# block 1

### Cells by drive strength, block 1

The bar under the picture is 50 microns long.
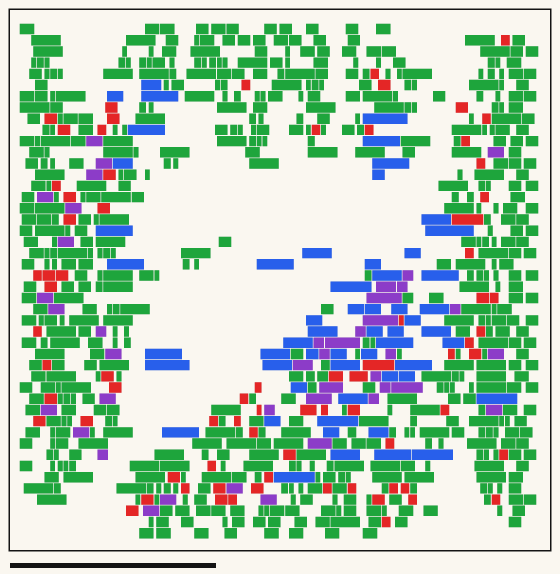
### Where the registers sit, block 1

The bar under the picture is 50 microns long. Other sequential cells in the stronger grey, the rest of the logic in the fainter grey.
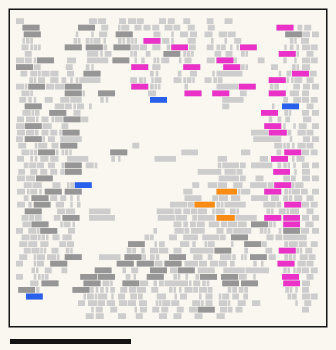
### Gate-type map, block 1

The bar under the picture is 50 microns long.
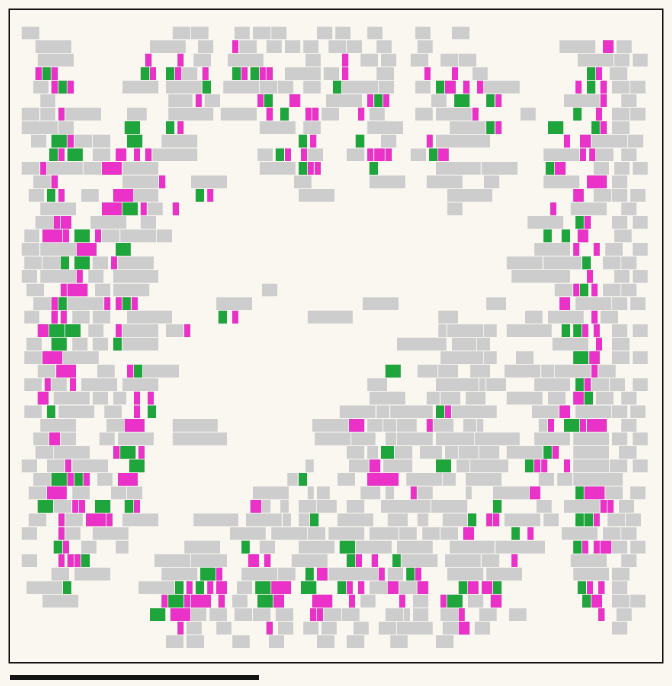
==> src/rtl/params_pkg.sv <==
// Shared types for the data-memory AXI4-Lite master: response codes, FSM states
// and a response-classification helper.
package params_pkg;

    typedef enum logic [1:0] {
        AXIL_RESP_OKAY   = 2'b00,
        AXIL_RESP_EXOKAY = 2'b01,
        AXIL_RESP_SLVERR = 2'b10,
        AXIL_RESP_DECERR = 2'b11
    } axil_resp_t;

    typedef enum logic [2:0] {
        DMEM_IDLE      = 3'd0,
        DMEM_WRITE     = 3'd1,
        DMEM_READ_ADDR = 3'd2,
        DMEM_READ_DATA = 3'd3,
        DMEM_DONE      = 3'd4
    } dmem_state_t;

    // Anything other than OKAY (SLVERR, DECERR, and EXOKAY which a non-exclusive
    // access must never get) is reported to the pipeline as an access fault.
    function automatic logic resp_is_err(input logic [1:0] resp);
        return (axil_resp_t'(resp) != AXIL_RESP_OKAY);
    endfunction

endpackage

==> src/rtl/dmem_axil_master.sv <==
// MEM-stage data-memory master: turns one held load/store request into a single
// AXI4-Lite transaction and answers with a one-cycle done pulse.
module dmem_axil_master
    import params_pkg::*;
#(
    parameter int ADDR_WIDTH = 32,
    parameter int DATA_WIDTH = 32
) (
    input  logic                    clk_i,
    input  logic                    rst_i,
    input  logic                    mem_req_i,
    input  logic                    mem_we_i,
    input  logic [ADDR_WIDTH-1:0]   mem_addr_i,
    input  logic [DATA_WIDTH-1:0]   mem_wdata_i,
    input  logic [DATA_WIDTH/8-1:0] mem_wstrb_i,
    output logic [DATA_WIDTH-1:0]   mem_rdata_o,
    output logic                    mem_done_o,
    output logic                    mem_err_o,
    output logic [ADDR_WIDTH-1:0]   m_axil_awaddr_o,
    output logic                    m_axil_awvalid_o,
    input  logic                    m_axil_awready_i,
    output logic [DATA_WIDTH-1:0]   m_axil_wdata_o,
    output logic [DATA_WIDTH/8-1:0] m_axil_wstrb_o,
    output logic                    m_axil_wvalid_o,
    input  logic                    m_axil_wready_i,
    input  logic [1:0]              m_axil_bresp_i,
    input  logic                    m_axil_bvalid_i,
    output logic                    m_axil_bready_o,
    output logic [ADDR_WIDTH-1:0]   m_axil_araddr_o,
    output logic                    m_axil_arvalid_o,
    input  logic                    m_axil_arready_i,
    input  logic [DATA_WIDTH-1:0]   m_axil_rdata_i,
    input  logic [1:0]              m_axil_rresp_i,
    input  logic                    m_axil_rvalid_i,
    output logic                    m_axil_rready_o
);

    dmem_state_t             r_state;
    dmem_state_t             w_state_next;
    logic [ADDR_WIDTH-1:0]   r_addr;
    logic [DATA_WIDTH-1:0]   r_wdata;
    logic [DATA_WIDTH/8-1:0] r_wstrb;
    logic [DATA_WIDTH-1:0]   r_rdata;
    logic                    r_aw_done;
    logic                    r_w_done;
    logic                    r_err;

    logic w_aw_hs;
    logic w_w_hs;
    logic w_b_hs;
    logic w_ar_hs;
    logic w_r_hs;

    // Channel controls are decoded from state and sticky flags only, so no
    // ready/valid input ever reaches an output combinationally.
    assign m_axil_awvalid_o = (r_state == DMEM_WRITE) && !r_aw_done;
    assign m_axil_wvalid_o  = (r_state == DMEM_WRITE) && !r_w_done;
    assign m_axil_bready_o  = (r_state == DMEM_WRITE);
    assign m_axil_arvalid_o = (r_state == DMEM_READ_ADDR);
    assign m_axil_rready_o  = (r_state == DMEM_READ_DATA);
    assign mem_done_o       = (r_state == DMEM_DONE);
    assign mem_err_o        = (r_state == DMEM_DONE) && r_err;

    assign m_axil_awaddr_o  = r_addr;
    assign m_axil_araddr_o  = r_addr;
    assign m_axil_wdata_o   = r_wdata;
    assign m_axil_wstrb_o   = r_wstrb;
    assign mem_rdata_o      = r_rdata;

    assign w_aw_hs = m_axil_awvalid_o && m_axil_awready_i;
    assign w_w_hs  = m_axil_wvalid_o  && m_axil_wready_i;
    assign w_b_hs  = m_axil_bready_o  && m_axil_bvalid_i;
    assign w_ar_hs = m_axil_arvalid_o && m_axil_arready_i;
    assign w_r_hs  = m_axil_rready_o  && m_axil_rvalid_i;

    // Next-state decode; DONE always returns to IDLE so a request still held
    // high on its completion cycle is not accepted a second time.
    always_comb begin
        w_state_next = r_state;
        case (r_state)
            DMEM_IDLE: begin
                if (mem_req_i) begin
                    w_state_next = mem_we_i ? DMEM_WRITE : DMEM_READ_ADDR;
                end else begin
                    w_state_next = DMEM_IDLE;
                end
            end
            DMEM_WRITE: begin
                if (w_b_hs) begin
                    w_state_next = DMEM_DONE;
                end else begin
                    w_state_next = DMEM_WRITE;
                end
            end
            DMEM_READ_ADDR: begin
                if (w_ar_hs) begin
                    w_state_next = DMEM_READ_DATA;
                end else begin
                    w_state_next = DMEM_READ_ADDR;
                end
            end
            DMEM_READ_DATA: begin
                if (w_r_hs) begin
                    w_state_next = DMEM_DONE;
                end else begin
                    w_state_next = DMEM_READ_DATA;
                end
            end
            DMEM_DONE: w_state_next = DMEM_IDLE;
            default:   w_state_next = DMEM_IDLE;
        endcase
    end

    // State, request latches, sticky handshake flags and response capture.
    always_ff @(posedge clk_i) begin
        if (rst_i) begin
            r_state   <= DMEM_IDLE;
            r_addr    <= {ADDR_WIDTH{1'b0}};
            r_wdata   <= {DATA_WIDTH{1'b0}};
            r_wstrb   <= {(DATA_WIDTH/8){1'b0}};
            r_rdata   <= {DATA_WIDTH{1'b0}};
            r_aw_done <= 1'b0;
            r_w_done  <= 1'b0;
            r_err     <= 1'b0;
        end else begin
            r_state <= w_state_next;
            case (r_state)
                DMEM_IDLE: begin
                    if (mem_req_i) begin
                        r_addr    <= mem_addr_i;
                        r_wdata   <= mem_wdata_i;
                        r_wstrb   <= mem_wstrb_i;
                        r_aw_done <= 1'b0;
                        r_w_done  <= 1'b0;
                    end
                end
                DMEM_WRITE: begin
                    if (w_aw_hs) begin
                        r_aw_done <= 1'b1;
                    end
                    if (w_w_hs) begin
                        r_w_done <= 1'b1;
                    end
                    if (w_b_hs) begin
                        r_err <= resp_is_err(m_axil_bresp_i);
                    end
                end
                DMEM_READ_DATA: begin
                    if (w_r_hs) begin
                        r_rdata <= m_axil_rdata_i;
                        r_err   <= resp_is_err(m_axil_rresp_i);
                    end
                end
                default: begin
                end
            endcase
        end
    end

endmodule

==> config.mk <==
export PLATFORM = sky130hd
export DESIGN_NAME = dmem_axil_master
export DESIGN_NICKNAME = d
export VERILOG_FILES = /design/src/rtl/params_pkg.sv /design/src/rtl/dmem_axil_master.sv
export SDC_FILE = /design/constraint.sdc
export NUM_CORES = 1
export LEC_CHECK = 0
export CORE_MARGIN = 2
export CORE_UTILIZATION = 25
export DETAILED_ROUTE_END_ITERATION = 10
export GPL_TIMING_DRIVEN = 1
export SLEW_MARGIN = 20
export SYNTH_ARGS = -nofsm -noshare
export SYNTH_HDL_FRONTEND = slang
export SYNTH_SLANG_ARGS = --single-unit
==> constraint.sdc <==
create_clock -name clk_i -period 1.4 [get_ports clk_i]
set_input_delay 0.21 -clock clk_i [delete_from_list [all_inputs] [get_ports clk_i]]
set_output_delay 0.21 -clock clk_i [all_outputs]
set_load 0.01 [all_outputs]
==> impl_metrics.toml <==
# generated from flow reports
[global_routing]
gr-usage-met1 = 0.182
antenna_found_initial = 0
grt_pass1_vias = 4275
met2_usage = 0.287
grt_max_degree = 57
grt_use_total = 0.163
grt.overflow.total = 0

[worst_hold_path]
holdPathStages = 2
hp-class = "input pin to flip-flop"

[floorplanning]
rows = 46
nWellTaps = 216
fp_util = 0.255
die_area_sq_um = 17200
pin_count = 252
core_sq_um = 15800

[synth]
synthDistinctLibCells = 26
syn_area_sq_um = 4040
ys_top_cells_by_count = "203 x nand2_1, 106 x dfxtp_1, 103 x a21oi_1, 32 x buf_4, 20 x clkbuf_1"
ys_area_sq_um = 4040
top_cell = "nand2_1"
synthTopCellsByArea = "dfxtp_1 53%, nand2_1 19%, a21oi_1 13%, buf_4 5.9%, clkbuf_1 1.9%"
ys_async_sr_fraction = 0
ys_warn_count = 0

[timing]
setup_ws_ns = -0.102
period_used_share = 1.07
fin_hold_ws_ns = 0.256
finalSetupViolCount = 108
fin_worst_skew_ns = 0.00514
hold_viol_final = 0
worst_pin_slew_ns = 0.334

[setup_path]
crit_fanout = 15
timing.rr.end = "m_axil_araddr_o[0]"
path_depth = 4
crit_family = "simple AND/OR/NAND/NOR gates"
slowest_delay_ns = 0.66
rrSetupSlack_ns = -0.10
startpoint = "r_state[1]"
endpoint = "m_axil_araddr_o[0]"
endpoint_kind = "flip-flop"

[power]
maxPowerGroup = "sequential cells"
power_leakage_nw = 3.50
ir_drop_mv = 0.550
swShare = 0.257
seqPwrFrac = 0.414

[clocking]
cts_tree = "done"
cts_buffer_depth = 2
cts_made_buffers = 9
clkTransAtPathRegs_ns = 0.07

[route]
vias = 4304
wl_met2_microns = 7830
viasPerCell = 4.42
drt-total-wl_microns = 15500
routed.top_layer = "met4"
drtAntennaViolNets = 0

[placement]
gp_congestion = 0.756
placed_cells = 933
place_ws_ns = -0.499

[layout]
final_cell_mix = "151 x nand2_1, 132 x dlygate4sd2_1, 111 x clkdlybuf4s50_1"
dominant_cells = "non-clock buffers"
design.seq.count = 106
logic_area_sq_um = 1870
nonClockInverterCount = 4
drive_gt1_frac = 0.227

[run_status]
status = "finished with violations"
violations = "negative setup slack"
About 'Cells by drive strength' of block 1:
| colour | size | cells | share |
|---|---|---|---|
| blue | drive 6 and up | 56 | 7.4% |
| green | drive 1 or less | 586 | 77% |
| purple | drive 3 to 4 | 41 | 5.4% |
| red | drive 2 | 75 | 9.9% |
Plain + repair buffers: 300
final design area excluding fillers: 7730 sq um

About 'Where the registers sit' of block 1:
| colour | signal | sequential cells |
|---|---|---|
| magenta | m_axil_araddr_o | 32 |
| orange | r_state | 3 |
| blue | m_axil_wstrb_o | 4 |
not coloured: 67
utilization after layout: 0.489
seq pwr: 3.30 mW
Seq/total area: 0.276
Flop area: 2130 sq um

About 'Gate-type map' of block 1:
| colour | family | cells | where |
|---|---|---|---|
| magenta | NAND gates | 206 | all over the die |
| green | inverting AOI/OAI gates | 106 | all over the die |
Comb/total area: 0.242
Finished Layout Cells: 974
Top cell excl fill/tap: nand2_1


# block 2

### Routing congestion map, block 2

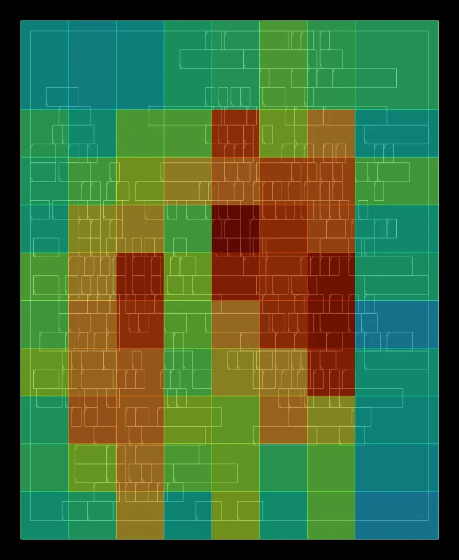
### Gate-type map, block 2

The bar under the picture is 20 microns long.
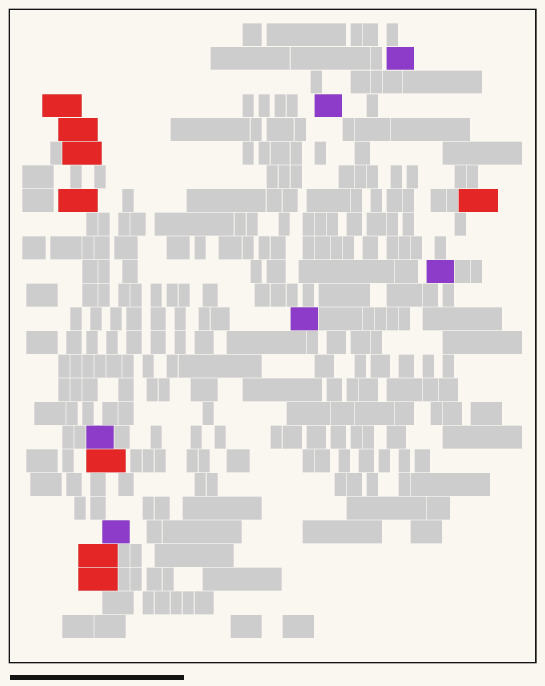
## src/rtl/prescaled_updown_counter_pkg.sv

```systemverilog
// Shared definitions for the prescaled counter family: counting modes and
// the width helper used to size prescaler registers.
package counter_pkg;

    typedef enum logic [1:0] {
        MODE_UP     = 2'b00,
        MODE_DOWN   = 2'b01,
        MODE_BOUNCE = 2'b10,
        MODE_HOLD   = 2'b11
    } mode_e;

    // Ceiling log2, never below 1 so a divide-by-1 prescaler still has a register.
    function automatic int clog2_min1(input int n);
        int w;
        w = 0;
        for (int i = 0; i < 31; i++) begin
            if ((1 << i) < n) begin
                w = i + 1;
            end
        end
        return (w < 1) ? 1 : w;
    endfunction

endpackage

```

## src/rtl/prescaled_updown_counter_if.sv

```systemverilog
// Control and status bundle of the prescaled up/down counter.
// The master side drives the run/step/load controls and observes the count.
interface prescaled_updown_counter_if #(
    parameter int WIDTH = 4
);
    logic             EN;
    logic             CE;
    logic [1:0]       MODE;
    logic             LOAD;
    logic [WIDTH-1:0] D;
    logic [WIDTH-1:0] Q;
    logic             DIR;
    logic             TICK;
    logic             CEO;

    modport master (
        output EN, CE, MODE, LOAD, D,
        input  Q, DIR, TICK, CEO
    );

    modport slave (
        input  EN, CE, MODE, LOAD, D,
        output Q, DIR, TICK, CEO
    );
endinterface

```

## src/rtl/prescaled_updown_counter_ce_prescaler.sv

```systemverilog
// Programmable clock-enable generator: one single-cycle TICK every DIV
// enabled cycles. Generic replacement for fixed-ratio enable dividers.
module ce_prescaler
    import counter_pkg::*;
#(
    parameter int DIV = 100000
) (
    input  logic C,
    input  logic CLR_N,
    input  logic EN,
    input  logic SCLR,
    output logic TICK
);

    localparam int PW = clog2_min1(DIV);
    localparam logic [PW-1:0] LAST = PW'(DIV - 1);

    logic [PW-1:0] p_r;
    logic          at_last;

    assign at_last = (p_r == LAST);

    // Phase counter: SCLR restarts the period, EN=0 freezes it in place.
    always_ff @(posedge C or negedge CLR_N) begin
        if (!CLR_N) begin
            p_r <= '0;
        end else if (SCLR) begin
            p_r <= '0;
        end else if (EN) begin
            p_r <= at_last ? '0 : p_r + PW'(1);
        end
    end

    // Gated by CLR_N so no tick can leak out while the block is held in reset.
    assign TICK = CLR_N & EN & at_last;

endmodule

```

## src/rtl/prescaled_updown_counter.sv

```systemverilog
// Prescaled WIDTH-bit counter with up, down, bounce and hold modes,
// synchronous clamped load and a cascade enable for the next stage.
module prescaled_updown_counter
    import counter_pkg::*;
#(
    parameter int DIV   = 100000,
    parameter int WIDTH = 4,
    parameter int MAX   = 2**WIDTH - 1
) (
    input  logic                       C,
    input  logic                       CLR_N,
    prescaled_updown_counter_if.slave  bus
);

    localparam logic [WIDTH-1:0] MAX_Q  = WIDTH'(MAX);
    localparam logic [WIDTH-1:0] MAX_M1 = WIDTH'(MAX - 1);
    localparam logic [WIDTH-1:0] ONE    = WIDTH'(1);

    logic             tick;
    logic             step;
    logic             boundary;
    logic [WIDTH-1:0] q_r;
    logic [WIDTH-1:0] q_nxt;
    logic             dir_r;
    logic             dir_nxt;
    mode_e            mode;

    assign mode = mode_e'(bus.MODE);

    ce_prescaler #(
        .DIV (DIV)
    ) u_prescaler (
        .C     (C),
        .CLR_N (CLR_N),
        .EN    (bus.EN),
        .SCLR  (bus.LOAD),
        .TICK  (tick)
    );

    assign step = tick & bus.CE;

    // Terminal-count decode: the state from which the next step rolls over or turns.
    always_comb begin
        boundary = 1'b0;
        case (mode)
            MODE_UP:     boundary = (q_r == MAX_Q);
            MODE_DOWN:   boundary = (q_r == '0);
            MODE_BOUNCE: boundary = (dir_r & (q_r == MAX_Q)) | (~dir_r & (q_r == '0));
            default:     boundary = 1'b0;
        endcase
    end

    // Next count/direction: LOAD wins over a coincident step, which is dropped.
    always_comb begin
        q_nxt   = q_r;
        dir_nxt = dir_r;
        if (bus.LOAD) begin
            q_nxt   = (int'(bus.D) > MAX) ? MAX_Q : bus.D;
            dir_nxt = (mode != MODE_DOWN);
        end else if (step) begin
            case (mode)
                MODE_UP: begin
                    dir_nxt = 1'b1;
                    // >= also folds an out-of-range count back to 0.
                    q_nxt   = (q_r >= MAX_Q) ? '0 : q_r + ONE;
                end
                MODE_DOWN: begin
                    dir_nxt = 1'b0;
                    q_nxt   = (q_r == '0) ? MAX_Q : q_r - ONE;
                end
                MODE_BOUNCE: begin
                    if (dir_r) begin
                        if (q_r >= MAX_Q) begin
                            q_nxt   = MAX_M1;
                            dir_nxt = 1'b0;
                        end else begin
                            q_nxt = q_r + ONE;
                        end
                    end else begin
                        if (q_r == '0) begin
                            q_nxt   = ONE;
                            dir_nxt = 1'b1;
                        end else begin
                            q_nxt = q_r - ONE;
                        end
                    end
                end
                default: begin
                    q_nxt   = q_r;
                    dir_nxt = dir_r;
                end
            endcase
        end
    end

    // Count and direction registers; reset leaves the counter at 0 heading up.
    always_ff @(posedge C or negedge CLR_N) begin
        if (!CLR_N) begin
            q_r   <= '0;
            dir_r <= 1'b1;
        end else begin
            q_r   <= q_nxt;
            dir_r <= dir_nxt;
        end
    end

    assign bus.Q    = q_r;
    assign bus.DIR  = dir_r;
    assign bus.TICK = tick;
    assign bus.CEO  = step & ~bus.LOAD & boundary;

endmodule
```

## src/flat_wrapper.sv

```systemverilog
// flat-port wrapper written by rule: the top's interface ports become plain ports
module prescaled_updown_counter_flat import counter_pkg::*;
#(
    parameter int DIV   = 100000,
    parameter int WIDTH = 4,
    parameter int MAX   = 2**WIDTH - 1
)
  (C, CLR_N, bus_EN, bus_CE, bus_MODE, bus_LOAD, bus_D, bus_Q, bus_DIR, bus_TICK, bus_CEO);
  prescaled_updown_counter_if #(.WIDTH(WIDTH)) bus_i ();
  input  logic C;
  input  logic CLR_N;
  input wire logic [$bits(bus_i.EN)-1:0] bus_EN;
  input wire logic [$bits(bus_i.CE)-1:0] bus_CE;
  input wire logic [$bits(bus_i.MODE)-1:0] bus_MODE;
  input wire logic [$bits(bus_i.LOAD)-1:0] bus_LOAD;
  input wire logic [$bits(bus_i.D)-1:0] bus_D;
  output wire logic [$bits(bus_i.Q)-1:0] bus_Q;
  output wire logic [$bits(bus_i.DIR)-1:0] bus_DIR;
  output wire logic [$bits(bus_i.TICK)-1:0] bus_TICK;
  output wire logic [$bits(bus_i.CEO)-1:0] bus_CEO;
  assign bus_i.EN = bus_EN;
  assign bus_i.CE = bus_CE;
  assign bus_i.MODE = bus_MODE;
  assign bus_i.LOAD = bus_LOAD;
  assign bus_i.D = bus_D;
  assign bus_Q = bus_i.Q;
  assign bus_DIR = bus_i.DIR;
  assign bus_TICK = bus_i.TICK;
  assign bus_CEO = bus_i.CEO;
  prescaled_updown_counter #(.DIV(DIV), .WIDTH(WIDTH), .MAX(MAX)) u_core (.C(C), .CLR_N(CLR_N), .bus(bus_i));
endmodule
```

## config.mk

```make
export PLATFORM = sky130hd
export DESIGN_NAME = prescaled_updown_counter_flat
export DESIGN_NICKNAME = d
export VERILOG_FILES = /design/src/rtl/prescaled_updown_counter_pkg.sv /design/src/rtl/prescaled_updown_counter_if.sv /design/src/rtl/prescaled_updown_counter_ce_prescaler.sv /design/src/rtl/prescaled_updown_counter.sv /design/src/flat_wrapper.sv
export SDC_FILE = /design/constraint.sdc
export NUM_CORES = 1
export LEC_CHECK = 0
export ABC_AREA = 1
export CORE_ASPECT_RATIO = 1.25
export CORE_UTILIZATION = 40
export DETAILED_ROUTE_END_ITERATION = 12
export PLACE_DENSITY = 0.67
export SKIP_CTS_REPAIR_TIMING = 1
export SLEW_MARGIN = 40
export SYNTH_ARGS = -nofsm -noshare
export SYNTH_HDL_FRONTEND = slang
export SYNTH_SLANG_ARGS = --single-unit
```

## constraint.sdc

```tcl
create_clock -name C -period 3.05 [get_ports C]
set_input_delay 0.4575 -clock C [delete_from_list [all_inputs] [get_ports C]]
set_output_delay 0.4575 -clock C [all_outputs]
set_load 0.03 [all_outputs]
```

==> impl_metrics.toml <==
# generated from flow reports
[run_status]
status = "finished, final reports clean"

[synth]
ys_sh_mux = 0
ys_sh_adder = 0.0588
synth_seq_share = 0.324

[setup_path]
required_ns = 2.59
ff2ff_path_depth = 9
critPathLaunchType = "flip-flop"
endpoint_kind = "primary output"
startpoint = "u_core.u_prescaler.p_r[0]"
worstSetupPathType = "flip-flop to primary output"
crit_family = "simple AND/OR/NAND/NOR gates"

[power]
seq-power_mw = 0.325

[floorplanning]
pin_count = 18
rows = 26

[layout]
largest_register_ff_count = 17
ff_latch_area_sq_um = 552
clock_buffers = 3
layout_top_cell = "nand2_1"

[clocking]
root_buffer = "clkbuf_8"

[timing]
fmax_ghz = 0.398
period_used_share = 0.824
fin_hold_ws_ns = 0.516
finalSetupViolCount = 0

[global_routing]
grt_first_pass_wirelength_microns = 7000
grt_max_degree = 23
grt_use_total = 0.207

[route]
drtAntennaViolNets = 0
first_pass_iters = 4

[flow_run]
drv_cap = 0
About 'Routing congestion map' of block 2:
GR Util met1: 0.240
M3 GR Usage: 0.0292
routed len/inst: 12.8 microns

About 'Gate-type map' of block 2:
| colour | family | cells |
|---|---|---|
| purple | XOR/XNOR gates | 6 |
| red | adder and majority cells | 8 |
Finished Layout Cells: 329
Comb/total area: 0.500


# block 3

### src/rtl/board_ctrl.sv
// 4x4 four-in-a-line game controller: cursor, placement, turn and win/draw scan.
// Optional auto-clear of finished games is enabled by BOARD_CTRL_AUTOCLEAR_EN.
module board_ctrl #(
   parameter int CLEAR_DELAY = 25_000_000
) (
   input  logic        clk_d,
   input  logic        rst,
   input  logic        btn_up,
   input  logic        btn_down,
   input  logic        btn_left,
   input  logic        btn_right,
   input  logic        btn_place,
   input  logic        btn_new,
   output logic [31:0] board,
   output logic [3:0]  select_position,
   output logic        turn,
   output logic [1:0]  winner,
   output logic        game_over,
   output logic        busy
);

   typedef enum logic [1:0] {PLAY, CHECK, WIN, DRAW} state_t;

   state_t      state, state_n;
   logic [31:0] board_n;
   logic [1:0]  row, row_n;
   logic [1:0]  col, col_n;
   logic        turn_n;
   logic [1:0]  winner_n;
   logic [4:0]  cnt, cnt_n;
   logic [3:0]  line, line_n;
   logic [1:0]  code;
   logic [15:0] mask;
   logic        line_win;
   logic        cell_empty;
   logic        ac_fire;

   assign select_position = {row, col};
   assign code            = turn ? 2'b10 : 2'b01;
   assign game_over       = (state == WIN) || (state == DRAW);
   assign busy            = (state == CHECK);
   assign cell_empty      = (board[{row, col, 1'b0} +: 2] == 2'b00);

   // Cells belonging to the line under evaluation
   always_comb begin
      mask = 16'h0000;
      case (line)
         4'd0, 4'd1, 4'd2, 4'd3: mask = 16'h000F << {line[1:0], 2'b00};
         4'd4, 4'd5, 4'd6, 4'd7: mask = 16'h1111 << line[1:0];
         4'd8:                   mask = 16'h8421;
         4'd9:                   mask = 16'h1248;
         default:                mask = 16'h0000;
      endcase
   end

   always_comb begin
      line_win = (mask != 16'h0000);
      for (int i = 0; i < 16; i++) begin
         if (mask[i] && board[2*i +: 2] != code)
            line_win = 1'b0;
      end
   end

`ifdef BOARD_CTRL_AUTOCLEAR_EN
   localparam int AW = $clog2(CLEAR_DELAY + 1);
   localparam logic [AW-1:0] AC_LAST = AW'(CLEAR_DELAY - 1);

   logic [AW-1:0] ac_cnt;

   assign ac_fire = game_over && (ac_cnt == AC_LAST);

   // Held at zero through CHECK so it starts from zero on WIN/DRAW entry
   always_ff @(posedge clk_d) begin
      if (rst || btn_new || state == CHECK)
         ac_cnt <= '0;
      else if (game_over)
         ac_cnt <= ac_cnt + 1'b1;
   end
`else
   assign ac_fire = 1'b0;
`endif

   always_comb begin
      state_n  = state;
      board_n  = board;
      row_n    = row;
      col_n    = col;
      turn_n   = turn;
      winner_n = winner;
      cnt_n    = cnt;
      line_n   = line;
      if (btn_new || ac_fire) begin
         state_n  = PLAY;
         board_n  = '0;
         row_n    = '0;
         col_n    = '0;
         turn_n   = 1'b0;
         winner_n = 2'b00;
         cnt_n    = '0;
         line_n   = '0;
      end else begin
         unique case (state)
            PLAY: begin
               priority case (1'b1)
                  btn_place: begin
                     if (cell_empty) begin
                        board_n[{row, col, 1'b0} +: 2] = code;
                        cnt_n   = cnt + 5'd1;
                        line_n  = '0;
                        state_n = CHECK;
                     end
                  end
                  btn_up:    row_n = row - 2'd1;
                  btn_down:  row_n = row + 2'd1;
                  btn_left:  col_n = col - 2'd1;
                  btn_right: col_n = col + 2'd1;
                  default: ;
               endcase
            end
            CHECK: begin
               if (line_win) begin
                  state_n  = WIN;
                  winner_n = code;
               end else if (line == 4'd9) begin
                  if (cnt == 5'd16) begin
                     state_n  = DRAW;
                     winner_n = 2'b11;
                  end else begin
                     turn_n  = ~turn;
                     state_n = PLAY;
                  end
               end else begin
                  line_n = line + 4'd1;
               end
            end
            WIN, DRAW: ;
            default: state_n = PLAY;
         endcase
      end
   end

   always_ff @(posedge clk_d) begin
      if (rst) begin
         state  <= PLAY;
         board  <= '0;
         row    <= '0;
         col    <= '0;
         turn   <= 1'b0;
         winner <= 2'b00;
         cnt    <= '0;
         line   <= '0;
      end else begin
         state  <= state_n;
         board  <= board_n;
         row    <= row_n;
         col    <= col_n;
         turn   <= turn_n;
         winner <= winner_n;
         cnt    <= cnt_n;
         line   <= line_n;
      end
   end

endmodule

### config.mk
export PLATFORM = sky130hd
export DESIGN_NAME = board_ctrl
export DESIGN_NICKNAME = d
export VERILOG_FILES = /design/src/rtl/board_ctrl.sv
export SDC_FILE = /design/constraint.sdc
export NUM_CORES = 1
export LEC_CHECK = 0
export CORE_MARGIN = 4
export CORE_UTILIZATION = 55
export CTS_BUF_LIST = sky130_fd_sc_hd__clkbuf_4 sky130_fd_sc_hd__clkbuf_8 sky130_fd_sc_hd__clkbuf_16
export CTS_CLUSTER_DIAMETER = 30
export CTS_CLUSTER_SIZE = 24
export DETAILED_ROUTE_END_ITERATION = 10
export DONT_BUFFER_PORTS = 1
export HOLD_SLACK_MARGIN = 0.02
export MAX_ROUTING_LAYER = met4
export PLACE_DENSITY = 0.7
export SYNTH_ARGS = -nofsm -noshare
export SYNTH_HDL_FRONTEND = slang
export SYNTH_SLANG_ARGS = --single-unit
### constraint.sdc
create_clock -name clk_d -period 2.91 [get_ports clk_d]
set_input_delay 0.4365 -clock clk_d [delete_from_list [all_inputs] [get_ports clk_d]]
set_output_delay 0.4365 -clock clk_d [all_outputs]
set_load 0.01 [all_outputs]
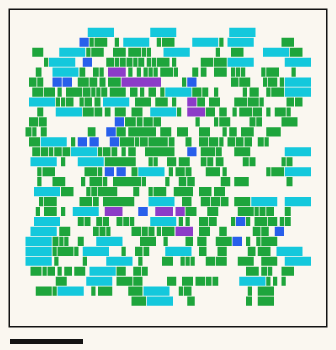
*Placement by cell class, block 3*
The bar under the picture is 20 microns long.
| colour | class | cells | share of their area |
|---|---|---|---|
| green | all other logic | 336 | 64% |
| purple | clock drivers and dummy loads | 8 | 3.3% |
| cyan | flip-flops | 50 | 29% |
| blue | other buffers and delay cells | 17 | 3.7% |
Rows: 28
utilization after layout: 0.603

==> impl_metrics.toml <==
# generated from flow reports
[run_status]
status = "finished, final reports clean"

[layout]
nonClockInverterCount = 11
largest_register_ff_count = 32
regMostFlops = "board"
layout_top_cell = "nand2_1"
final_cell_mix = "59 x nand2_1, 50 x dfxtp_1, 39 x nor2_1"
reg_top3 = "board: 32 flops, cnt: 5 flops, line: 4 flops"
logic_area_sq_um = 2210
n_all_buffers = 17
design.seq.count = 50
fin_cells = 486
comb_share = 0.616

[timing]
finalCriticalPeriod_ns = 2.69
fin_hold_ws_ns = 0.413
fin_worst_skew_ns = 0.00764
period_used_share = 0.923
rsz0062_at_grt = "false"
hold_viol_final = 0
finalSetupViolCount = 0

[global_routing]
antenna_found_initial = 0
grt_use_total = 0.274

[setup_path]
slowest_stage = "dfxtp_1"
endpoint = "winner[0]"
critPathLaunchType = "flip-flop"
crit_family = "simple AND/OR/NAND/NOR gates"
worstSetupPathType = "flip-flop to flip-flop"
endpoint_kind = "flip-flop"
slowest_delay_ns = 0.52
path_depth = 8
startpoint = "turn"
cp.buffers_inverters = 1

[floorplanning]
pin_count = 49
die_area_sq_um = 7460

[synth]
topCombFamilyByArea = "simple AND/OR/NAND/NOR gates"
ys_area_sq_um = 3380
yosys.area_share.aoi = 0.162
synthXorXnorAreaFrac = 0.0208
ys_seq_elements = 50
ys_top_cells_by_count = "59 x nand2_1, 50 x dfxtp_1, 40 x nor2_1, 31 x mux2i_1, 19 x o21ai_0"
ys_sh_mux = 0.105
ys_async_sr_fraction = 0
top_cell = "nand2_1"
synth_seq_share = 0.297
synthCells = 410
synthTopCellsByArea = "dfxtp_1 30%, mux2i_1 9.2%, nand2_1 6.6%, nor2_1 4.4%, ha_1 3.3%"
synth_nets = 427

[placement]
dp_hpwl_microns = 7140
place_area_sq_um = 3470
gp_congestion = 0.897
place_ws_ns = 0.271

[route]
first_pass_iters = 5
routedWlPerCell_microns = 19.3
drtIter0Drc = 223

[power]
total_power_mw = 1.35
switchingPower_mw = 0.352

[clocking]
cts-hold-fix-buffers = 0
cts_buffer_depth = 2
h-tree-depth = 2
insertion_delay_ns = 0.32
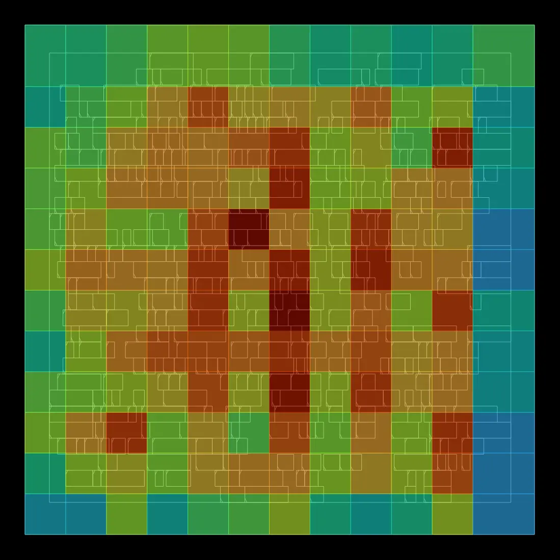
*Routing congestion map, block 3*
GRT busiest layer: met2
met2 usage: 0.426


# block 4

### Where the registers sit, block 4

The bar under the picture is 20 microns long. Other sequential cells in the stronger grey, the rest of the logic in the fainter grey.
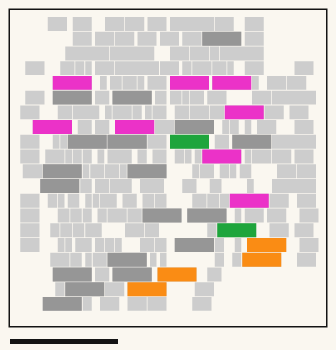
===== src/rtl/dff_bank_arbiter.sv =====
// Round-robin arbiter sharing one WIDTH-bit register (with complementary
// output) among NREQ requesters via a req/gnt/ack handshake.
module dff_bank_arbiter #(
    parameter int unsigned WIDTH = 8,
    parameter int unsigned NREQ  = 4,
    localparam int unsigned IDW  = $clog2(NREQ)
) (
    input  logic                  clk,
    input  logic                  rst,
    input  logic [NREQ-1:0]       req_i,
    input  logic [NREQ*WIDTH-1:0] wdata_i,
    output logic [NREQ-1:0]       gnt_o,
    output logic [NREQ-1:0]       ack_o,
    output logic [WIDTH-1:0]      q_o,
    output logic [WIDTH-1:0]      qb_o,
    output logic                  busy_o,
    output logic [IDW-1:0]        owner_o
);

    typedef enum logic [1:0] {StIdle, StGrant, StAck} state_e;

    state_e             state_q, state_d;
    logic [IDW-1:0]     win_q, win_d;
    logic [IDW-1:0]     ptr_q, ptr_d;
    logic [IDW-1:0]     owner_q, owner_d;
    logic [NREQ-1:0]    gnt_q, gnt_d;
    logic [NREQ-1:0]    ack_q, ack_d;
    logic [WIDTH-1:0]   q_q, q_d;
    logic [WIDTH-1:0]   qb_q, qb_d;
    logic [IDW-1:0]     pick_idx;
    logic [WIDTH-1:0]   wdata_arr [NREQ];

    for (genvar i = 0; i < NREQ; i++) begin : g_slice
        assign wdata_arr[i] = wdata_i[i*WIDTH +: WIDTH];
    end

    // Round-robin pick: first set request scanning from ptr upward, modulo NREQ.
    // Descending loop so the closest-to-ptr candidate is assigned last and wins.
    always_comb begin
        pick_idx = '0;
        for (int k = NREQ - 1; k >= 0; k--) begin
            if (req_i[(int'(ptr_q) + k) % NREQ]) begin
                pick_idx = IDW'((int'(ptr_q) + k) % NREQ);
            end
        end
    end

    // State and datapath registers; synchronous reset aborts any in-flight grant.
    always_ff @(posedge clk) begin
        if (rst) begin
            state_q <= StIdle;
            win_q   <= '0;
            ptr_q   <= '0;
            owner_q <= '0;
            gnt_q   <= '0;
            ack_q   <= '0;
            q_q     <= '0;
            qb_q    <= '1;
        end else begin
            state_q <= state_d;
            win_q   <= win_d;
            ptr_q   <= ptr_d;
            owner_q <= owner_d;
            gnt_q   <= gnt_d;
            ack_q   <= ack_d;
            q_q     <= q_d;
            qb_q    <= qb_d;
        end
    end

    // Next-state and commit logic; gnt/ack default to zero so they pulse.
    always_comb begin
        state_d = state_q;
        win_d   = win_q;
        ptr_d   = ptr_q;
        owner_d = owner_q;
        gnt_d   = '0;
        ack_d   = '0;
        q_d     = q_q;
        qb_d    = qb_q;
        unique case (state_q)
            StIdle: begin
                if (|req_i) begin
                    win_d   = pick_idx;
                    gnt_d   = NREQ'(1) << pick_idx;
                    state_d = StGrant;
                end
            end
            StGrant: begin
                if (req_i[win_q]) begin
                    q_d     = wdata_arr[win_q];
                    qb_d    = ~wdata_arr[win_q];
                    owner_d = win_q;
                    ptr_d   = (win_q == IDW'(NREQ - 1)) ? '0 : win_q + 1'b1;
                    ack_d   = NREQ'(1) << win_q;
                    state_d = StAck;
                end else begin
                    // Requester withdrew: abort without touching ptr or owner.
                    state_d = StIdle;
                end
            end
            StAck: begin
                state_d = StIdle;
            end
            default: begin
                state_d = StIdle;
            end
        endcase
    end

    // Outputs come straight from registers; busy decodes the state register.
    always_comb begin
        gnt_o   = gnt_q;
        ack_o   = ack_q;
        q_o     = q_q;
        qb_o    = qb_q;
        owner_o = owner_q;
        busy_o  = (state_q != StIdle);
    end

endmodule


===== config.mk =====
export PLATFORM = sky130hd
export DESIGN_NAME = dff_bank_arbiter
export DESIGN_NICKNAME = d
export VERILOG_FILES = /design/src/rtl/dff_bank_arbiter.sv
export SDC_FILE = /design/constraint.sdc
export NUM_CORES = 1
export LEC_CHECK = 0
export CAP_MARGIN = 10
export CORE_UTILIZATION = 44
export DETAILED_ROUTE_END_ITERATION = 8
export HOLD_SLACK_MARGIN = 0.1
export PLACE_DENSITY = 0.95
export SYNTH_ARGS = -nofsm -noshare
export SYNTH_HDL_FRONTEND = slang
export SYNTH_SLANG_ARGS = --single-unit

===== constraint.sdc =====
create_clock -name clk -period 2.4 [get_ports clk]
set_input_delay 0.72 -clock clk [delete_from_list [all_inputs] [get_ports clk]]
set_output_delay 0.72 -clock clk [all_outputs]
set_load 0.02 [all_outputs]

==> impl_metrics.toml <==
# generated from flow reports
[route]
drcViolationCount = 0
drtIter0Drc = 50
routed.top_layer = "met4"
met3_length_microns = 249
vias = 1311
viasPerCell = 5.10

[layout]
design.seq.count = 32
nonClockInverterCount = 1
layout.nets = 251
antenna_cells = 0
layout_top_cell = "clkdlybuf4s50_1"
areaGrowthSynthToFinish_pct = 55.2
clock_buffers = 6
drive_gt1_frac = 0.141
nMultiInputCombCells = 100
fillers = 228

[power]
swShare = 0.279
powerDensity_nw_per_um2 = 565
comb_power_mw = 0.317
maxPowerGroup = "sequential cells"
power_frac_clock = 0.263

[synth]
synthXorXnorAreaFrac = 0
top_area_cell = "dfxtp_1"
ys_warn_count = 0
topCombFamilyByArea = "simple AND/OR/NAND/NOR gates"
ys_async_sr_fraction = 0
synthTopCellsByArea = "dfxtp_1 46%, mux4_2 13%, nand2_1 6.5%, a21oi_1 5.7%, a21o_1 4.3%"
synth_seq_share = 0.459
ys.flop_type = "dfxtp_1"
netlist.area_leader.share = 0.459
yosys.area_share.aoi = 0.142
synthDistinctLibCells = 28

[global_routing]
antenna_found_initial = 0
met2_usage = 0.358
met3_usage = 0.0703

[timing]
slew_viol_final = 0
setup-tns-final_ns = 0
period_used_share = 0.940
finalCriticalPeriod_ns = 2.26

[clocking]
insertion_delay_ns = 0.33
clkTransAtPathRegs_ns = 0.10
post_cts_buffers = 0
cts_sinks = 32
cts_buffer_depth = 2

[setup_path]
required_ns = 1.68
cp.arrival_ns = 1.54
rrSetupSlack_ns = 0.53
slowest_delay_ns = 0.55
critPathLaunchType = "flip-flop"
crit_fanout = 4
endpoint = "busy_o"
ff2ff_path_depth = 4

[placement]
portBuffers = 64
dp_hpwl_microns = 2490

[worst_hold_path]
min_to = "q_o[3]"

[run_status]
status = "finished, final reports clean"

[flow_run]
openroad.warnings = 26

[floorplanning]
pin_count = 65
About 'Where the registers sit' of block 4:
| colour | signal | sequential cells |
|---|---|---|
| orange | ack_o | 4 |
| green | owner_o | 2 |
| magenta | q_o | 8 |
not coloured: 18
seq pwr: 0.586 mW
Seq/total area: 0.296


# block 5

### src/rtl/dm_ctrl_pkg.sv
// ---------------------------------------------------------------------------
// dm_ctrl_pkg
// Shared definitions for the data-memory access controller:
//   ST_IDLE / ST_ACCESS  controller state encoding
//   WAIT_CW              wait-state counter width (holds 0..15)
//   OP_RD / OP_WR        latched operation type
//   wait_cnt_t           wait-state counter word
// ---------------------------------------------------------------------------
package dm_ctrl_pkg;

    localparam int unsigned WAIT_CW = 4;

    localparam logic [0:0] ST_IDLE   = 1'b0;
    localparam logic [0:0] ST_ACCESS = 1'b1;

    localparam logic OP_RD = 1'b0;
    localparam logic OP_WR = 1'b1;

    typedef logic [WAIT_CW-1:0] wait_cnt_t;

endpackage

### src/rtl/dm_wait_cnt.sv
// ---------------------------------------------------------------------------
// dm_wait_cnt
// Loadable wait-state down-counter. The counter stops at zero.
// Ports:
//   clk       in   system clock
//   rst       in   synchronous active-high reset (count -> 0)
//   load      in   load load_val (takes priority over dec)
//   load_val  in   WAIT_CW-bit value to load
//   dec       in   decrement by one while non-zero
//   cnt       out  current count
//   zero      out  count equals zero
// ---------------------------------------------------------------------------
module dm_wait_cnt
    import dm_ctrl_pkg::*;
(
    input  logic      clk,
    input  logic      rst,
    input  logic      load,
    input  wait_cnt_t load_val,
    input  logic      dec,
    output wait_cnt_t cnt,
    output logic      zero
);

    always_ff @(posedge clk) begin
        if (rst) begin
            cnt <= '0;
        end else if (load) begin
            cnt <= load_val;
        end else if (dec && (cnt != '0)) begin
            cnt <= cnt - 1'b1;
        end
    end

    assign zero = (cnt == '0);

endmodule

### src/rtl/dm_access_ctrl.sv
// ---------------------------------------------------------------------------
// dm_access_ctrl
// Data-memory access controller feeding the bus-connect mux. Accepts a read
// or write request in IDLE, drives a synchronous single-port SRAM for
// WAIT_CYC+1 ACCESS cycles while stalling the sequencer, and holds the last
// read word on dm_bc_dt. All outputs are registered.
// Optional feature (macro DM_RAW_FWD_EN): a 1-entry write-forwarding register
// that lets a read of the last written address complete without touching
// the SRAM.
// Parameters: DATA_W (data width), ADDR_W (address width),
//             WAIT_CYC (extra wait states, 0..15)
// Ports:
//   clk, rst        clock, synchronous active-high reset
//   ps_dm_rd_en     read request (sampled in IDLE)
//   ps_dm_wr_en     write request (sampled in IDLE)
//   dg_dm_addr      access address
//   bc_dm_wdt       write data
//   mem_rdt         SRAM read data
//   mem_ce/mem_we   SRAM chip/write enable
//   mem_addr        SRAM address
//   mem_wdt         SRAM write data
//   dm_bc_dt        last completed read word
//   dm_rd_vld       pulse: dm_bc_dt updated
//   dm_ps_stall     sequencer hold, high in every ACCESS cycle
//   dm_ps_err       pulse: read and write requested together
// ---------------------------------------------------------------------------
module dm_access_ctrl
    import dm_ctrl_pkg::*;
#(
    parameter int unsigned DATA_W   = 16,
    parameter int unsigned ADDR_W   = 16,
    parameter int unsigned WAIT_CYC = 1
) (
    input  logic              clk,
    input  logic              rst,
    input  logic              ps_dm_rd_en,
    input  logic              ps_dm_wr_en,
    input  logic [ADDR_W-1:0] dg_dm_addr,
    input  logic [DATA_W-1:0] bc_dm_wdt,
    input  logic [DATA_W-1:0] mem_rdt,
    output logic              mem_ce,
    output logic              mem_we,
    output logic [ADDR_W-1:0] mem_addr,
    output logic [DATA_W-1:0] mem_wdt,
    output logic [DATA_W-1:0] dm_bc_dt,
    output logic              dm_rd_vld,
    output logic              dm_ps_stall,
    output logic              dm_ps_err
);

    if (WAIT_CYC > 15) begin : g_wait_cyc_range
        $error("dm_access_ctrl: WAIT_CYC must be in 0..15");
    end

    logic [0:0]  state;
    logic        op_q;
    logic        accept;
    logic        fwd_hit;
    logic        start;
    logic        cnt_zero;
    wait_cnt_t   cnt;
    logic [DATA_W-1:0] fwd_data;

    assign accept = (state == ST_IDLE) && (ps_dm_rd_en || ps_dm_wr_en);
    assign start  = accept && !fwd_hit;

    dm_wait_cnt u_wait_cnt (
        .clk      (clk),
        .rst      (rst),
        .load     (start),
        .load_val (WAIT_CW'(WAIT_CYC)),
        .dec      (state == ST_ACCESS),
        .cnt      (cnt),
        .zero     (cnt_zero)
    );

`ifdef DM_RAW_FWD_EN
    logic              fwd_vld;
    logic [ADDR_W-1:0] fwd_addr;

    // A combined rd/wr request is a write, so it never forwards.
    assign fwd_hit = ps_dm_rd_en && !ps_dm_wr_en && fwd_vld
                     && (dg_dm_addr == fwd_addr);

    // mem_addr/mem_wdt still hold the latched request on the final edge.
    always_ff @(posedge clk) begin
        if (rst) begin
            fwd_vld  <= 1'b0;
            fwd_addr <= '0;
            fwd_data <= '0;
        end else if ((state == ST_ACCESS) && cnt_zero && (op_q == OP_WR)) begin
            fwd_vld  <= 1'b1;
            fwd_addr <= mem_addr;
            fwd_data <= mem_wdt;
        end
    end
`else
    assign fwd_hit  = 1'b0;
    assign fwd_data = '0;
`endif

    always_ff @(posedge clk) begin
        if (rst) begin
            state       <= ST_IDLE;
            op_q        <= OP_RD;
            mem_ce      <= 1'b0;
            mem_we      <= 1'b0;
            mem_addr    <= '0;
            mem_wdt     <= '0;
            dm_bc_dt    <= '0;
            dm_rd_vld   <= 1'b0;
            dm_ps_stall <= 1'b0;
            dm_ps_err   <= 1'b0;
        end else begin
            dm_rd_vld <= 1'b0;
            dm_ps_err <= 1'b0;
            case (state)
                ST_IDLE: begin
                    if (accept) begin
                        dm_ps_err <= ps_dm_rd_en && ps_dm_wr_en;
                        if (fwd_hit) begin
                            dm_bc_dt  <= fwd_data;
                            dm_rd_vld <= 1'b1;
                        end else begin
                            // mem_addr/mem_wdt double as the request latch.
                            state       <= ST_ACCESS;
                            op_q        <= ps_dm_wr_en ? OP_WR : OP_RD;
                            mem_ce      <= 1'b1;
                            mem_we      <= ps_dm_wr_en;
                            mem_addr    <= dg_dm_addr;
                            mem_wdt     <= bc_dm_wdt;
                            dm_ps_stall <= 1'b1;
                        end
                    end
                end
                ST_ACCESS: begin
                    if (cnt_zero) begin
                        state       <= ST_IDLE;
                        mem_ce      <= 1'b0;
                        mem_we      <= 1'b0;
                        dm_ps_stall <= 1'b0;
                        if (op_q == OP_RD) begin
                            dm_bc_dt  <= mem_rdt;
                            dm_rd_vld <= 1'b1;
                        end
                    end
                end
                default: begin
                    state <= ST_IDLE;
                end
            endcase
        end
    end

endmodule

### config.mk
export PLATFORM = sky130hd
export DESIGN_NAME = dm_access_ctrl
export DESIGN_NICKNAME = d
export VERILOG_FILES = /design/src/rtl/dm_ctrl_pkg.sv /design/src/rtl/dm_wait_cnt.sv /design/src/rtl/dm_access_ctrl.sv
export SDC_FILE = /design/constraint.sdc
export NUM_CORES = 1
export LEC_CHECK = 0
export CAP_MARGIN = 5
export CELL_PAD_IN_SITES_DETAIL_PLACEMENT = 0
export CELL_PAD_IN_SITES_GLOBAL_PLACEMENT = 2
export CORE_UTILIZATION = 24
export CTS_CLUSTER_SIZE = 40
export DETAILED_ROUTE_END_ITERATION = 12
export PLACE_DENSITY = 0.85
export REMOVE_ABC_BUFFERS = 1
export SETUP_SLACK_MARGIN = 0.5
export SKIP_CTS_REPAIR_TIMING = 1
export SYNTH_ARGS = -nofsm -noshare
export SYNTH_HDL_FRONTEND = slang
export SYNTH_SLANG_ARGS = --single-unit
### constraint.sdc
create_clock -name clk -period 4.6 [get_ports clk]
set_clock_uncertainty 0.05 [all_clocks]
set_input_delay 0.92 -clock clk [delete_from_list [all_inputs] [get_ports clk]]
set_output_delay 0.92 -clock clk [all_outputs]
set_load 0.1 [all_outputs]
==> impl_metrics.toml <==
# generated from flow reports
[run_status]
status = "finished, final reports clean"

[setup_path]
endpoint_kind = "primary output"

[route]
vias = 1996
drtIter0Drc = 53
viasPerCell = 4.26

[timing]
finalCriticalPeriod_ns = 2.79
setup_ws_ns = 1.81
rsz0062_at_grt = "false"
period_used_share = 0.607
slew_viol_final = 0
hold_viol_final = 0

[global_routing]
met2_usage = 0.206
gr-usage-met1 = 0.148

[layout]
clkCellAreaFrac = 0.0573
logic_area_sq_um = 990
areaGrowthSynthToFinish_pct = 58.9
n_all_buffers = 107

[synth]
syn_area_per_cell_sq_um = 8.78
synthCells = 255
top_cell = "nand2_1"
ys_sh_mux = 0.0715

[power]
maxPowerGroup = "sequential cells"
comb_power_mw = 0.464
ir_drop_mv = 0.253

[placement]
place_area_sq_um = 3360

[clocking]
h-tree-depth = 3
cts_buffer_depth = 2

[floorplanning]
dieHeight_microns = 98.6
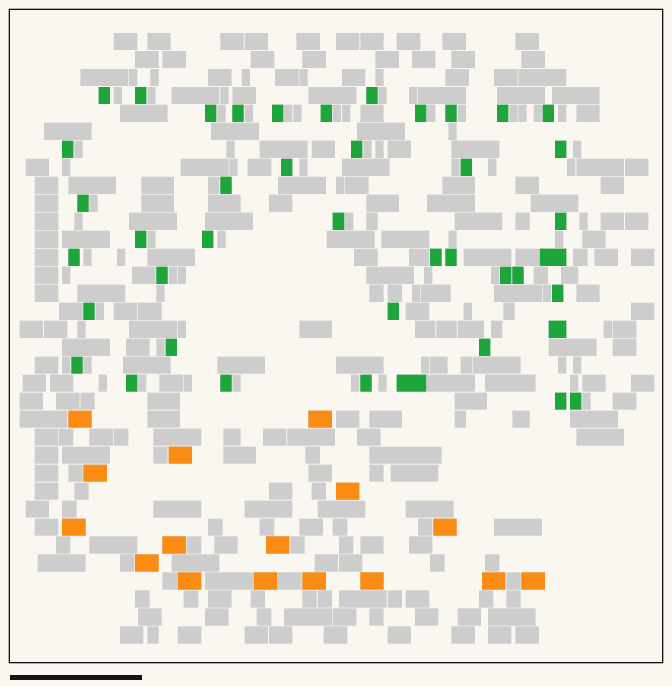
*Gate-type map, block 5*
The bar under the picture is 20 microns long.
| colour | family | cells |
|---|---|---|
| green | inverting AOI/OAI gates | 42 |
| orange | multiplexers | 16 |
Comb/total area: 0.278
Finished Layout Cells: 468
Top cell excl fill/tap: clkdlybuf4s50_1

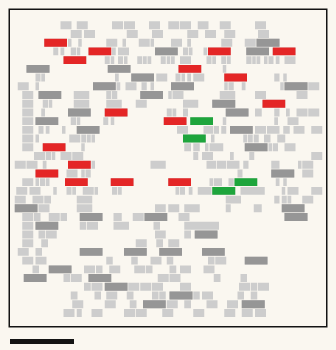
*Where the registers sit, block 5*
The bar under the picture is 20 microns long. Other sequential cells in the stronger grey, the rest of the logic in the fainter grey.
| colour | signal | sequential cells |
|---|---|---|
| green | u_wait_cnt.cnt | 4 |
| red | mem_addr | 16 |
utilization after layout: 0.400
Seq/total area: 0.326

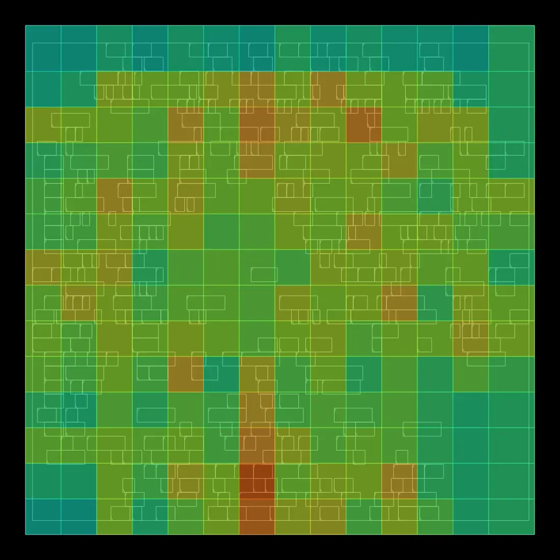
*Routing congestion map, block 5*
M3 GR Usage: 0.0546
routed len/inst: 12.4 microns


# block 6

## src/rtl/spi_ctrl_pkg.sv

```systemverilog
// spi_ctrl_pkg: shared state encoding and byte constants for the SPI register controller
package spi_ctrl_pkg;
  typedef enum logic [1:0] {CMD, WR, RD} state_t;
  localparam int CMD_WR_BIT = 7;
  localparam logic [7:0] READ_OOR_VAL = 8'hFF;
  localparam logic [7:0] TX_DUMMY = 8'h00;
endpackage

```

## src/rtl/spi_reg_ctrl_if.sv

```systemverilog
// spi_byte_if: byte handshake between SPI shift stage (master) and register controller (slave)
// ss/rx_data/rx_rdy flow to the controller; tx_data/tx_latch flow back to the shift stage.
interface spi_byte_if;
  logic ss;
  logic [7:0] rx_data;
  logic rx_rdy;
  logic [7:0] tx_data;
  logic tx_latch;
  modport master (output ss, rx_data, rx_rdy, input tx_data, tx_latch);
  modport slave (input ss, rx_data, rx_rdy, output tx_data, tx_latch);
endinterface

```

## src/rtl/spi_ctrl_regfile.sv

```systemverilog
// spi_ctrl_regfile: NUM_REGS x 8 register storage, one write port, two combinational read ports
// Ports: sclk/rst, we/wa/wd write port, ra0/rd0 and ra1/rd1 read ports, flat = all registers.
module spi_ctrl_regfile #(
  parameter int NUM_REGS = 6,
  parameter int AW = 3,
  parameter logic [7:0] RST_VAL = 8'h00
) (
  input  logic sclk,
  input  logic rst,
  input  logic we,
  input  logic [AW-1:0] wa,
  input  logic [7:0] wd,
  input  logic [AW-1:0] ra0,
  input  logic [AW-1:0] ra1,
  output logic [7:0] rd0,
  output logic [7:0] rd1,
  output logic [NUM_REGS*8-1:0] flat
);
  logic [7:0] mem [NUM_REGS];
  always_ff @(posedge sclk or posedge rst)
    if (rst) for (int i = 0; i < NUM_REGS; i++) mem[i] <= RST_VAL;
    else if (we && int'(wa) < NUM_REGS) mem[wa] <= wd;
  assign rd0 = int'(ra0) < NUM_REGS ? mem[ra0] : RST_VAL;
  assign rd1 = int'(ra1) < NUM_REGS ? mem[ra1] : RST_VAL;
  for (genvar g = 0; g < NUM_REGS; g++) begin : g_flat
    assign flat[8*g +: 8] = mem[g];
  end
endmodule

```

## src/rtl/spi_reg_ctrl.sv

```systemverilog
// spi_reg_ctrl: command/address/data byte decoder driving a register file behind an SPI slave
// Ports: sclk, rst (async, active-high), bus (spi_byte_if.slave: ss, rx_data, rx_rdy, tx_data,
// tx_latch), wr_stb/wr_addr write notification, regs_flat all registers, addr_err sticky flag.
// Define SPI_CTRL_ADDR_CHECK_EN for range-checked, non-wrapping addressing with addr_err.
module spi_reg_ctrl import spi_ctrl_pkg::*; #(
  parameter int NUM_REGS = 6,
  parameter int AW = 3,
  parameter logic [7:0] RST_VAL = 8'h00
) (
  input  logic sclk,
  input  logic rst,
  spi_byte_if.slave bus,
  output logic wr_stb,
  output logic [AW-1:0] wr_addr,
  output logic [NUM_REGS*8-1:0] regs_flat,
  output logic addr_err
);
`ifdef SPI_CTRL_ADDR_CHECK_EN
  localparam bit CHK = 1'b1;
`else
  localparam bit CHK = 1'b0;
`endif
  function automatic logic [AW-1:0] idx(input logic [6:0] a);
    return CHK ? a[AW-1:0] : AW'(a % 7'(NUM_REGS));
  endfunction
  function automatic logic oor(input logic [6:0] a);
    return CHK && a >= 7'(NUM_REGS);
  endfunction
  state_t state, state_d;
  logic [6:0] addr, addr_d, addr_inc, cur;
  logic rx_rdy_q, ev, we, latch_d, err_d;
  logic [7:0] tx_d, rd_cur, rd_nxt;
  assign ev = bus.rx_rdy & ~rx_rdy_q;
  assign cur = state == CMD ? bus.rx_data[6:0] : addr;
  // without range checking, the increment also normalises addr into 0..NUM_REGS-1
  assign addr_inc = CHK ? addr + 7'd1 :
                    idx(addr) == AW'(NUM_REGS - 1) ? 7'd0 : 7'(idx(addr)) + 7'd1;
  spi_ctrl_regfile #(.NUM_REGS(NUM_REGS), .AW(AW), .RST_VAL(RST_VAL)) u_rf (
    .sclk(sclk), .rst(rst), .we(we), .wa(idx(addr)), .wd(bus.rx_data),
    .ra0(idx(cur)), .ra1(idx(addr_inc)), .rd0(rd_cur), .rd1(rd_nxt), .flat(regs_flat)
  );
  always_comb begin
    state_d = state;
    addr_d = addr;
    tx_d = bus.tx_data;
    latch_d = 1'b0;
    we = 1'b0;
    err_d = addr_err;
    if (!bus.ss) state_d = CMD;
    else if (ev) begin
      latch_d = 1'b1;
      tx_d = TX_DUMMY;
      if (state == CMD) begin
        addr_d = bus.rx_data[6:0];
        state_d = bus.rx_data[CMD_WR_BIT] ? WR : RD;
        if (!bus.rx_data[CMD_WR_BIT]) begin
          tx_d = oor(cur) ? READ_OOR_VAL : rd_cur;
          err_d = addr_err | oor(cur);
        end
      end else if (state == WR) begin
        we = !oor(addr);
        err_d = addr_err | oor(addr);
        addr_d = addr_inc;
      end else begin
        addr_d = addr_inc;
        tx_d = oor(addr_inc) ? READ_OOR_VAL : rd_nxt;
        err_d = addr_err | oor(addr_inc);
      end
    end
  end
  always_ff @(posedge sclk or posedge rst)
    if (rst) begin
      state <= CMD;
      addr <= '0;
      rx_rdy_q <= 1'b0;
      bus.tx_data <= '0;
      bus.tx_latch <= 1'b0;
      wr_stb <= 1'b0;
      wr_addr <= '0;
      addr_err <= 1'b0;
    end else begin
      state <= state_d;
      addr <= addr_d;
      rx_rdy_q <= bus.rx_rdy;
      bus.tx_data <= tx_d;
      bus.tx_latch <= latch_d;
      wr_stb <= we;
      wr_addr <= idx(addr);
      addr_err <= err_d;
    end
endmodule

```

## src/flat_wrapper.sv

```systemverilog
// flat-port wrapper written by rule: the top's interface ports become plain ports
module spi_reg_ctrl_flat import spi_ctrl_pkg::*;
#(
  parameter int NUM_REGS = 6,
  parameter int AW = 3,
  parameter logic [7:0] RST_VAL = 8'h00
)
  (sclk, rst, wr_stb, wr_addr, regs_flat, addr_err, bus_ss, bus_rx_data, bus_rx_rdy, bus_tx_data, bus_tx_latch);
  spi_byte_if bus_i ();
  input  logic sclk;
  input  logic rst;
  output logic wr_stb;
  output logic [AW-1:0] wr_addr;
  output logic [NUM_REGS*8-1:0] regs_flat;
  output logic addr_err;
  input wire logic [$bits(bus_i.ss)-1:0] bus_ss;
  input wire logic [$bits(bus_i.rx_data)-1:0] bus_rx_data;
  input wire logic [$bits(bus_i.rx_rdy)-1:0] bus_rx_rdy;
  output wire logic [$bits(bus_i.tx_data)-1:0] bus_tx_data;
  output wire logic [$bits(bus_i.tx_latch)-1:0] bus_tx_latch;
  assign bus_i.ss = bus_ss;
  assign bus_i.rx_data = bus_rx_data;
  assign bus_i.rx_rdy = bus_rx_rdy;
  assign bus_tx_data = bus_i.tx_data;
  assign bus_tx_latch = bus_i.tx_latch;
  spi_reg_ctrl #(.NUM_REGS(NUM_REGS), .AW(AW), .RST_VAL(RST_VAL)) u_core (.sclk(sclk), .rst(rst), .bus(bus_i), .wr_stb(wr_stb), .wr_addr(wr_addr), .regs_flat(regs_flat), .addr_err(addr_err));
endmodule
```

## config.mk

```make
export PLATFORM = sky130hd
export DESIGN_NAME = spi_reg_ctrl_flat
export DESIGN_NICKNAME = d
export VERILOG_FILES = /design/src/rtl/spi_ctrl_pkg.sv /design/src/rtl/spi_reg_ctrl_if.sv /design/src/rtl/spi_ctrl_regfile.sv /design/src/rtl/spi_reg_ctrl.sv /design/src/flat_wrapper.sv
export SDC_FILE = /design/constraint.sdc
export NUM_CORES = 1
export LEC_CHECK = 0
export CAP_MARGIN = 25
export CORE_ASPECT_RATIO = 1.1
export CORE_UTILIZATION = 45
export DETAILED_ROUTE_END_ITERATION = 10
export PLACE_DENSITY = 0.69
export REMOVE_ABC_BUFFERS = 1
export SYNTH_ARGS = -nofsm -noshare
export SYNTH_HDL_FRONTEND = slang
export SYNTH_SLANG_ARGS = --single-unit
```

## constraint.sdc

```tcl
create_clock -name sclk -period 5.3 [get_ports sclk]
set_clock_uncertainty 0.2 [all_clocks]
set_input_delay 0.53 -clock sclk [delete_from_list [all_inputs] [get_ports sclk]]
set_output_delay 0.53 -clock sclk [all_outputs]
set_load 0.02 [all_outputs]
```

==> impl_metrics.toml <==
# generated from flow reports
[synth]
synthXorXnorAreaFrac = 0.0175
ys_async_sr_fraction = 1.00
top_cell = "dfrtp_1"
synthCells = 409
syn_area_per_cell_sq_um = 11.0
synth_seq_share = 0.393
ys.flop_type = "dfrtp_1"

[timing]
finalCriticalPeriod_ns = 5.10
fin_hold_ws_ns = 0.363
worst_pin_slew_ns = 0.817

[route]
routedWlPerCell_microns = 21.6
vias = 3764

[power]
switchingPower_mw = 0.926
ir_drop_mv = 0.184
comb_power_mw = 1.13
maxPowerGroup = "combinational cells"

[setup_path]
cp.buffers_inverters = 2
slowest_delay_ns = 0.53
endpoint_kind = "flip-flop"
required_ns = 5.32

[clocking]
root_buffer = "clkbuf_8"
cts_buffer_depth = 2

[layout]
logic_area_sq_um = 2570
design.seq.count = 71

[run_status]
status = "finished, final reports clean"

[worst_hold_path]
hp-class = "flip-flop to flip-flop"

[placement]
portBuffers = 72
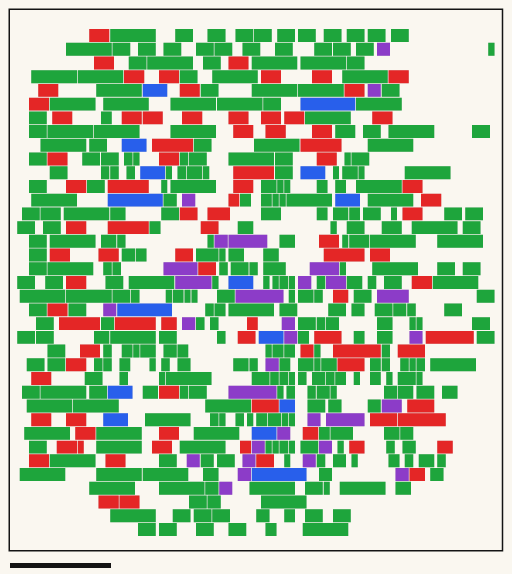
*Cells by drive strength, block 6*
The bar under the picture is 20 microns long.
| colour | size | cells | share |
|---|---|---|---|
| red | drive 2 | 88 | 18% |
| green | drive 1 or less | 355 | 73% |
| blue | drive 6 and up | 15 | 3.1% |
| purple | drive 3 to 4 | 31 | 6.3% |
area delta synth->final: 26.3%
final worst setup slack: 0.200 ns
final design area excluding fillers: 5700 sq um

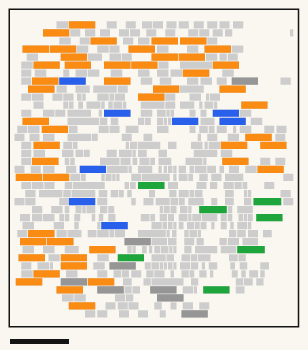
*Where the registers sit, block 6*
The bar under the picture is 20 microns long. Other sequential cells in the stronger grey, the rest of the logic in the fainter grey.
| colour | signal | sequential cells |
|---|---|---|
| blue | u_core.bus.tx_data | 8 |
| green | u_core.addr | 7 |
| orange | u_core.u_rf.flat | 48 |
not coloured: 8
utilization after layout: 0.598
Flop area: 1780 sq um

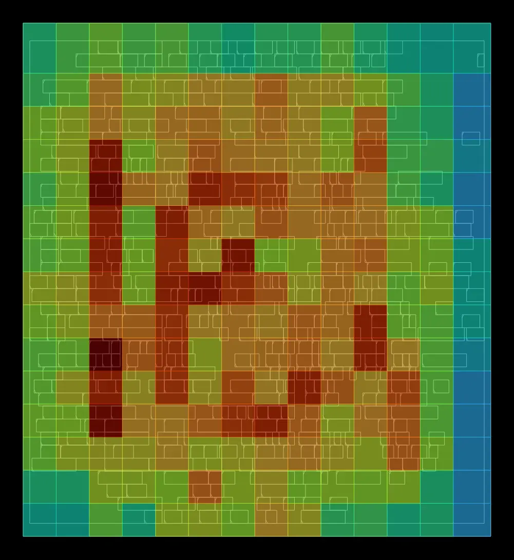
*Routing congestion map, block 6*
GRT Util Overall: 0.257
met2 usage: 0.419
GRT busiest layer: met2


# block 7

`config.mk`:
```
export PLATFORM = sky130hd
export DESIGN_NAME = mod_symbol_fifo
export DESIGN_NICKNAME = d
export VERILOG_FILES = /design/src/rtl/mod_symbol_fifo_pkg.sv /design/src/rtl/mod_symbol_fifo_bit_fifo.sv /design/src/rtl/mod_symbol_fifo.sv
export SDC_FILE = /design/constraint.sdc
export NUM_CORES = 1
export LEC_CHECK = 0
export ABC_AREA = 1
export CORE_AREA = 2 2 79 81
export DETAILED_ROUTE_END_ITERATION = 6
export DIE_AREA = 0 0 81 83
export PLACE_DENSITY = 0.78
export SLEW_MARGIN = 20
export SYNTH_ARGS = -nofsm -noshare
export SYNTH_HDL_FRONTEND = slang
export SYNTH_SLANG_ARGS = --single-unit
```
`constraint.sdc`:
```
create_clock -name CLK -period 2 [get_ports CLK]
set_input_delay 0.6 -clock CLK [delete_from_list [all_inputs] [get_ports CLK]]
set_output_delay 0.6 -clock CLK [all_outputs]
set_load 0.02 [all_outputs]
```
`src/rtl/mod_symbol_fifo_pkg.sv`:
```
// Shared definitions for the symbol FIFO / constellation mapper slice.
// Holds the MODE encodings, the FSM state type, the default amplitude
// constants and the bits-per-symbol helper used by the top level.
package mod_pkg;

   typedef enum logic [1:0] {
      MODE_BPSK = 2'b00,
      MODE_QPSK = 2'b01,
      MODE_OOK  = 2'b10,
      MODE_RSVD = 2'b11
   } mode_t;

   typedef enum logic [1:0] {
      ST_IDLE,
      ST_POP,
      ST_SEND
   } state_t;

   localparam int AMP_FULL_DEF = 32767;
   localparam int AMP_QPSK_DEF = 23170;

   // Reserved encoding behaves as BPSK, so only QPSK consumes two bits.
   function automatic logic [1:0] bits_per_sym(input logic [1:0] mode);
      return (mode == MODE_QPSK) ? 2'd2 : 2'd1;
   endfunction

endpackage

```
`src/rtl/mod_symbol_fifo_bit_fifo.sv`:
```
// Single-bit synchronous FIFO.
// Ports:
//   clk, reset : rising-edge clock, synchronous active-high reset
//   wr_en, din : write request and data bit (dropped when full)
//   rd_en      : pop request (ignored when empty)
//   dout       : oldest stored bit (valid whenever not empty)
//   full/empty : occupancy flags derived from the registered count
//   count      : current occupancy, 0..DEPTH
//   overflow   : sticky, set by any write attempted while full
module bit_fifo #(
   parameter int DEPTH = 16
) (
   input  logic                     clk,
   input  logic                     reset,
   input  logic                     wr_en,
   input  logic                     din,
   input  logic                     rd_en,
   output logic                     dout,
   output logic                     full,
   output logic                     empty,
   output logic [$clog2(DEPTH):0]   count,
   output logic                     overflow
);

   localparam int AW = $clog2(DEPTH);
   localparam int CW = AW + 1;

   logic [DEPTH-1:0] mem;
   logic [AW-1:0]    wr_ptr;
   logic [AW-1:0]    rd_ptr;
   logic             do_wr;
   logic             do_rd;

   assign full  = (count == CW'(DEPTH));
   assign empty = (count == '0);
   assign dout  = mem[rd_ptr];

   // Full is judged on the registered count, so a write while full is
   // dropped even if a pop frees a slot on the same edge.
   assign do_wr = wr_en && !full;
   assign do_rd = rd_en && !empty;

   always_ff @(posedge clk) begin
      if (do_wr) begin
         mem[wr_ptr] <= din;
      end
   end

   // Pointers wrap naturally because DEPTH is a power of two.
   always_ff @(posedge clk) begin
      if (reset) begin
         wr_ptr   <= '0;
         rd_ptr   <= '0;
         count    <= '0;
         overflow <= 1'b0;
      end else begin
         if (do_wr) wr_ptr <= wr_ptr + 1'b1;
         if (do_rd) rd_ptr <= rd_ptr + 1'b1;
         case ({do_wr, do_rd})
            2'b10:   count <= count + 1'b1;
            2'b01:   count <= count - 1'b1;
            default: count <= count;
         endcase
         if (wr_en && full) overflow <= 1'b1;
      end
   end

endmodule

```
`src/rtl/mod_symbol_fifo.sv`:
```
// Bit buffer plus constellation mapper.
// Serial bits are buffered in a bit_fifo; on rEN (accepted only in IDLE)
// K bits are popped (1 for BPSK/OOK/reserved, 2 for QPSK) and mapped to a
// signed I/Q pair that is qualified by a one-cycle send_in strobe.
// Ports:
//   CLK, RESET          : rising-edge clock, synchronous active-high reset
//   wEN, dIn            : serial bit write
//   rEN, MODE           : symbol request and modulation select
//   bFull/bEmpty/bCount : FIFO status
//   busy                : FSM not in IDLE
//   send_in             : data_i/data_q valid strobe
//   data_i, data_q      : two's complement samples, held until next SEND
//   overflow/underflow  : sticky error flags, cleared only by RESET
module mod_symbol_fifo
   import mod_pkg::*;
#(
   parameter int DEPTH    = 16,
   parameter int SAMPLE_W = 16,
   parameter int AMP_FULL = AMP_FULL_DEF,
   parameter int AMP_QPSK = AMP_QPSK_DEF
) (
   input  logic                       CLK,
   input  logic                       RESET,
   input  logic                       wEN,
   input  logic                       dIn,
   input  logic                       rEN,
   input  logic [1:0]                 MODE,
   output logic                       bFull,
   output logic                       bEmpty,
   output logic [$clog2(DEPTH):0]     bCount,
   output logic                       busy,
   output logic                       send_in,
   output logic signed [SAMPLE_W-1:0] data_i,
   output logic signed [SAMPLE_W-1:0] data_q,
   output logic                       overflow,
   output logic                       underflow
);

   localparam int CW = $clog2(DEPTH) + 1;

   localparam logic signed [SAMPLE_W-1:0] A_FULL = SAMPLE_W'(AMP_FULL);
   localparam logic signed [SAMPLE_W-1:0] A_QPSK = SAMPLE_W'(AMP_QPSK);

   state_t      state;
   state_t      state_next;
   mode_t       mode_q;
   logic [1:0]  k_q;
   logic [1:0]  pop_n;
   logic [1:0]  sym_bits;
   logic        fifo_dout;
   logic        pop;
   logic        accept;
   logic        uflow_set;
   logic        last_pop;
   logic        b1;
   logic        b0;
   logic signed [SAMPLE_W-1:0] map_i;
   logic signed [SAMPLE_W-1:0] map_q;

   bit_fifo #(.DEPTH(DEPTH)) u_fifo (
      .clk      (CLK),
      .reset    (RESET),
      .wr_en    (wEN),
      .din      (dIn),
      .rd_en    (pop),
      .dout     (fifo_dout),
      .full     (bFull),
      .empty    (bEmpty),
      .count    (bCount),
      .overflow (overflow)
   );

   assign busy    = (state != ST_IDLE);
   assign send_in = (state == ST_SEND);

   always_ff @(posedge CLK) begin
      if (RESET) state <= ST_IDLE;
      else       state <= state_next;
   end

   always_comb begin
      state_next = state;
      pop        = 1'b0;
      accept     = 1'b0;
      uflow_set  = 1'b0;
      last_pop   = 1'b0;
      case (state)
         ST_IDLE: begin
            if (rEN) begin
               if (bCount >= CW'(bits_per_sym(MODE))) begin
                  accept     = 1'b1;
                  state_next = ST_POP;
               end else begin
                  uflow_set = 1'b1;
               end
            end
         end
         ST_POP: begin
            pop = 1'b1;
            if (pop_n + 2'd1 == k_q) begin
               last_pop   = 1'b1;
               state_next = ST_SEND;
            end
         end
         ST_SEND: state_next = ST_IDLE;
         default: state_next = ST_IDLE;
      endcase
   end

   // On the last pop edge the newest bit is still on the FIFO output, so
   // the mapper reads it directly instead of waiting for the shift.
   always_comb begin
      b0    = fifo_dout;
      b1    = (k_q == 2'd2) ? sym_bits[0] : fifo_dout;
      map_i = '0;
      map_q = '0;
      case (mode_q)
         MODE_QPSK: begin
            map_i = b1 ? A_QPSK : -A_QPSK;
            map_q = b0 ? A_QPSK : -A_QPSK;
         end
         MODE_OOK:  map_i = b1 ? A_FULL : '0;
         default:   map_i = b1 ? A_FULL : -A_FULL;
      endcase
   end

   always_ff @(posedge CLK) begin
      if (RESET) begin
         mode_q    <= MODE_BPSK;
         k_q       <= 2'd1;
         pop_n     <= '0;
         sym_bits  <= '0;
         data_i    <= '0;
         data_q    <= '0;
         underflow <= 1'b0;
      end else begin
         if (uflow_set) underflow <= 1'b1;
         if (accept) begin
            mode_q <= mode_t'(MODE);
            k_q    <= bits_per_sym(MODE);
            pop_n  <= '0;
         end
         if (pop) begin
            pop_n    <= pop_n + 2'd1;
            sym_bits <= {sym_bits[0], fifo_dout};
         end
         if (last_pop) begin
            data_i <= map_i;
            data_q <= map_q;
         end
      end
   end

endmodule

```
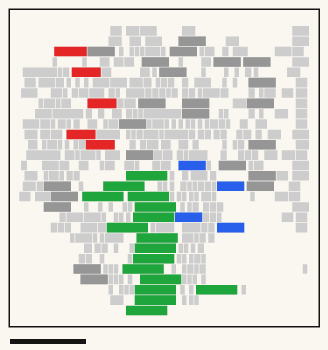
*Where the registers sit, block 7*
The bar under the picture is 20 microns long. Other sequential cells in the stronger grey, the rest of the logic in the fainter grey.
| colour | signal | sequential cells |
|---|---|---|
| green | u_fifo.mem | 16 |
| blue | u_fifo.rd_ptr | 4 |
| red | u_fifo.count | 5 |
utilization after layout: 0.574
Flop area: 1130 sq um
Seq/total area: 0.338
seq pwr: 1.27 mW

==> impl_metrics.toml <==
# generated from flow reports
[synth]
top_area_cell = "dfxtp_1"
ys_sh_mux = 0
simple_gate_area_frac = 0.223
synth_seq_share = 0.432
ys_sh_adder = 0.0704
ys_cells = 323

[setup_path]
cp.arrival_ns = 2.36
crit_fanout = 4
r2r-start = "u_fifo.count[2]"
slowest_stage = "fa_2"

[layout]
fillers = 539
clock_buffers = 5
layout.nets = 395

[floorplanning]
rows = 28
pin_count = 50
die_area_sq_um = 6720

[route]
drtAntennaViolNets = 0
viasPerCell = 4.79
vias = 2155

[timing]
finalSetupViolCount = 1
slew_viol_final = 0
setup_ws_ns = -0.129

[placement]
place_ws_ns = -0.471
placed_cells = 439

[power]
power_leakage_nw = 1.67
powerDensity_nw_per_um2 = 1080
ir_drop_mv = 0.705
switchingPower_mw = 1.42

[flow_run]
openroad.warnings = 33

[run_status]
status = "finished with violations"
violations = "negative setup slack"

[global_routing]
grt_use_total = 0.159

[clocking]
post_cts_buffers = 2
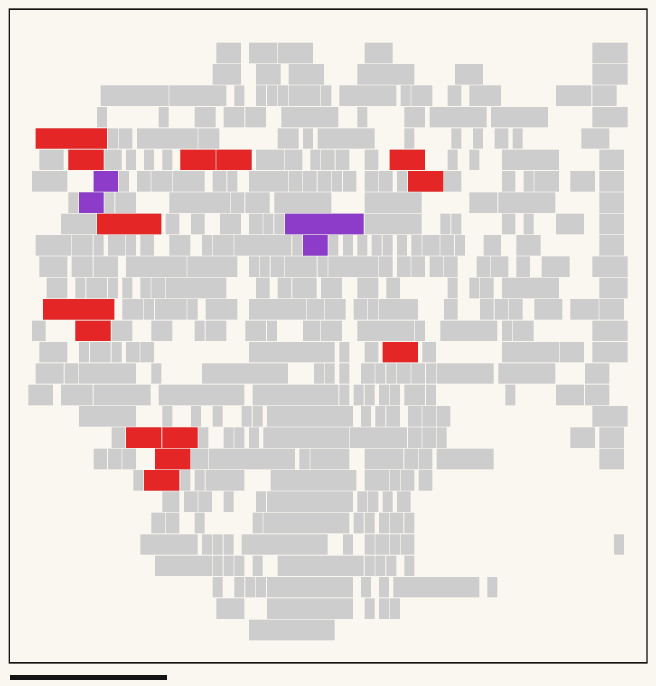
*Gate-type map, block 7*
The bar under the picture is 20 microns long.
| colour | family | cells |
|---|---|---|
| red | adder and majority cells | 14 |
| purple | XOR/XNOR gates | 4 |
Top cell excl fill/tap: nand2_1
Finished Layout Cells: 450
Comb/total area: 0.349


# block 8

$ cat config.mk
export PLATFORM = sky130hd
export DESIGN_NAME = mult_stream_ctrl
export DESIGN_NICKNAME = d
export VERILOG_FILES = /design/src/rtl/mult_stream_pkg.sv /design/src/rtl/mult_res_fifo.sv /design/src/rtl/mult_stream_ctrl.sv
export SDC_FILE = /design/constraint.sdc
export NUM_CORES = 1
export LEC_CHECK = 0
export CAP_MARGIN = 5
export CELL_PAD_IN_SITES_DETAIL_PLACEMENT = 0
export CELL_PAD_IN_SITES_GLOBAL_PLACEMENT = 2
export CORE_ASPECT_RATIO = 1.75
export CORE_MARGIN = 1.5
export CORE_UTILIZATION = 46
export DETAILED_ROUTE_END_ITERATION = 7
export GPL_TIMING_DRIVEN = 0
export PLACE_DENSITY_LB_ADDON = 0.1
export SETUP_SLACK_MARGIN = 0.3
export SYNTH_ARGS = -nofsm -noshare
export SYNTH_HDL_FRONTEND = slang
export SYNTH_SLANG_ARGS = --single-unit
$ cat constraint.sdc
create_clock -name clk -period 15.2 [get_ports clk]
set_input_delay 3.8 -clock clk [delete_from_list [all_inputs] [get_ports clk]]
set_output_delay 3.8 -clock clk [all_outputs]
set_load 0.03 [all_outputs]
$ cat src/rtl/mult_stream_pkg.sv
// Shared widths and default sizing for the streaming multiplier controller.
// Imported by mult_res_fifo and mult_stream_ctrl.
package mult_stream_pkg;

    localparam int OP_W        = 32;
    localparam int PROD_W      = 64;
    localparam int DEF_MUL_LAT = 5;
    localparam int DEF_DEPTH   = 8;

endpackage

$ cat src/rtl/mult_res_fifo.sv
// First-word-fall-through result buffer with occupancy count.
// Head entry is presented on dout; dout reads as zero when empty.
module mult_res_fifo
    import mult_stream_pkg::*;
#(
    parameter int DEPTH = DEF_DEPTH,
    parameter int WIDTH = PROD_W,
    localparam int AW = $clog2(DEPTH),
    localparam int CW = $clog2(DEPTH + 1)
) (
    input  logic             clk,
    input  logic             rst,
    input  logic             push,
    input  logic [WIDTH-1:0] din,
    input  logic             pop,
    output logic [WIDTH-1:0] dout,
    output logic             full,
    output logic             empty,
    output logic [CW-1:0]    count
);

    logic [WIDTH-1:0] mem [DEPTH];
    logic [AW-1:0]    wr_ptr;
    logic [AW-1:0]    rd_ptr;
    logic             do_pop;

    assign do_pop = pop && !empty;
    assign full   = (count == CW'(DEPTH));
    assign empty  = (count == '0);
    assign dout   = empty ? '0 : mem[rd_ptr];

    // Storage array, written at the tail pointer.
    always_ff @(posedge clk) begin
        if (push) begin
            mem[wr_ptr] <= din;
        end
    end

    // Pointer and occupancy bookkeeping; pointers wrap modulo DEPTH.
    always_ff @(posedge clk) begin
        if (rst) begin
            wr_ptr <= '0;
            rd_ptr <= '0;
            count  <= '0;
        end else begin
            if (push) begin
                wr_ptr <= wr_ptr + 1'b1;
            end
            if (do_pop) begin
                rd_ptr <= rd_ptr + 1'b1;
            end
            if (push && !do_pop) begin
                count <= count + 1'b1;
            end else if (do_pop && !push) begin
                count <= count - 1'b1;
            end
        end
    end

endmodule

$ cat src/rtl/mult_stream_ctrl.sv
// Credit-based stream controller around an external pipelined multiplier.
// Optional statistics counters are enabled by MULT_STREAM_STATS_EN.
module mult_stream_ctrl
    import mult_stream_pkg::*;
#(
    parameter int MUL_LAT = DEF_MUL_LAT,
    parameter int DEPTH   = DEF_DEPTH
) (
    input  logic              clk,
    input  logic              rst,
    input  logic              in_valid,
    output logic              in_ready,
    input  logic [OP_W-1:0]   in_a,
    input  logic [OP_W-1:0]   in_b,
    output logic [OP_W-1:0]   mul_a,
    output logic [OP_W-1:0]   mul_b,
    input  logic [PROD_W-1:0] mul_p,
    output logic              out_valid,
    input  logic              out_ready,
    output logic [PROD_W-1:0] out_p
`ifdef MULT_STREAM_STATS_EN
    ,
    output logic [31:0]       stat_issued,
    output logic [31:0]       stat_done,
    output logic [31:0]       stat_stall
`endif
);

    localparam int CRW = $clog2(DEPTH + 1);

    logic [MUL_LAT-1:0] vld_sr;
    logic [CRW-1:0]     credit;
    logic               fire;
    logic               pop;
    logic               fifo_push;
    logic               fifo_full;
    logic               fifo_empty;
    logic [CRW-1:0]     fifo_count;

    assign mul_a     = in_a;
    assign mul_b     = in_b;
    assign in_ready  = (credit != '0);
    assign fire      = in_valid && in_ready;
    assign out_valid = (fifo_count != '0);
    assign pop       = out_valid && out_ready;
    assign fifo_push = vld_sr[MUL_LAT-1] && !fifo_full;

    // Track which cycles carry a real operation through the multiplier.
    always_ff @(posedge clk) begin
        if (rst) begin
            vld_sr <= '0;
        end else begin
            vld_sr[0] <= fire;
            for (int i = 1; i < MUL_LAT; i++) begin
                vld_sr[i] <= vld_sr[i-1];
            end
        end
    end

    // One credit per buffer entry, reserved at issue, returned on pop.
    always_ff @(posedge clk) begin
        if (rst) begin
            credit <= CRW'(DEPTH);
        end else if (fire && !pop) begin
            credit <= credit - 1'b1;
        end else if (pop && !fire) begin
            credit <= credit + 1'b1;
        end
    end

    mult_res_fifo #(
        .DEPTH (DEPTH),
        .WIDTH (PROD_W)
    ) u_fifo (
        .clk   (clk),
        .rst   (rst),
        .push  (fifo_push),
        .din   (mul_p),
        .pop   (pop && !fifo_empty),
        .dout  (out_p),
        .full  (fifo_full),
        .empty (fifo_empty),
        .count (fifo_count)
    );

`ifdef MULT_STREAM_STATS_EN
    // Free-running wrap-around activity counters.
    always_ff @(posedge clk) begin
        if (rst) begin
            stat_issued <= '0;
            stat_done   <= '0;
            stat_stall  <= '0;
        end else begin
            stat_issued <= stat_issued + 32'(fire);
            stat_done   <= stat_done + 32'(pop);
            stat_stall  <= stat_stall + 32'(in_valid && !in_ready);
        end
    end
`endif

endmodule

==> impl_metrics.toml <==
# generated from flow reports
[run_status]
status = "finished, final reports clean"

[timing]
fin_worst_skew_ns = 0.0142
finalSetupViolCount = 0

[layout]
n_all_buffers = 342
design.seq.count = 534
buf_share = 0.128
largest_register_ff_count = 512
comb_share = 0.171

[synth]
ys_seq_elements = 534
yosys.area_share.aoi = 0.00336
ys_top_cells_by_count = "512 x edfxtp_1, 128 x mux4_2, 84 x nor2_1, 68 x mux2i_1, 67 x buf_4"
synthTopCellsByArea = "edfxtp_1 74%, mux4_2 14%, mux2i_1 3.3%, buf_4 2.4%, dfxtp_1 2.1%"
syn_area_sq_um = 20900
ys_cells = 988

[placement]
portBuffers = 197
place_ws_ns = 6.83

[flow_run]
drv_cap = 0

[power]
pg_clk_mw = 1.19
comb_power_mw = 1.21

[clocking]
cts_made_buffers = 46
insertion_delay_ns = 0.56
h-tree-depth = 2

[route]
first_pass_iters = 4

[setup_path]
critical_path.cell_chain = "buf_4, clkdlybuf4s50_1"
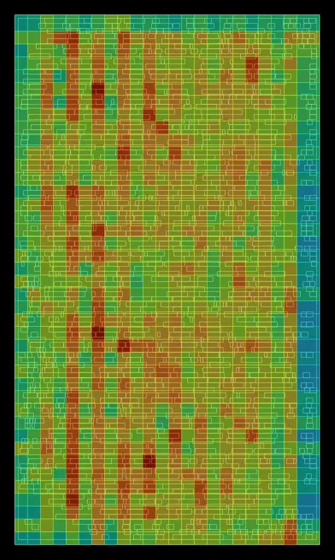
*Routing congestion map, block 8*
GRT Util Overall: 0.193
GRT busiest layer: met2
routed len/inst: 23.3 microns
met2 usage: 0.355
utilization after layout: 0.573


# block 9

--- config.mk ---
export PLATFORM = sky130hd
export DESIGN_NAME = mmio_timer
export DESIGN_NICKNAME = d
export VERILOG_FILES = /design/src/rtl/mmio_timer_pkg.sv /design/src/rtl/mmio_lane_align.sv /design/src/rtl/mmio_timer.sv
export SDC_FILE = /design/constraint.sdc
export NUM_CORES = 1
export LEC_CHECK = 0
export CAP_MARGIN = 20
export CORE_MARGIN = 2
export CORE_UTILIZATION = 40
export DETAILED_ROUTE_END_ITERATION = 7
export SYNTH_ARGS = -nofsm -noshare
export SYNTH_HDL_FRONTEND = slang
export SYNTH_HIERARCHICAL = 1
export SYNTH_SLANG_ARGS = --single-unit
--- constraint.sdc ---
create_clock -name clk -period 3.9 [get_ports clk]
set_input_delay 0.39 -clock clk [delete_from_list [all_inputs] [get_ports clk]]
set_output_delay 0.39 -clock clk [all_outputs]
set_load 0.01 [all_outputs]
--- src/rtl/mmio_timer_pkg.sv ---
// Shared definitions for the mmio_timer peripheral: register offsets, CTRL
// layout, RV32I load/store funct3 encodings and the CTRL write mask helper.
package mmio_timer_pkg;

  localparam logic [4:0] OFF_CTRL    = 5'h00;
  localparam logic [4:0] OFF_COUNT   = 5'h04;
  localparam logic [4:0] OFF_COMPARE = 5'h08;
  localparam logic [4:0] OFF_STATUS  = 5'h0C;
  localparam logic [4:0] OFF_DUTY    = 5'h10;

  localparam int unsigned CTRL_ENABLE       = 0;
  localparam int unsigned CTRL_AUTO_RELOAD  = 1;
  localparam int unsigned CTRL_IRQ_EN       = 2;
  localparam int unsigned CTRL_PRESCALE_LSB = 8;

  localparam logic [2:0] LB  = 3'b000;
  localparam logic [2:0] LH  = 3'b001;
  localparam logic [2:0] LW  = 3'b010;
  localparam logic [2:0] LBU = 3'b100;
  localparam logic [2:0] LHU = 3'b101;
  localparam logic [2:0] SB  = 3'b000;
  localparam logic [2:0] SH  = 3'b001;
  localparam logic [2:0] SW  = 3'b010;

  typedef struct packed {
    logic [23:0] prescale;
    logic [4:0]  rsvd;
    logic        irq_en;
    logic        auto_reload;
    logic        enable;
  } ctrl_t;

  // Bits of CTRL that hold state; everything else reads back as zero.
  function automatic logic [31:0] ctrl_mask(input int unsigned prescale_w);
    logic [31:0] m;
    m = '0;
    m[CTRL_ENABLE]      = 1'b1;
    m[CTRL_AUTO_RELOAD] = 1'b1;
    m[CTRL_IRQ_EN]      = 1'b1;
    for (int unsigned i = 0; i < 24; i++) begin
      if (i < prescale_w) m[CTRL_PRESCALE_LSB + i] = 1'b1;
    end
    return m;
  endfunction

endpackage

--- src/rtl/mmio_lane_align.sv ---
// Byte-lane handling for 32-bit data-memory style responders: store merge
// into an existing word and load extract/extend, both from funct3 + addr[1:0].
module mmio_lane_align
  import mmio_timer_pkg::*;
(
  input  logic [2:0]  funct3,
  input  logic [1:0]  addr_lo,
  input  logic [31:0] store_data,
  input  logic [31:0] old_word,
  output logic        store_ok,
  output logic [3:0]  byte_en,
  output logic [31:0] merged_word,
  output logic [31:0] load_data
);

  logic [31:0] wdata_pos;
  logic [7:0]  ld_byte;
  logic [15:0] ld_half;

  always_comb begin : store_path
    store_ok    = 1'b1;
    byte_en     = '0;
    wdata_pos   = store_data;
    merged_word = old_word;
    case (funct3)
      SB: begin
        byte_en   = 4'b0001 << addr_lo;
        wdata_pos = {4{store_data[7:0]}};
      end
      SH: begin
        byte_en   = addr_lo[1] ? 4'b1100 : 4'b0011;
        wdata_pos = {2{store_data[15:0]}};
      end
      SW:      byte_en  = '1;
      default: store_ok = 1'b0;
    endcase
    for (int unsigned i = 0; i < 4; i++) begin
      if (byte_en[i]) merged_word[8*i +: 8] = wdata_pos[8*i +: 8];
    end
  end

  always_comb begin : load_path
    ld_byte = old_word[7:0];
    case (addr_lo)
      2'd0: ld_byte = old_word[7:0];
      2'd1: ld_byte = old_word[15:8];
      2'd2: ld_byte = old_word[23:16];
      2'd3: ld_byte = old_word[31:24];
    endcase
    ld_half = addr_lo[1] ? old_word[31:16] : old_word[15:0];
    case (funct3)
      LB:      load_data = {{24{ld_byte[7]}}, ld_byte};
      LH:      load_data = {{16{ld_half[15]}}, ld_half};
      LBU:     load_data = {24'h0, ld_byte};
      LHU:     load_data = {16'h0, ld_half};
      default: load_data = old_word;
    endcase
  end

endmodule

--- src/rtl/mmio_timer.sv ---
// Memory-mapped prescaled timer with compare match, level irq and optional
// PWM output (DUTY register at 0x10) enabled by defining MMIO_TIMER_PWM_EN.
module mmio_timer #(
  parameter logic [31:0] BASE_ADDR  = 32'h0000_2000,
  parameter int unsigned PRESCALE_W = 8
) (
  input  logic        clk,
  input  logic        reset,
  input  logic        dmem_wren,
  input  logic [31:0] dmem_address,
  input  logic [31:0] dmem_data_in,
  input  logic [2:0]  funct3,
  output logic [31:0] dmem_data_out,
  output logic        hit,
  output logic        irq,
  output logic        pwm_out
);
  import mmio_timer_pkg::*;

  ctrl_t                 ctrl_q, ctrl_d;
  logic [31:0]           count_q, count_d, compare_q, compare_d;
  logic                  match_q, match_d;
  logic [PRESCALE_W-1:0] pcnt_q, pcnt_d, prescale;
  logic                  sel, wr, tick, match_hit, store_ok, pwm_d;
  logic [2:0]            idx;
  logic [3:0]            byte_en;
  logic [31:0]           rd_word, merged_word, load_data;
`ifdef MMIO_TIMER_PWM_EN
  logic [31:0]           duty_q, duty_d;
`endif

  assign sel       = (dmem_address[31:5] == BASE_ADDR[31:5]);
  assign idx       = dmem_address[4:2];
  assign prescale  = ctrl_q.prescale[PRESCALE_W-1:0];
  assign tick      = ctrl_q.enable && (pcnt_q == prescale);
  assign match_hit = tick && (count_q == compare_q);
  assign wr        = dmem_wren && sel && store_ok;

  always_comb begin : read_mux
    rd_word = '0;
    case ({idx, 2'b00})
      OFF_CTRL:    rd_word = ctrl_q;
      OFF_COUNT:   rd_word = count_q;
      OFF_COMPARE: rd_word = compare_q;
      OFF_STATUS:  rd_word = {31'h0, match_q};
`ifdef MMIO_TIMER_PWM_EN
      OFF_DUTY:    rd_word = duty_q;
`endif
      default:     rd_word = '0;
    endcase
  end

  mmio_lane_align u_lane (
    .funct3      (funct3),
    .addr_lo     (dmem_address[1:0]),
    .store_data  (dmem_data_in),
    .old_word    (rd_word),
    .store_ok    (store_ok),
    .byte_en     (byte_en),
    .merged_word (merged_word),
    .load_data   (load_data)
  );

  // Tick update first, then CPU stores override it; match set is applied
  // last so it wins over a same-cycle write-1-to-clear.
  always_comb begin : next_state
    pcnt_d    = (!ctrl_q.enable || tick) ? '0 : pcnt_q + PRESCALE_W'(1);
    ctrl_d    = ctrl_q;
    count_d   = count_q;
    compare_d = compare_q;
    match_d   = match_q;
`ifdef MMIO_TIMER_PWM_EN
    duty_d    = duty_q;
    pwm_d     = ctrl_q.enable && (count_q < duty_q);
`else
    pwm_d     = 1'b0;
`endif
    if (tick) begin
      if (match_hit) begin
        if (ctrl_q.auto_reload) count_d = '0;
        else                    ctrl_d.enable = 1'b0;
      end else begin
        count_d = count_q + 32'd1;
      end
    end
    if (wr) begin
      case ({idx, 2'b00})
        OFF_CTRL:    ctrl_d    = ctrl_t'(merged_word & ctrl_mask(PRESCALE_W));
        OFF_COUNT:   count_d   = merged_word;
        OFF_COMPARE: compare_d = merged_word;
        OFF_STATUS:  if (byte_en[0] && merged_word[0]) match_d = 1'b0;
`ifdef MMIO_TIMER_PWM_EN
        OFF_DUTY:    duty_d    = merged_word;
`endif
        default: ;
      endcase
    end
    if (match_hit) match_d = 1'b1;
  end

  always_ff @(posedge clk) begin
    if (reset) begin
      ctrl_q        <= '0;
      count_q       <= '0;
      compare_q     <= '0;
      match_q       <= 1'b0;
      pcnt_q        <= '0;
      dmem_data_out <= '0;
      hit           <= 1'b0;
      irq           <= 1'b0;
      pwm_out       <= 1'b0;
`ifdef MMIO_TIMER_PWM_EN
      duty_q        <= '0;
`endif
    end else begin
      ctrl_q        <= ctrl_d;
      count_q       <= count_d;
      compare_q     <= compare_d;
      match_q       <= match_d;
      pcnt_q        <= pcnt_d;
      dmem_data_out <= sel ? load_data : '0;
      hit           <= sel;
      irq           <= match_q & ctrl_q.irq_en;
      pwm_out       <= pwm_d;
`ifdef MMIO_TIMER_PWM_EN
      duty_q        <= duty_d;
`endif
    end
  end

endmodule

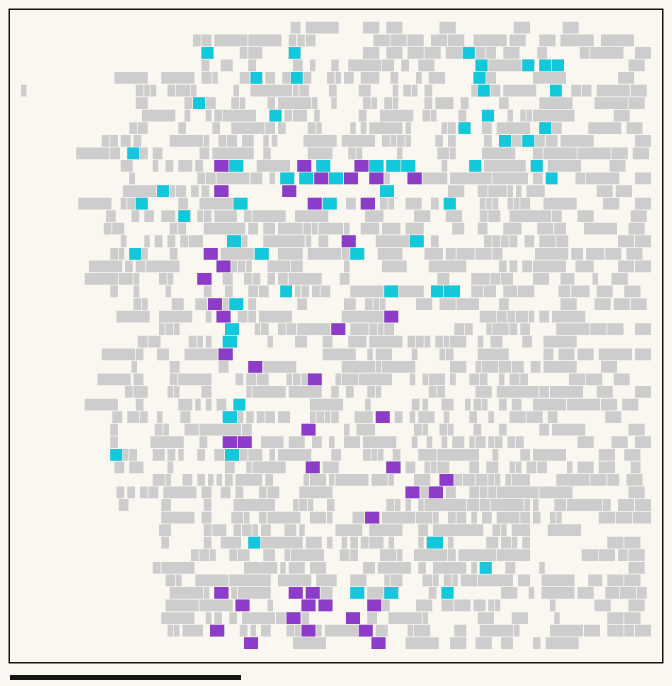
*Gate-type map, block 9*
The bar under the picture is 50 microns long.
| colour | family | cells |
|---|---|---|
| purple | XOR/XNOR gates | 46 |
| cyan | AND-OR and OR-AND gates | 60 |
Top cell excl fill/tap: nand2_1
Comb/total area: 0.517
Finished Layout Cells: 1263

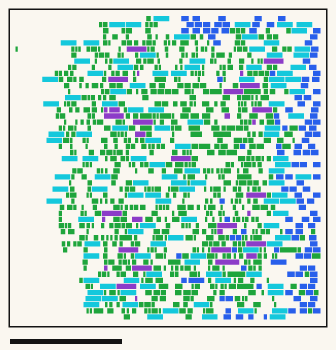
*Placement by cell class, block 9*
The bar under the picture is 50 microns long.
| colour | class | cells | share of their area |
|---|---|---|---|
| green | all other logic | 753 | 54% |
| purple | clock drivers and dummy loads | 32 | 6.3% |
| blue | other buffers and delay cells | 126 | 14% |
| cyan | flip-flops | 118 | 26% |
Seq/total area: 0.256
utilization after layout: 0.497
Core ar.: 18600 sq um
Rows: 50

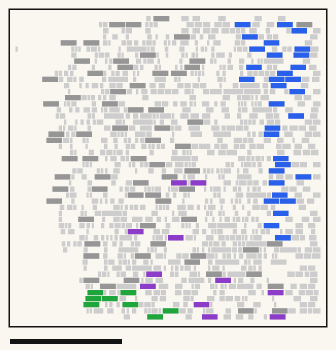
*Where the registers sit, block 9*
The bar under the picture is 50 microns long. Other sequential cells in the stronger grey, the rest of the logic in the fainter grey.
| colour | signal | sequential cells |
|---|---|---|
| green | pcnt_q | 8 |
| blue | dmem_data_out | 32 |
| purple | ctrl_q | 11 |
not coloured: 67
Flop area: 2360 sq um
seq pwr: 1.38 mW

==> impl_metrics.toml <==
# generated from flow reports
[setup_path]
critical_path.cell_chain = "clkdlybuf4s50_1, nor2b_1, nor2b_1, buf_4, a22o_1, mux2_2, nand2_1, o31ai_4, a21o_1, and2_1"
slowest_stage = "clkdlybuf4s50_1"
slowest_delay_ns = 0.67
critPathLaunchType = "input pin"

[synth]
syn_area_per_cell_sq_um = 7.89

[layout]
fillers = 1848
layout.nets = 1088
stdcell_area_sq_um = 9240

[run_status]
status = "finished, final reports clean"

[global_routing]
met3_usage = 0.0448

[clocking]
root_buffer = "clkbuf_16"
cts_made_buffers = 17

[worst_hold_path]
min_from = "reset"

[power]
ir_drop_mv = 0.359
powerDensity_nw_per_um2 = 429
p_comb_frac = 0.267

[placement]
place_area_sq_um = 8670

[route]
drtIter0Drc = 789

# block 10

### Placement by cell class, block 10

The bar under the picture is 20 microns long.
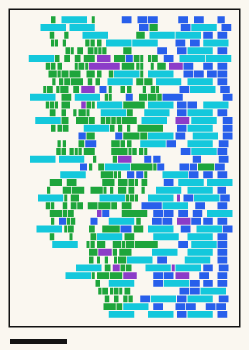
### Routing congestion map, block 10

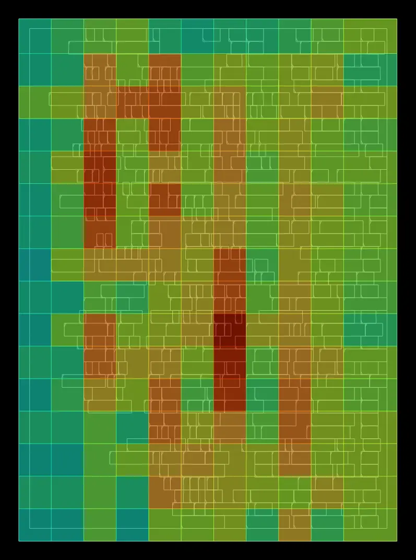
### Gate-type map, block 10

The bar under the picture is 20 microns long.
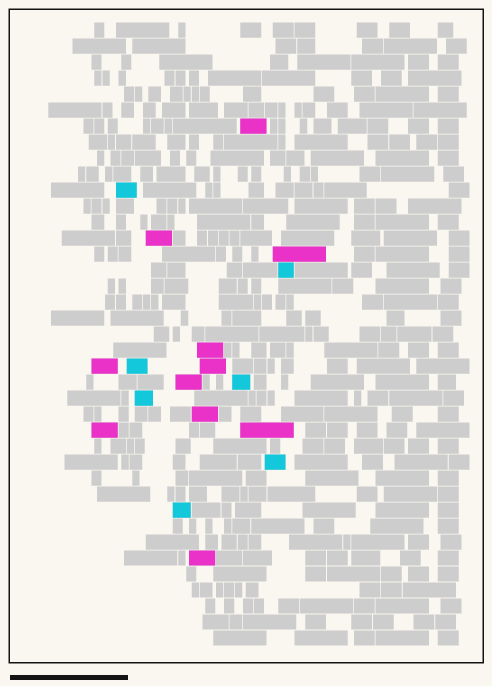
[src/rtl/sl3_fec_word_lock.sv]
// sl3_fec_word_lock: sync-header word alignment hunter with 10GBASE-R style block lock
module sl3_fec_word_lock #(
    parameter int WIDTH     = 40,
    parameter int LOCK_GOOD = 64,
    parameter int WIN       = 1024,
    parameter int BAD_LIM   = 16,
    parameter int SLIP_WAIT = 8
) (
    input  logic             clk,
    input  logic             arst_n,
    input  logic             din_valid,
    input  logic [WIDTH-1:0] din,
    output logic [WIDTH-1:0] dout,
    output logic             dout_valid,
    output logic             slip,
    output logic             locked,
    output logic [7:0]       lock_losses
);
    localparam int GW = $clog2(LOCK_GOOD + 1);
    localparam int NW = $clog2(WIN + 1);
    localparam int BW = $clog2(BAD_LIM + 1);
    localparam int TW = $clog2(SLIP_WAIT + 1);
    localparam logic [GW-1:0] GOOD_MAX = GW'(LOCK_GOOD);
    localparam logic [NW-1:0] WIN_MAX  = NW'(WIN);
    localparam logic [BW-1:0] BAD_MAX  = BW'(BAD_LIM);
    localparam logic [TW-1:0] WAIT_MAX = TW'(SLIP_WAIT);

    typedef enum logic [1:0] {S_HUNT, S_WAIT, S_LOCKED} state_t;

    state_t        state, state_n;
    logic [GW-1:0] good_cnt, good_n, good_inc;
    logic [NW-1:0] win_cnt, win_n, win_inc;
    logic [BW-1:0] bad_cnt, bad_n, bad_sum;
    logic [TW-1:0] wait_cnt, wait_n, wait_inc;
    logic          slip_n;
    logic [7:0]    losses_n;
    logic          good;

    assign good     = din[1] ^ din[0];
    assign good_inc = good_cnt + 1'b1;
    assign win_inc  = win_cnt + 1'b1;
    assign bad_sum  = bad_cnt + BW'(!good);
    assign wait_inc = wait_cnt + 1'b1;
    assign locked   = (state == S_LOCKED);

    // Register the data path through with one cycle of latency, independent of lock
    always_ff @(posedge clk or negedge arst_n) begin
        if (!arst_n) begin
            dout       <= '0;
            dout_valid <= 1'b0;
        end else begin
            dout       <= din;
            dout_valid <= din_valid;
        end
    end

    // Lock FSM state, counters, slip pulse and loss counter
    always_ff @(posedge clk or negedge arst_n) begin
        if (!arst_n) begin
            state       <= S_HUNT;
            good_cnt    <= '0;
            win_cnt     <= '0;
            bad_cnt     <= '0;
            wait_cnt    <= '0;
            slip        <= 1'b0;
            lock_losses <= '0;
        end else begin
            state       <= state_n;
            good_cnt    <= good_n;
            win_cnt     <= win_n;
            bad_cnt     <= bad_n;
            wait_cnt    <= wait_n;
            slip        <= slip_n;
            lock_losses <= losses_n;
        end
    end

    // Next-state logic; invalid cycles hold everything and never slip
    always_comb begin
        state_n  = state;
        good_n   = good_cnt;
        win_n    = win_cnt;
        bad_n    = bad_cnt;
        wait_n   = wait_cnt;
        slip_n   = 1'b0;
        losses_n = lock_losses;
        if (din_valid) begin
            case (state)
                S_HUNT: begin
                    if (good) begin
                        good_n = good_inc;
                        if (good_inc == GOOD_MAX) begin
                            state_n = S_LOCKED;
                            good_n  = '0;
                            win_n   = '0;
                            bad_n   = '0;
                        end
                    end else begin
                        good_n  = '0;
                        wait_n  = '0;
                        slip_n  = 1'b1;
                        state_n = S_WAIT;
                    end
                end
                S_WAIT: begin
                    wait_n = wait_inc;
                    if (wait_inc == WAIT_MAX) begin
                        state_n = S_HUNT;
                        good_n  = '0;
                        wait_n  = '0;
                    end
                end
                S_LOCKED: begin
                    win_n = win_inc;
                    bad_n = bad_sum;
                    if (bad_sum == BAD_MAX) begin
                        state_n  = S_WAIT;
                        slip_n   = 1'b1;
                        losses_n = (lock_losses == 8'hff) ? lock_losses : lock_losses + 8'd1;
                        good_n   = '0;
                        wait_n   = '0;
                        win_n    = '0;
                        bad_n    = '0;
                    end else if (win_inc == WIN_MAX) begin
                        win_n = '0;
                        bad_n = '0;
                    end
                end
                default: state_n = S_HUNT;
            endcase
        end
    end
endmodule

[config.mk]
export PLATFORM = sky130hd
export DESIGN_NAME = sl3_fec_word_lock
export DESIGN_NICKNAME = d
export VERILOG_FILES = /design/src/rtl/sl3_fec_word_lock.sv
export SDC_FILE = /design/constraint.sdc
export NUM_CORES = 1
export LEC_CHECK = 0
export CAP_MARGIN = 10
export CORE_ASPECT_RATIO = 1.4
export CORE_MARGIN = 2
export CORE_UTILIZATION = 41
export CTS_BUF_LIST = sky130_fd_sc_hd__clkbuf_8
export CTS_CLUSTER_SIZE = 30
export DETAILED_ROUTE_END_ITERATION = 12
export PLACE_DENSITY_LB_ADDON = 0.25
export REMOVE_ABC_BUFFERS = 1
export SYNTH_ARGS = -nofsm -noshare
export SYNTH_HDL_FRONTEND = slang
export SYNTH_SLANG_ARGS = --single-unit
[constraint.sdc]
create_clock -name clk -period 2.6 [get_ports clk]
set_input_delay 0.52 -clock clk [delete_from_list [all_inputs] [get_ports clk]]
set_output_delay 0.52 -clock clk [all_outputs]
set_load 0.02 [all_outputs]
==> impl_metrics.toml <==
# generated from flow reports
[timing]
rsz0062_at_grt = "false"
finalCriticalPeriod_ns = 2.48
fin_worst_skew_ns = 0.00913
finalSetupViolCount = 0
setup-tns-final_ns = 0
hold_viol_final = 0
period_used_share = 0.954
fin_hold_ws_ns = 0.145
slew_headroom = 0.658
fmax_ghz = 0.403

[synth]
synthDistinctLibCells = 49
ys_async_sr_fraction = 1.00
edf_count = 0
ys.flop_type = "dfrtp_1"
simple_gate_area_frac = 0.183
top_cell = "dfrtp_1"
yosys.area_share.aoi = 0.125
synthXorXnorAreaFrac = 0.0262
ys_top_cells_by_count = "79 x dfrtp_1, 38 x nand2_1, 22 x o21ai_0, 17 x nor2_1, 14 x nand3_1"

[route]
wl_met1_microns = 3280
routed.top_layer = "met4"
drtIter0Drc = 151
first_pass_iters = 5
drtAntennaViolNets = 0

[layout]
buf_share = 0.229
nonClockInverterCount = 9
logic_area_sq_um = 1390
ff_latch_area_sq_um = 1980
clock_buffers = 9
reg_top3 = "dout: 40 flops, win_cnt: 11 flops, lock_losses: 8 flops"
regMostFlops = "dout"
nMultiInputCombCells = 204
fillers = 662

[global_routing]
grt_use_total = 0.182
gr-usage-met1 = 0.213
grt.overflow.total = 0

[placement]
gp_congestion = 0.817
place_area_sq_um = 4510
placed_cells = 500
portBuffers = 93
place_ws_ns = -0.568

[clocking]
cts-hold-fix-buffers = 0
h-tree-depth = 3
cts_made_buffers = 9
cts_buffer_depth = 2
insertion_delay_ns = 0.35

[power]
pg_clk_mw = 0.839
p_comb_frac = 0.200
comb_power_mw = 0.558
ir_drop_mv = 0.295
seq-power_mw = 1.39

[floorplanning]
fp_util = 0.415
die-width_microns = 80.3
rows = 39
dieHeight_microns = 111
die_area_sq_um = 8910
nWellTaps = 102

[setup_path]
critical_path.cell_chain = "dlygate4sd2_1, xor2_2, inv_2, ha_4, ha_4, buf_4, o21ai_0, mux2_4, o21ai_4, nand3_4, or2_4, o31ai_2"
r2r-start = "bad_cnt[0]"
cp.arrival_ns = 2.73
crit_top_cell = "ha_4"
crit_family = "AND-OR/OR-AND gates"
crit_fanout = 7
timing.rr.end = "good_cnt[5]"
path_depth = 12
slowest_delay_ns = 0.32

[run_status]
status = "finished, final reports clean"

[worst_hold_path]
hp-class = "input pin to async pin"

[flow_run]
openroad.warnings = 29
drv_cap = 0
Notes on 'Placement by cell class' of block 10 above:
| colour | class | cells | share of their area |
|---|---|---|---|
| purple | clock drivers and dummy loads | 15 | 3.8% |
| blue | other buffers and delay cells | 112 | 24% |
| green | all other logic | 213 | 30% |
| cyan | flip-flops | 79 | 42% |
utilization after layout: 0.598
final design area excluding fillers: 4810 sq um
Seq/total area: 0.411
Core ar.: 8050 sq um

Notes on 'Routing congestion map' of block 10 above:
met2 usage: 0.308
GRT busiest layer: met2

Notes on 'Gate-type map' of block 10 above:
| colour | family | cells |
|---|---|---|
| cyan | AND-OR and OR-AND gates | 7 |
| magenta | adder and majority cells | 11 |
Top cell excl fill/tap: clkdlybuf4s50_1
Finished Layout Cells: 521
Comb/total area: 0.290


# block 11

### Gate-type map, block 11

The bar under the picture is 20 microns long.
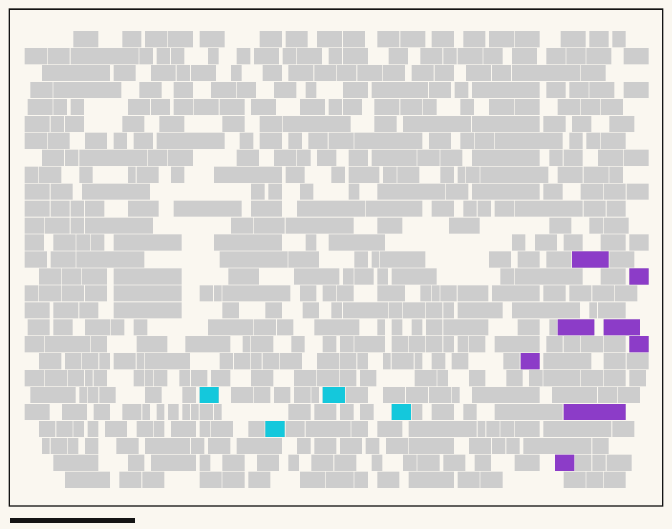
### Placement by cell class, block 11

The bar under the picture is 20 microns long.
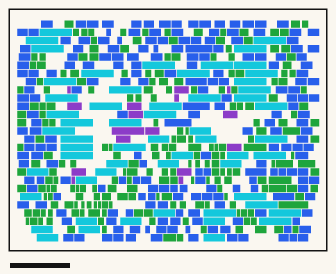
==> src/rtl/mem_wb_pipe_if.sv <==
// MEM->WB pipeline bus: MEM-stage instruction fields in, last-stage write-back fields out.
interface mem_wb_pipe_if #(
    parameter int DATA_W  = 32,
    parameter int RADDR_W = 5
);
    logic               in_valid;
    logic               in_pred;
    logic [DATA_W-1:0]  in_data;
    logic [RADDR_W-1:0] in_rw;
    logic               in_regwrite;
    logic               in_regsel;

    logic               out_valid;
    logic               out_pred;
    logic [DATA_W-1:0]  out_data;
    logic [RADDR_W-1:0] out_rw;
    logic               out_regwrite;
    logic               out_regsel;

    // Memory-stage side: drives the instruction, observes write-back
    modport master (
        output in_valid, in_pred, in_data, in_rw, in_regwrite, in_regsel,
        input  out_valid, out_pred, out_data, out_rw, out_regwrite, out_regsel
    );

    // Pipeline register side
    modport slave (
        input  in_valid, in_pred, in_data, in_rw, in_regwrite, in_regsel,
        output out_valid, out_pred, out_data, out_rw, out_regwrite, out_regsel
    );
endinterface

==> src/rtl/mem_wb_pipe.sv <==
// MEM->WB pipeline register chain with predicated commit, stall/flush,
// two combinational forwarding lookups and a saturating annul counter.
module mem_wb_pipe #(
    parameter int DATA_W   = 32,
    parameter int RADDR_W  = 5,
    parameter int DEPTH    = 1,
    parameter bit ZERO_REG = 1'b1,
    parameter int CNT_W    = 16
) (
    input  logic               clk,
    input  logic               reset,
    input  logic               stall,
    input  logic               flush,
    mem_wb_pipe_if.slave       bus,
    input  logic [RADDR_W-1:0] fwd_addr_a,
    input  logic [RADDR_W-1:0] fwd_addr_b,
    output logic               fwd_hit_a,
    output logic               fwd_hit_b,
    output logic [DATA_W-1:0]  fwd_data_a,
    output logic [DATA_W-1:0]  fwd_data_b,
    output logic [CNT_W-1:0]   annul_cnt
);
    localparam int unsigned LAST = DEPTH - 1;

    logic [DEPTH-1:0]   v_q;
    logic [DEPTH-1:0]   p_q;
    logic [DEPTH-1:0]   we_q;
    logic [DEPTH-1:0]   sel_q;
    logic [DATA_W-1:0]  d_q  [DEPTH];
    logic [RADDR_W-1:0] rw_q [DEPTH];

    logic we_in;
    logic annul_ev;

    // Entry write enable and predicate-annul event for the incoming instruction
    always_comb begin
        we_in    = bus.in_valid & bus.in_regwrite & bus.in_pred &
                   ~(ZERO_REG & (bus.in_rw == '0));
        annul_ev = bus.in_valid & bus.in_regwrite & ~bus.in_pred;
    end

    // Stage chain: reset and flush both clear, stall holds, otherwise shift
    always_ff @(posedge clk) begin
        if (reset || flush) begin
            v_q   <= '0;
            p_q   <= '0;
            we_q  <= '0;
            sel_q <= '0;
            for (int unsigned k = 0; k < DEPTH; k++) begin
                d_q[k]  <= '0;
                rw_q[k] <= '0;
            end
        end else if (!stall) begin
            v_q[0]   <= bus.in_valid;
            p_q[0]   <= bus.in_pred;
            we_q[0]  <= we_in;
            sel_q[0] <= bus.in_regsel;
            d_q[0]   <= bus.in_data;
            rw_q[0]  <= bus.in_rw;
            for (int unsigned k = 1; k < DEPTH; k++) begin
                v_q[k]   <= v_q[k-1];
                p_q[k]   <= p_q[k-1];
                we_q[k]  <= we_q[k-1];
                sel_q[k] <= sel_q[k-1];
                d_q[k]   <= d_q[k-1];
                rw_q[k]  <= rw_q[k-1];
            end
        end
    end

    // Annul counter: cleared only by reset, counts on advance cycles, saturates
    always_ff @(posedge clk) begin
        if (reset) begin
            annul_cnt <= '0;
        end else if (!flush && !stall && annul_ev && (annul_cnt != '1)) begin
            annul_cnt <= annul_cnt + 1'b1;
        end
    end

    // Forwarding lookup: scan oldest to youngest so the youngest match overwrites
    always_comb begin
        fwd_hit_a  = 1'b0;
        fwd_hit_b  = 1'b0;
        fwd_data_a = '0;
        fwd_data_b = '0;
        for (int unsigned k = 0; k < DEPTH; k++) begin
            if (v_q[LAST-k] && we_q[LAST-k] && (rw_q[LAST-k] == fwd_addr_a) &&
                !(ZERO_REG && (fwd_addr_a == '0))) begin
                fwd_hit_a  = 1'b1;
                fwd_data_a = d_q[LAST-k];
            end
            if (v_q[LAST-k] && we_q[LAST-k] && (rw_q[LAST-k] == fwd_addr_b) &&
                !(ZERO_REG && (fwd_addr_b == '0))) begin
                fwd_hit_b  = 1'b1;
                fwd_data_b = d_q[LAST-k];
            end
        end
    end

    // Write-back outputs come straight from the last stage
    always_comb begin
        bus.out_valid    = v_q[LAST];
        bus.out_pred     = p_q[LAST];
        bus.out_data     = d_q[LAST];
        bus.out_rw       = rw_q[LAST];
        bus.out_regwrite = we_q[LAST];
        bus.out_regsel   = sel_q[LAST];
    end
endmodule
==> src/flat_wrapper.sv <==
// flat-port wrapper written by rule: the top's interface ports become plain ports
module mem_wb_pipe_flat 
#(
    parameter int DATA_W   = 32,
    parameter int RADDR_W  = 5,
    parameter int DEPTH    = 1,
    parameter bit ZERO_REG = 1'b1,
    parameter int CNT_W    = 16
)
  (clk, reset, stall, flush, fwd_addr_a, fwd_addr_b, fwd_hit_a, fwd_hit_b, fwd_data_a, fwd_data_b, annul_cnt, bus_in_valid, bus_in_pred, bus_in_data, bus_in_rw, bus_in_regwrite, bus_in_regsel, bus_out_valid, bus_out_pred, bus_out_data, bus_out_rw, bus_out_regwrite, bus_out_regsel);
  mem_wb_pipe_if #(.DATA_W(DATA_W), .RADDR_W(RADDR_W)) bus_i ();
  input  logic clk;
  input  logic reset;
  input  logic stall;
  input  logic flush;
  input  logic [RADDR_W-1:0] fwd_addr_a;
  input  logic [RADDR_W-1:0] fwd_addr_b;
  output logic fwd_hit_a;
  output logic fwd_hit_b;
  output logic [DATA_W-1:0] fwd_data_a;
  output logic [DATA_W-1:0] fwd_data_b;
  output logic [CNT_W-1:0] annul_cnt;
  input wire logic [$bits(bus_i.in_valid)-1:0] bus_in_valid;
  input wire logic [$bits(bus_i.in_pred)-1:0] bus_in_pred;
  input wire logic [$bits(bus_i.in_data)-1:0] bus_in_data;
  input wire logic [$bits(bus_i.in_rw)-1:0] bus_in_rw;
  input wire logic [$bits(bus_i.in_regwrite)-1:0] bus_in_regwrite;
  input wire logic [$bits(bus_i.in_regsel)-1:0] bus_in_regsel;
  output wire logic [$bits(bus_i.out_valid)-1:0] bus_out_valid;
  output wire logic [$bits(bus_i.out_pred)-1:0] bus_out_pred;
  output wire logic [$bits(bus_i.out_data)-1:0] bus_out_data;
  output wire logic [$bits(bus_i.out_rw)-1:0] bus_out_rw;
  output wire logic [$bits(bus_i.out_regwrite)-1:0] bus_out_regwrite;
  output wire logic [$bits(bus_i.out_regsel)-1:0] bus_out_regsel;
  assign bus_i.in_valid = bus_in_valid;
  assign bus_i.in_pred = bus_in_pred;
  assign bus_i.in_data = bus_in_data;
  assign bus_i.in_rw = bus_in_rw;
  assign bus_i.in_regwrite = bus_in_regwrite;
  assign bus_i.in_regsel = bus_in_regsel;
  assign bus_out_valid = bus_i.out_valid;
  assign bus_out_pred = bus_i.out_pred;
  assign bus_out_data = bus_i.out_data;
  assign bus_out_rw = bus_i.out_rw;
  assign bus_out_regwrite = bus_i.out_regwrite;
  assign bus_out_regsel = bus_i.out_regsel;
  mem_wb_pipe #(.DATA_W(DATA_W), .RADDR_W(RADDR_W), .DEPTH(DEPTH), .ZERO_REG(ZERO_REG), .CNT_W(CNT_W)) u_core (.clk(clk), .reset(reset), .stall(stall), .flush(flush), .bus(bus_i), .fwd_addr_a(fwd_addr_a), .fwd_addr_b(fwd_addr_b), .fwd_hit_a(fwd_hit_a), .fwd_hit_b(fwd_hit_b), .fwd_data_a(fwd_data_a), .fwd_data_b(fwd_data_b), .annul_cnt(annul_cnt));
endmodule
==> config.mk <==
export PLATFORM = sky130hd
export DESIGN_NAME = mem_wb_pipe_flat
export DESIGN_NICKNAME = d
export VERILOG_FILES = /design/src/rtl/mem_wb_pipe_if.sv /design/src/rtl/mem_wb_pipe.sv /design/src/flat_wrapper.sv
export SDC_FILE = /design/constraint.sdc
export NUM_CORES = 1
export LEC_CHECK = 0
export CAP_MARGIN = 20
export CORE_ASPECT_RATIO = 0.75
export CORE_MARGIN = 2
export CORE_UTILIZATION = 39
export CTS_BUF_LIST = sky130_fd_sc_hd__clkbuf_8
export CTS_CLUSTER_SIZE = 8
export DETAILED_ROUTE_END_ITERATION = 10
export PLACE_DENSITY = 0.83
export SLEW_MARGIN = 20
export SYNTH_ARGS = -nofsm -noshare
export SYNTH_HDL_FRONTEND = slang
export SYNTH_SLANG_ARGS = --single-unit
==> constraint.sdc <==
create_clock -name clk -period 2.4 [get_ports clk]
set_input_delay 0.24 -clock clk [delete_from_list [all_inputs] [get_ports clk]]
set_output_delay 0.24 -clock clk [all_outputs]
set_load 0.02 [all_outputs]
==> impl_metrics.toml <==
# generated from flow reports
[synth]
top_area_cell = "edfxtp_1"
ys.flop_type = "edfxtp_1"
ys_warn_count = 0

[global_routing]
grt_pass1_vias = 2944
grt.busiest_layer = "met2"

[worst_hold_path]
min_from = "u_core.bus.out_regsel"

[setup_path]
r2r-start = "u_core.annul_cnt[7]"
path_depth = 8

[power]
pg_clk_mw = 0.867
seqPwrFrac = 0.481

[layout]
dominant_cells = "non-clock buffers"
areaGrowthSynthToFinish_pct = 88.1

[timing]
setup_ws_ns = -0.0228
finalSetupViolCount = 17
rsz0062_at_grt = "true"

[route]
wl_met1_microns = 4230

[clocking]
root_buffer = "clkbuf_8"

[run_status]
violations = "negative setup slack"
status = "finished with violations"
Notes on 'Gate-type map' of block 11 above:
| colour | family | cells |
|---|---|---|
| cyan | AND-OR and OR-AND gates | 4 |
| purple | XOR/XNOR gates | 8 |
Comb/total area: 0.281
Top cell excl fill/tap: clkdlybuf4s50_1
Finished Layout Cells: 600

Notes on 'Placement by cell class' of block 11 above:
| colour | class | cells | share of their area |
|---|---|---|---|
| purple | clock drivers and dummy loads | 16 | 3.5% |
| green | all other logic | 218 | 29% |
| blue | other buffers and delay cells | 208 | 40% |
| cyan | flip-flops | 57 | 28% |
Seq/total area: 0.271
final design area excluding fillers: 5570 sq um
utilization after layout: 0.757
Rows: 27
Core ar.: 7360 sq um



## Gallery

Routing congestion map.
shot_01.png
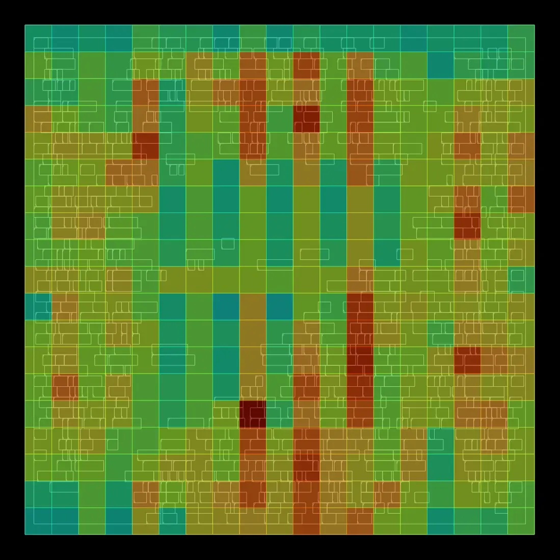
shot_02.png
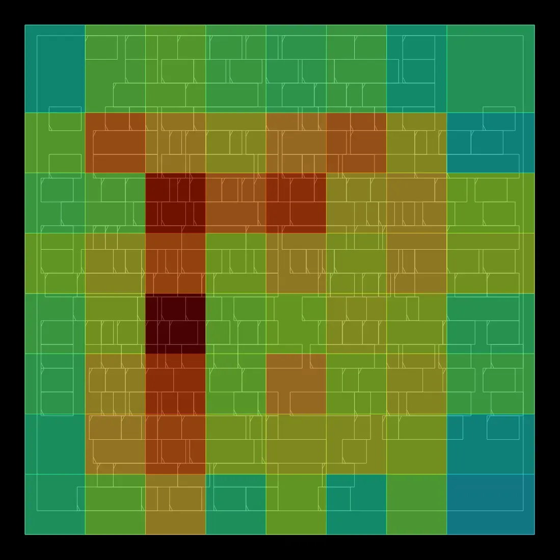
shot_03.png
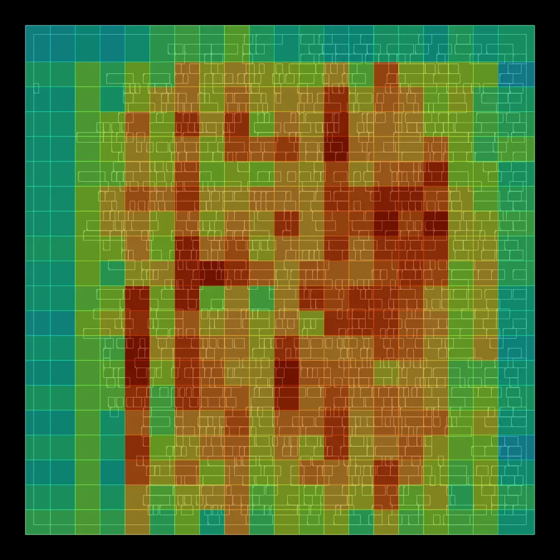
shot_04.png
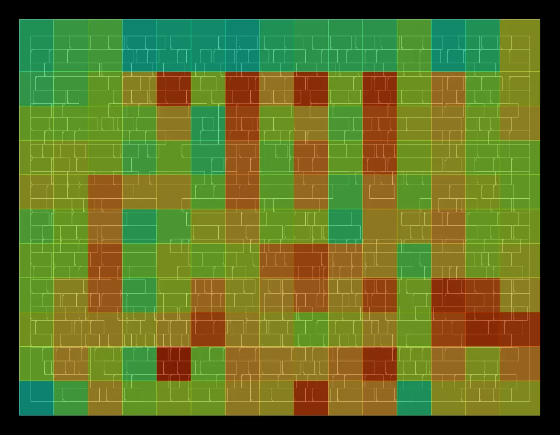
shot_05.png
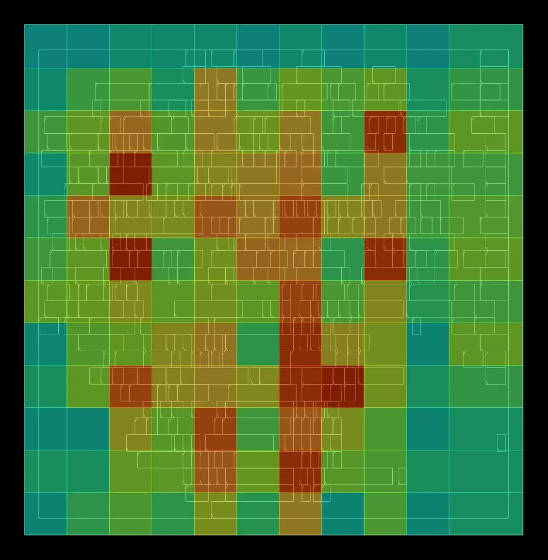
- shot_01.png = block 1
- shot_05.png = block 7
- shot_02.png = block 4
- shot_03.png = block 9
- shot_04.png = block 11
The one with the least wire per cell is shot_05.png.


==> gallery <==
Cells by drive strength.
Plate I
The bar under the picture is 20 microns long.
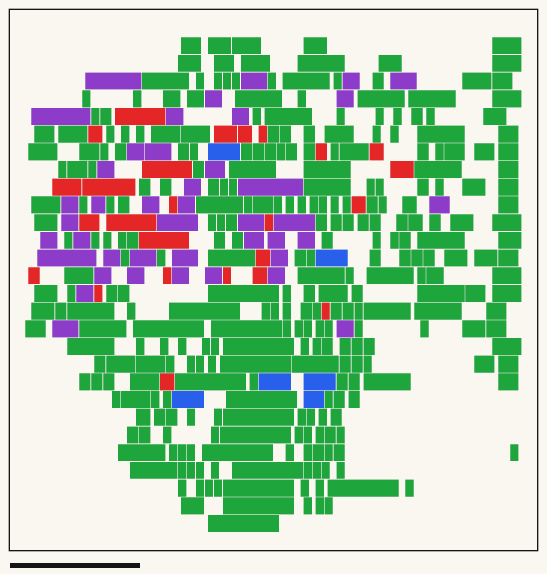
Plate II
The bar under the picture is 20 microns long.
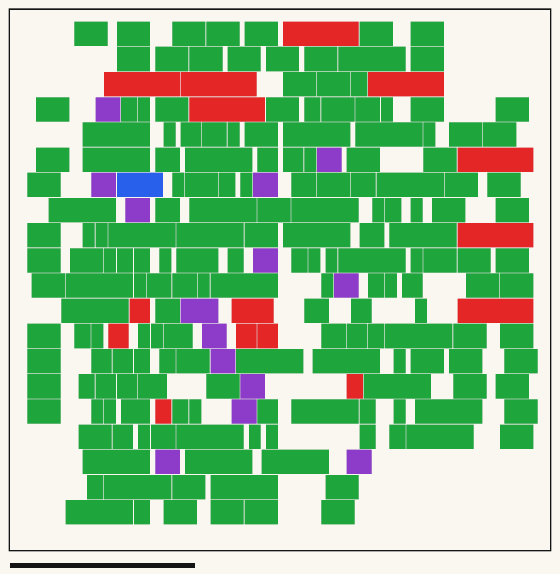
Plate III
The bar under the picture is 20 microns long.
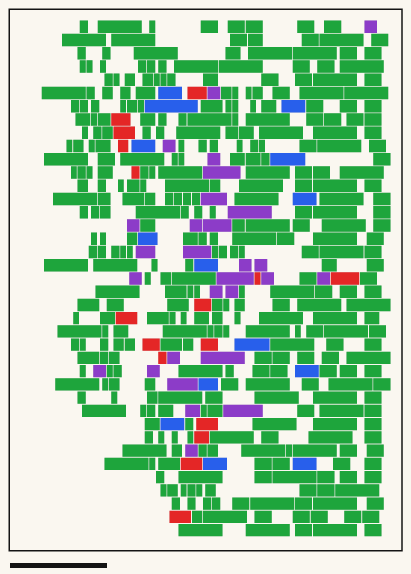
Plate IV
The bar under the picture is 20 microns long.
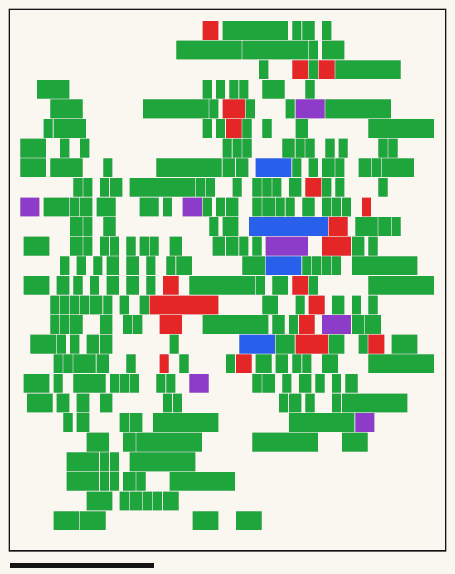
Plate V
The bar under the picture is 20 microns long.
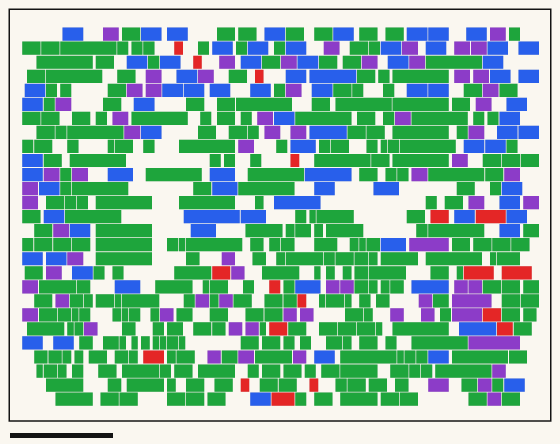
Plate VI
The bar under the picture is 50 microns long.
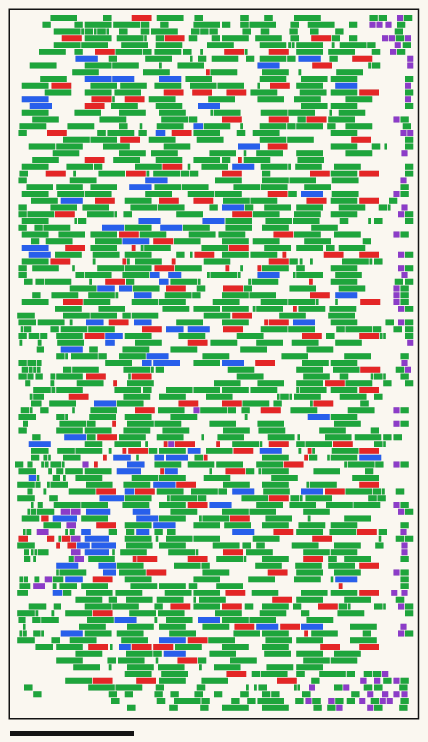
Block 8 is Plate VI.
Block 4 is Plate II.
Block 10 is Plate III.
Block 7 is Plate I.
Block 2 is Plate IV.
Block 11 is Plate V.

Key to Plate I:
| colour | size | cells | share |
|---|---|---|---|
| green | drive 1 or less | 302 | 81% |
| purple | drive 3 to 4 | 42 | 11% |
| red | drive 2 | 25 | 6.7% |
| blue | drive 6 and up | 6 | 1.6% |

No activity file was given, so power comes from the tool's default toggle rates.
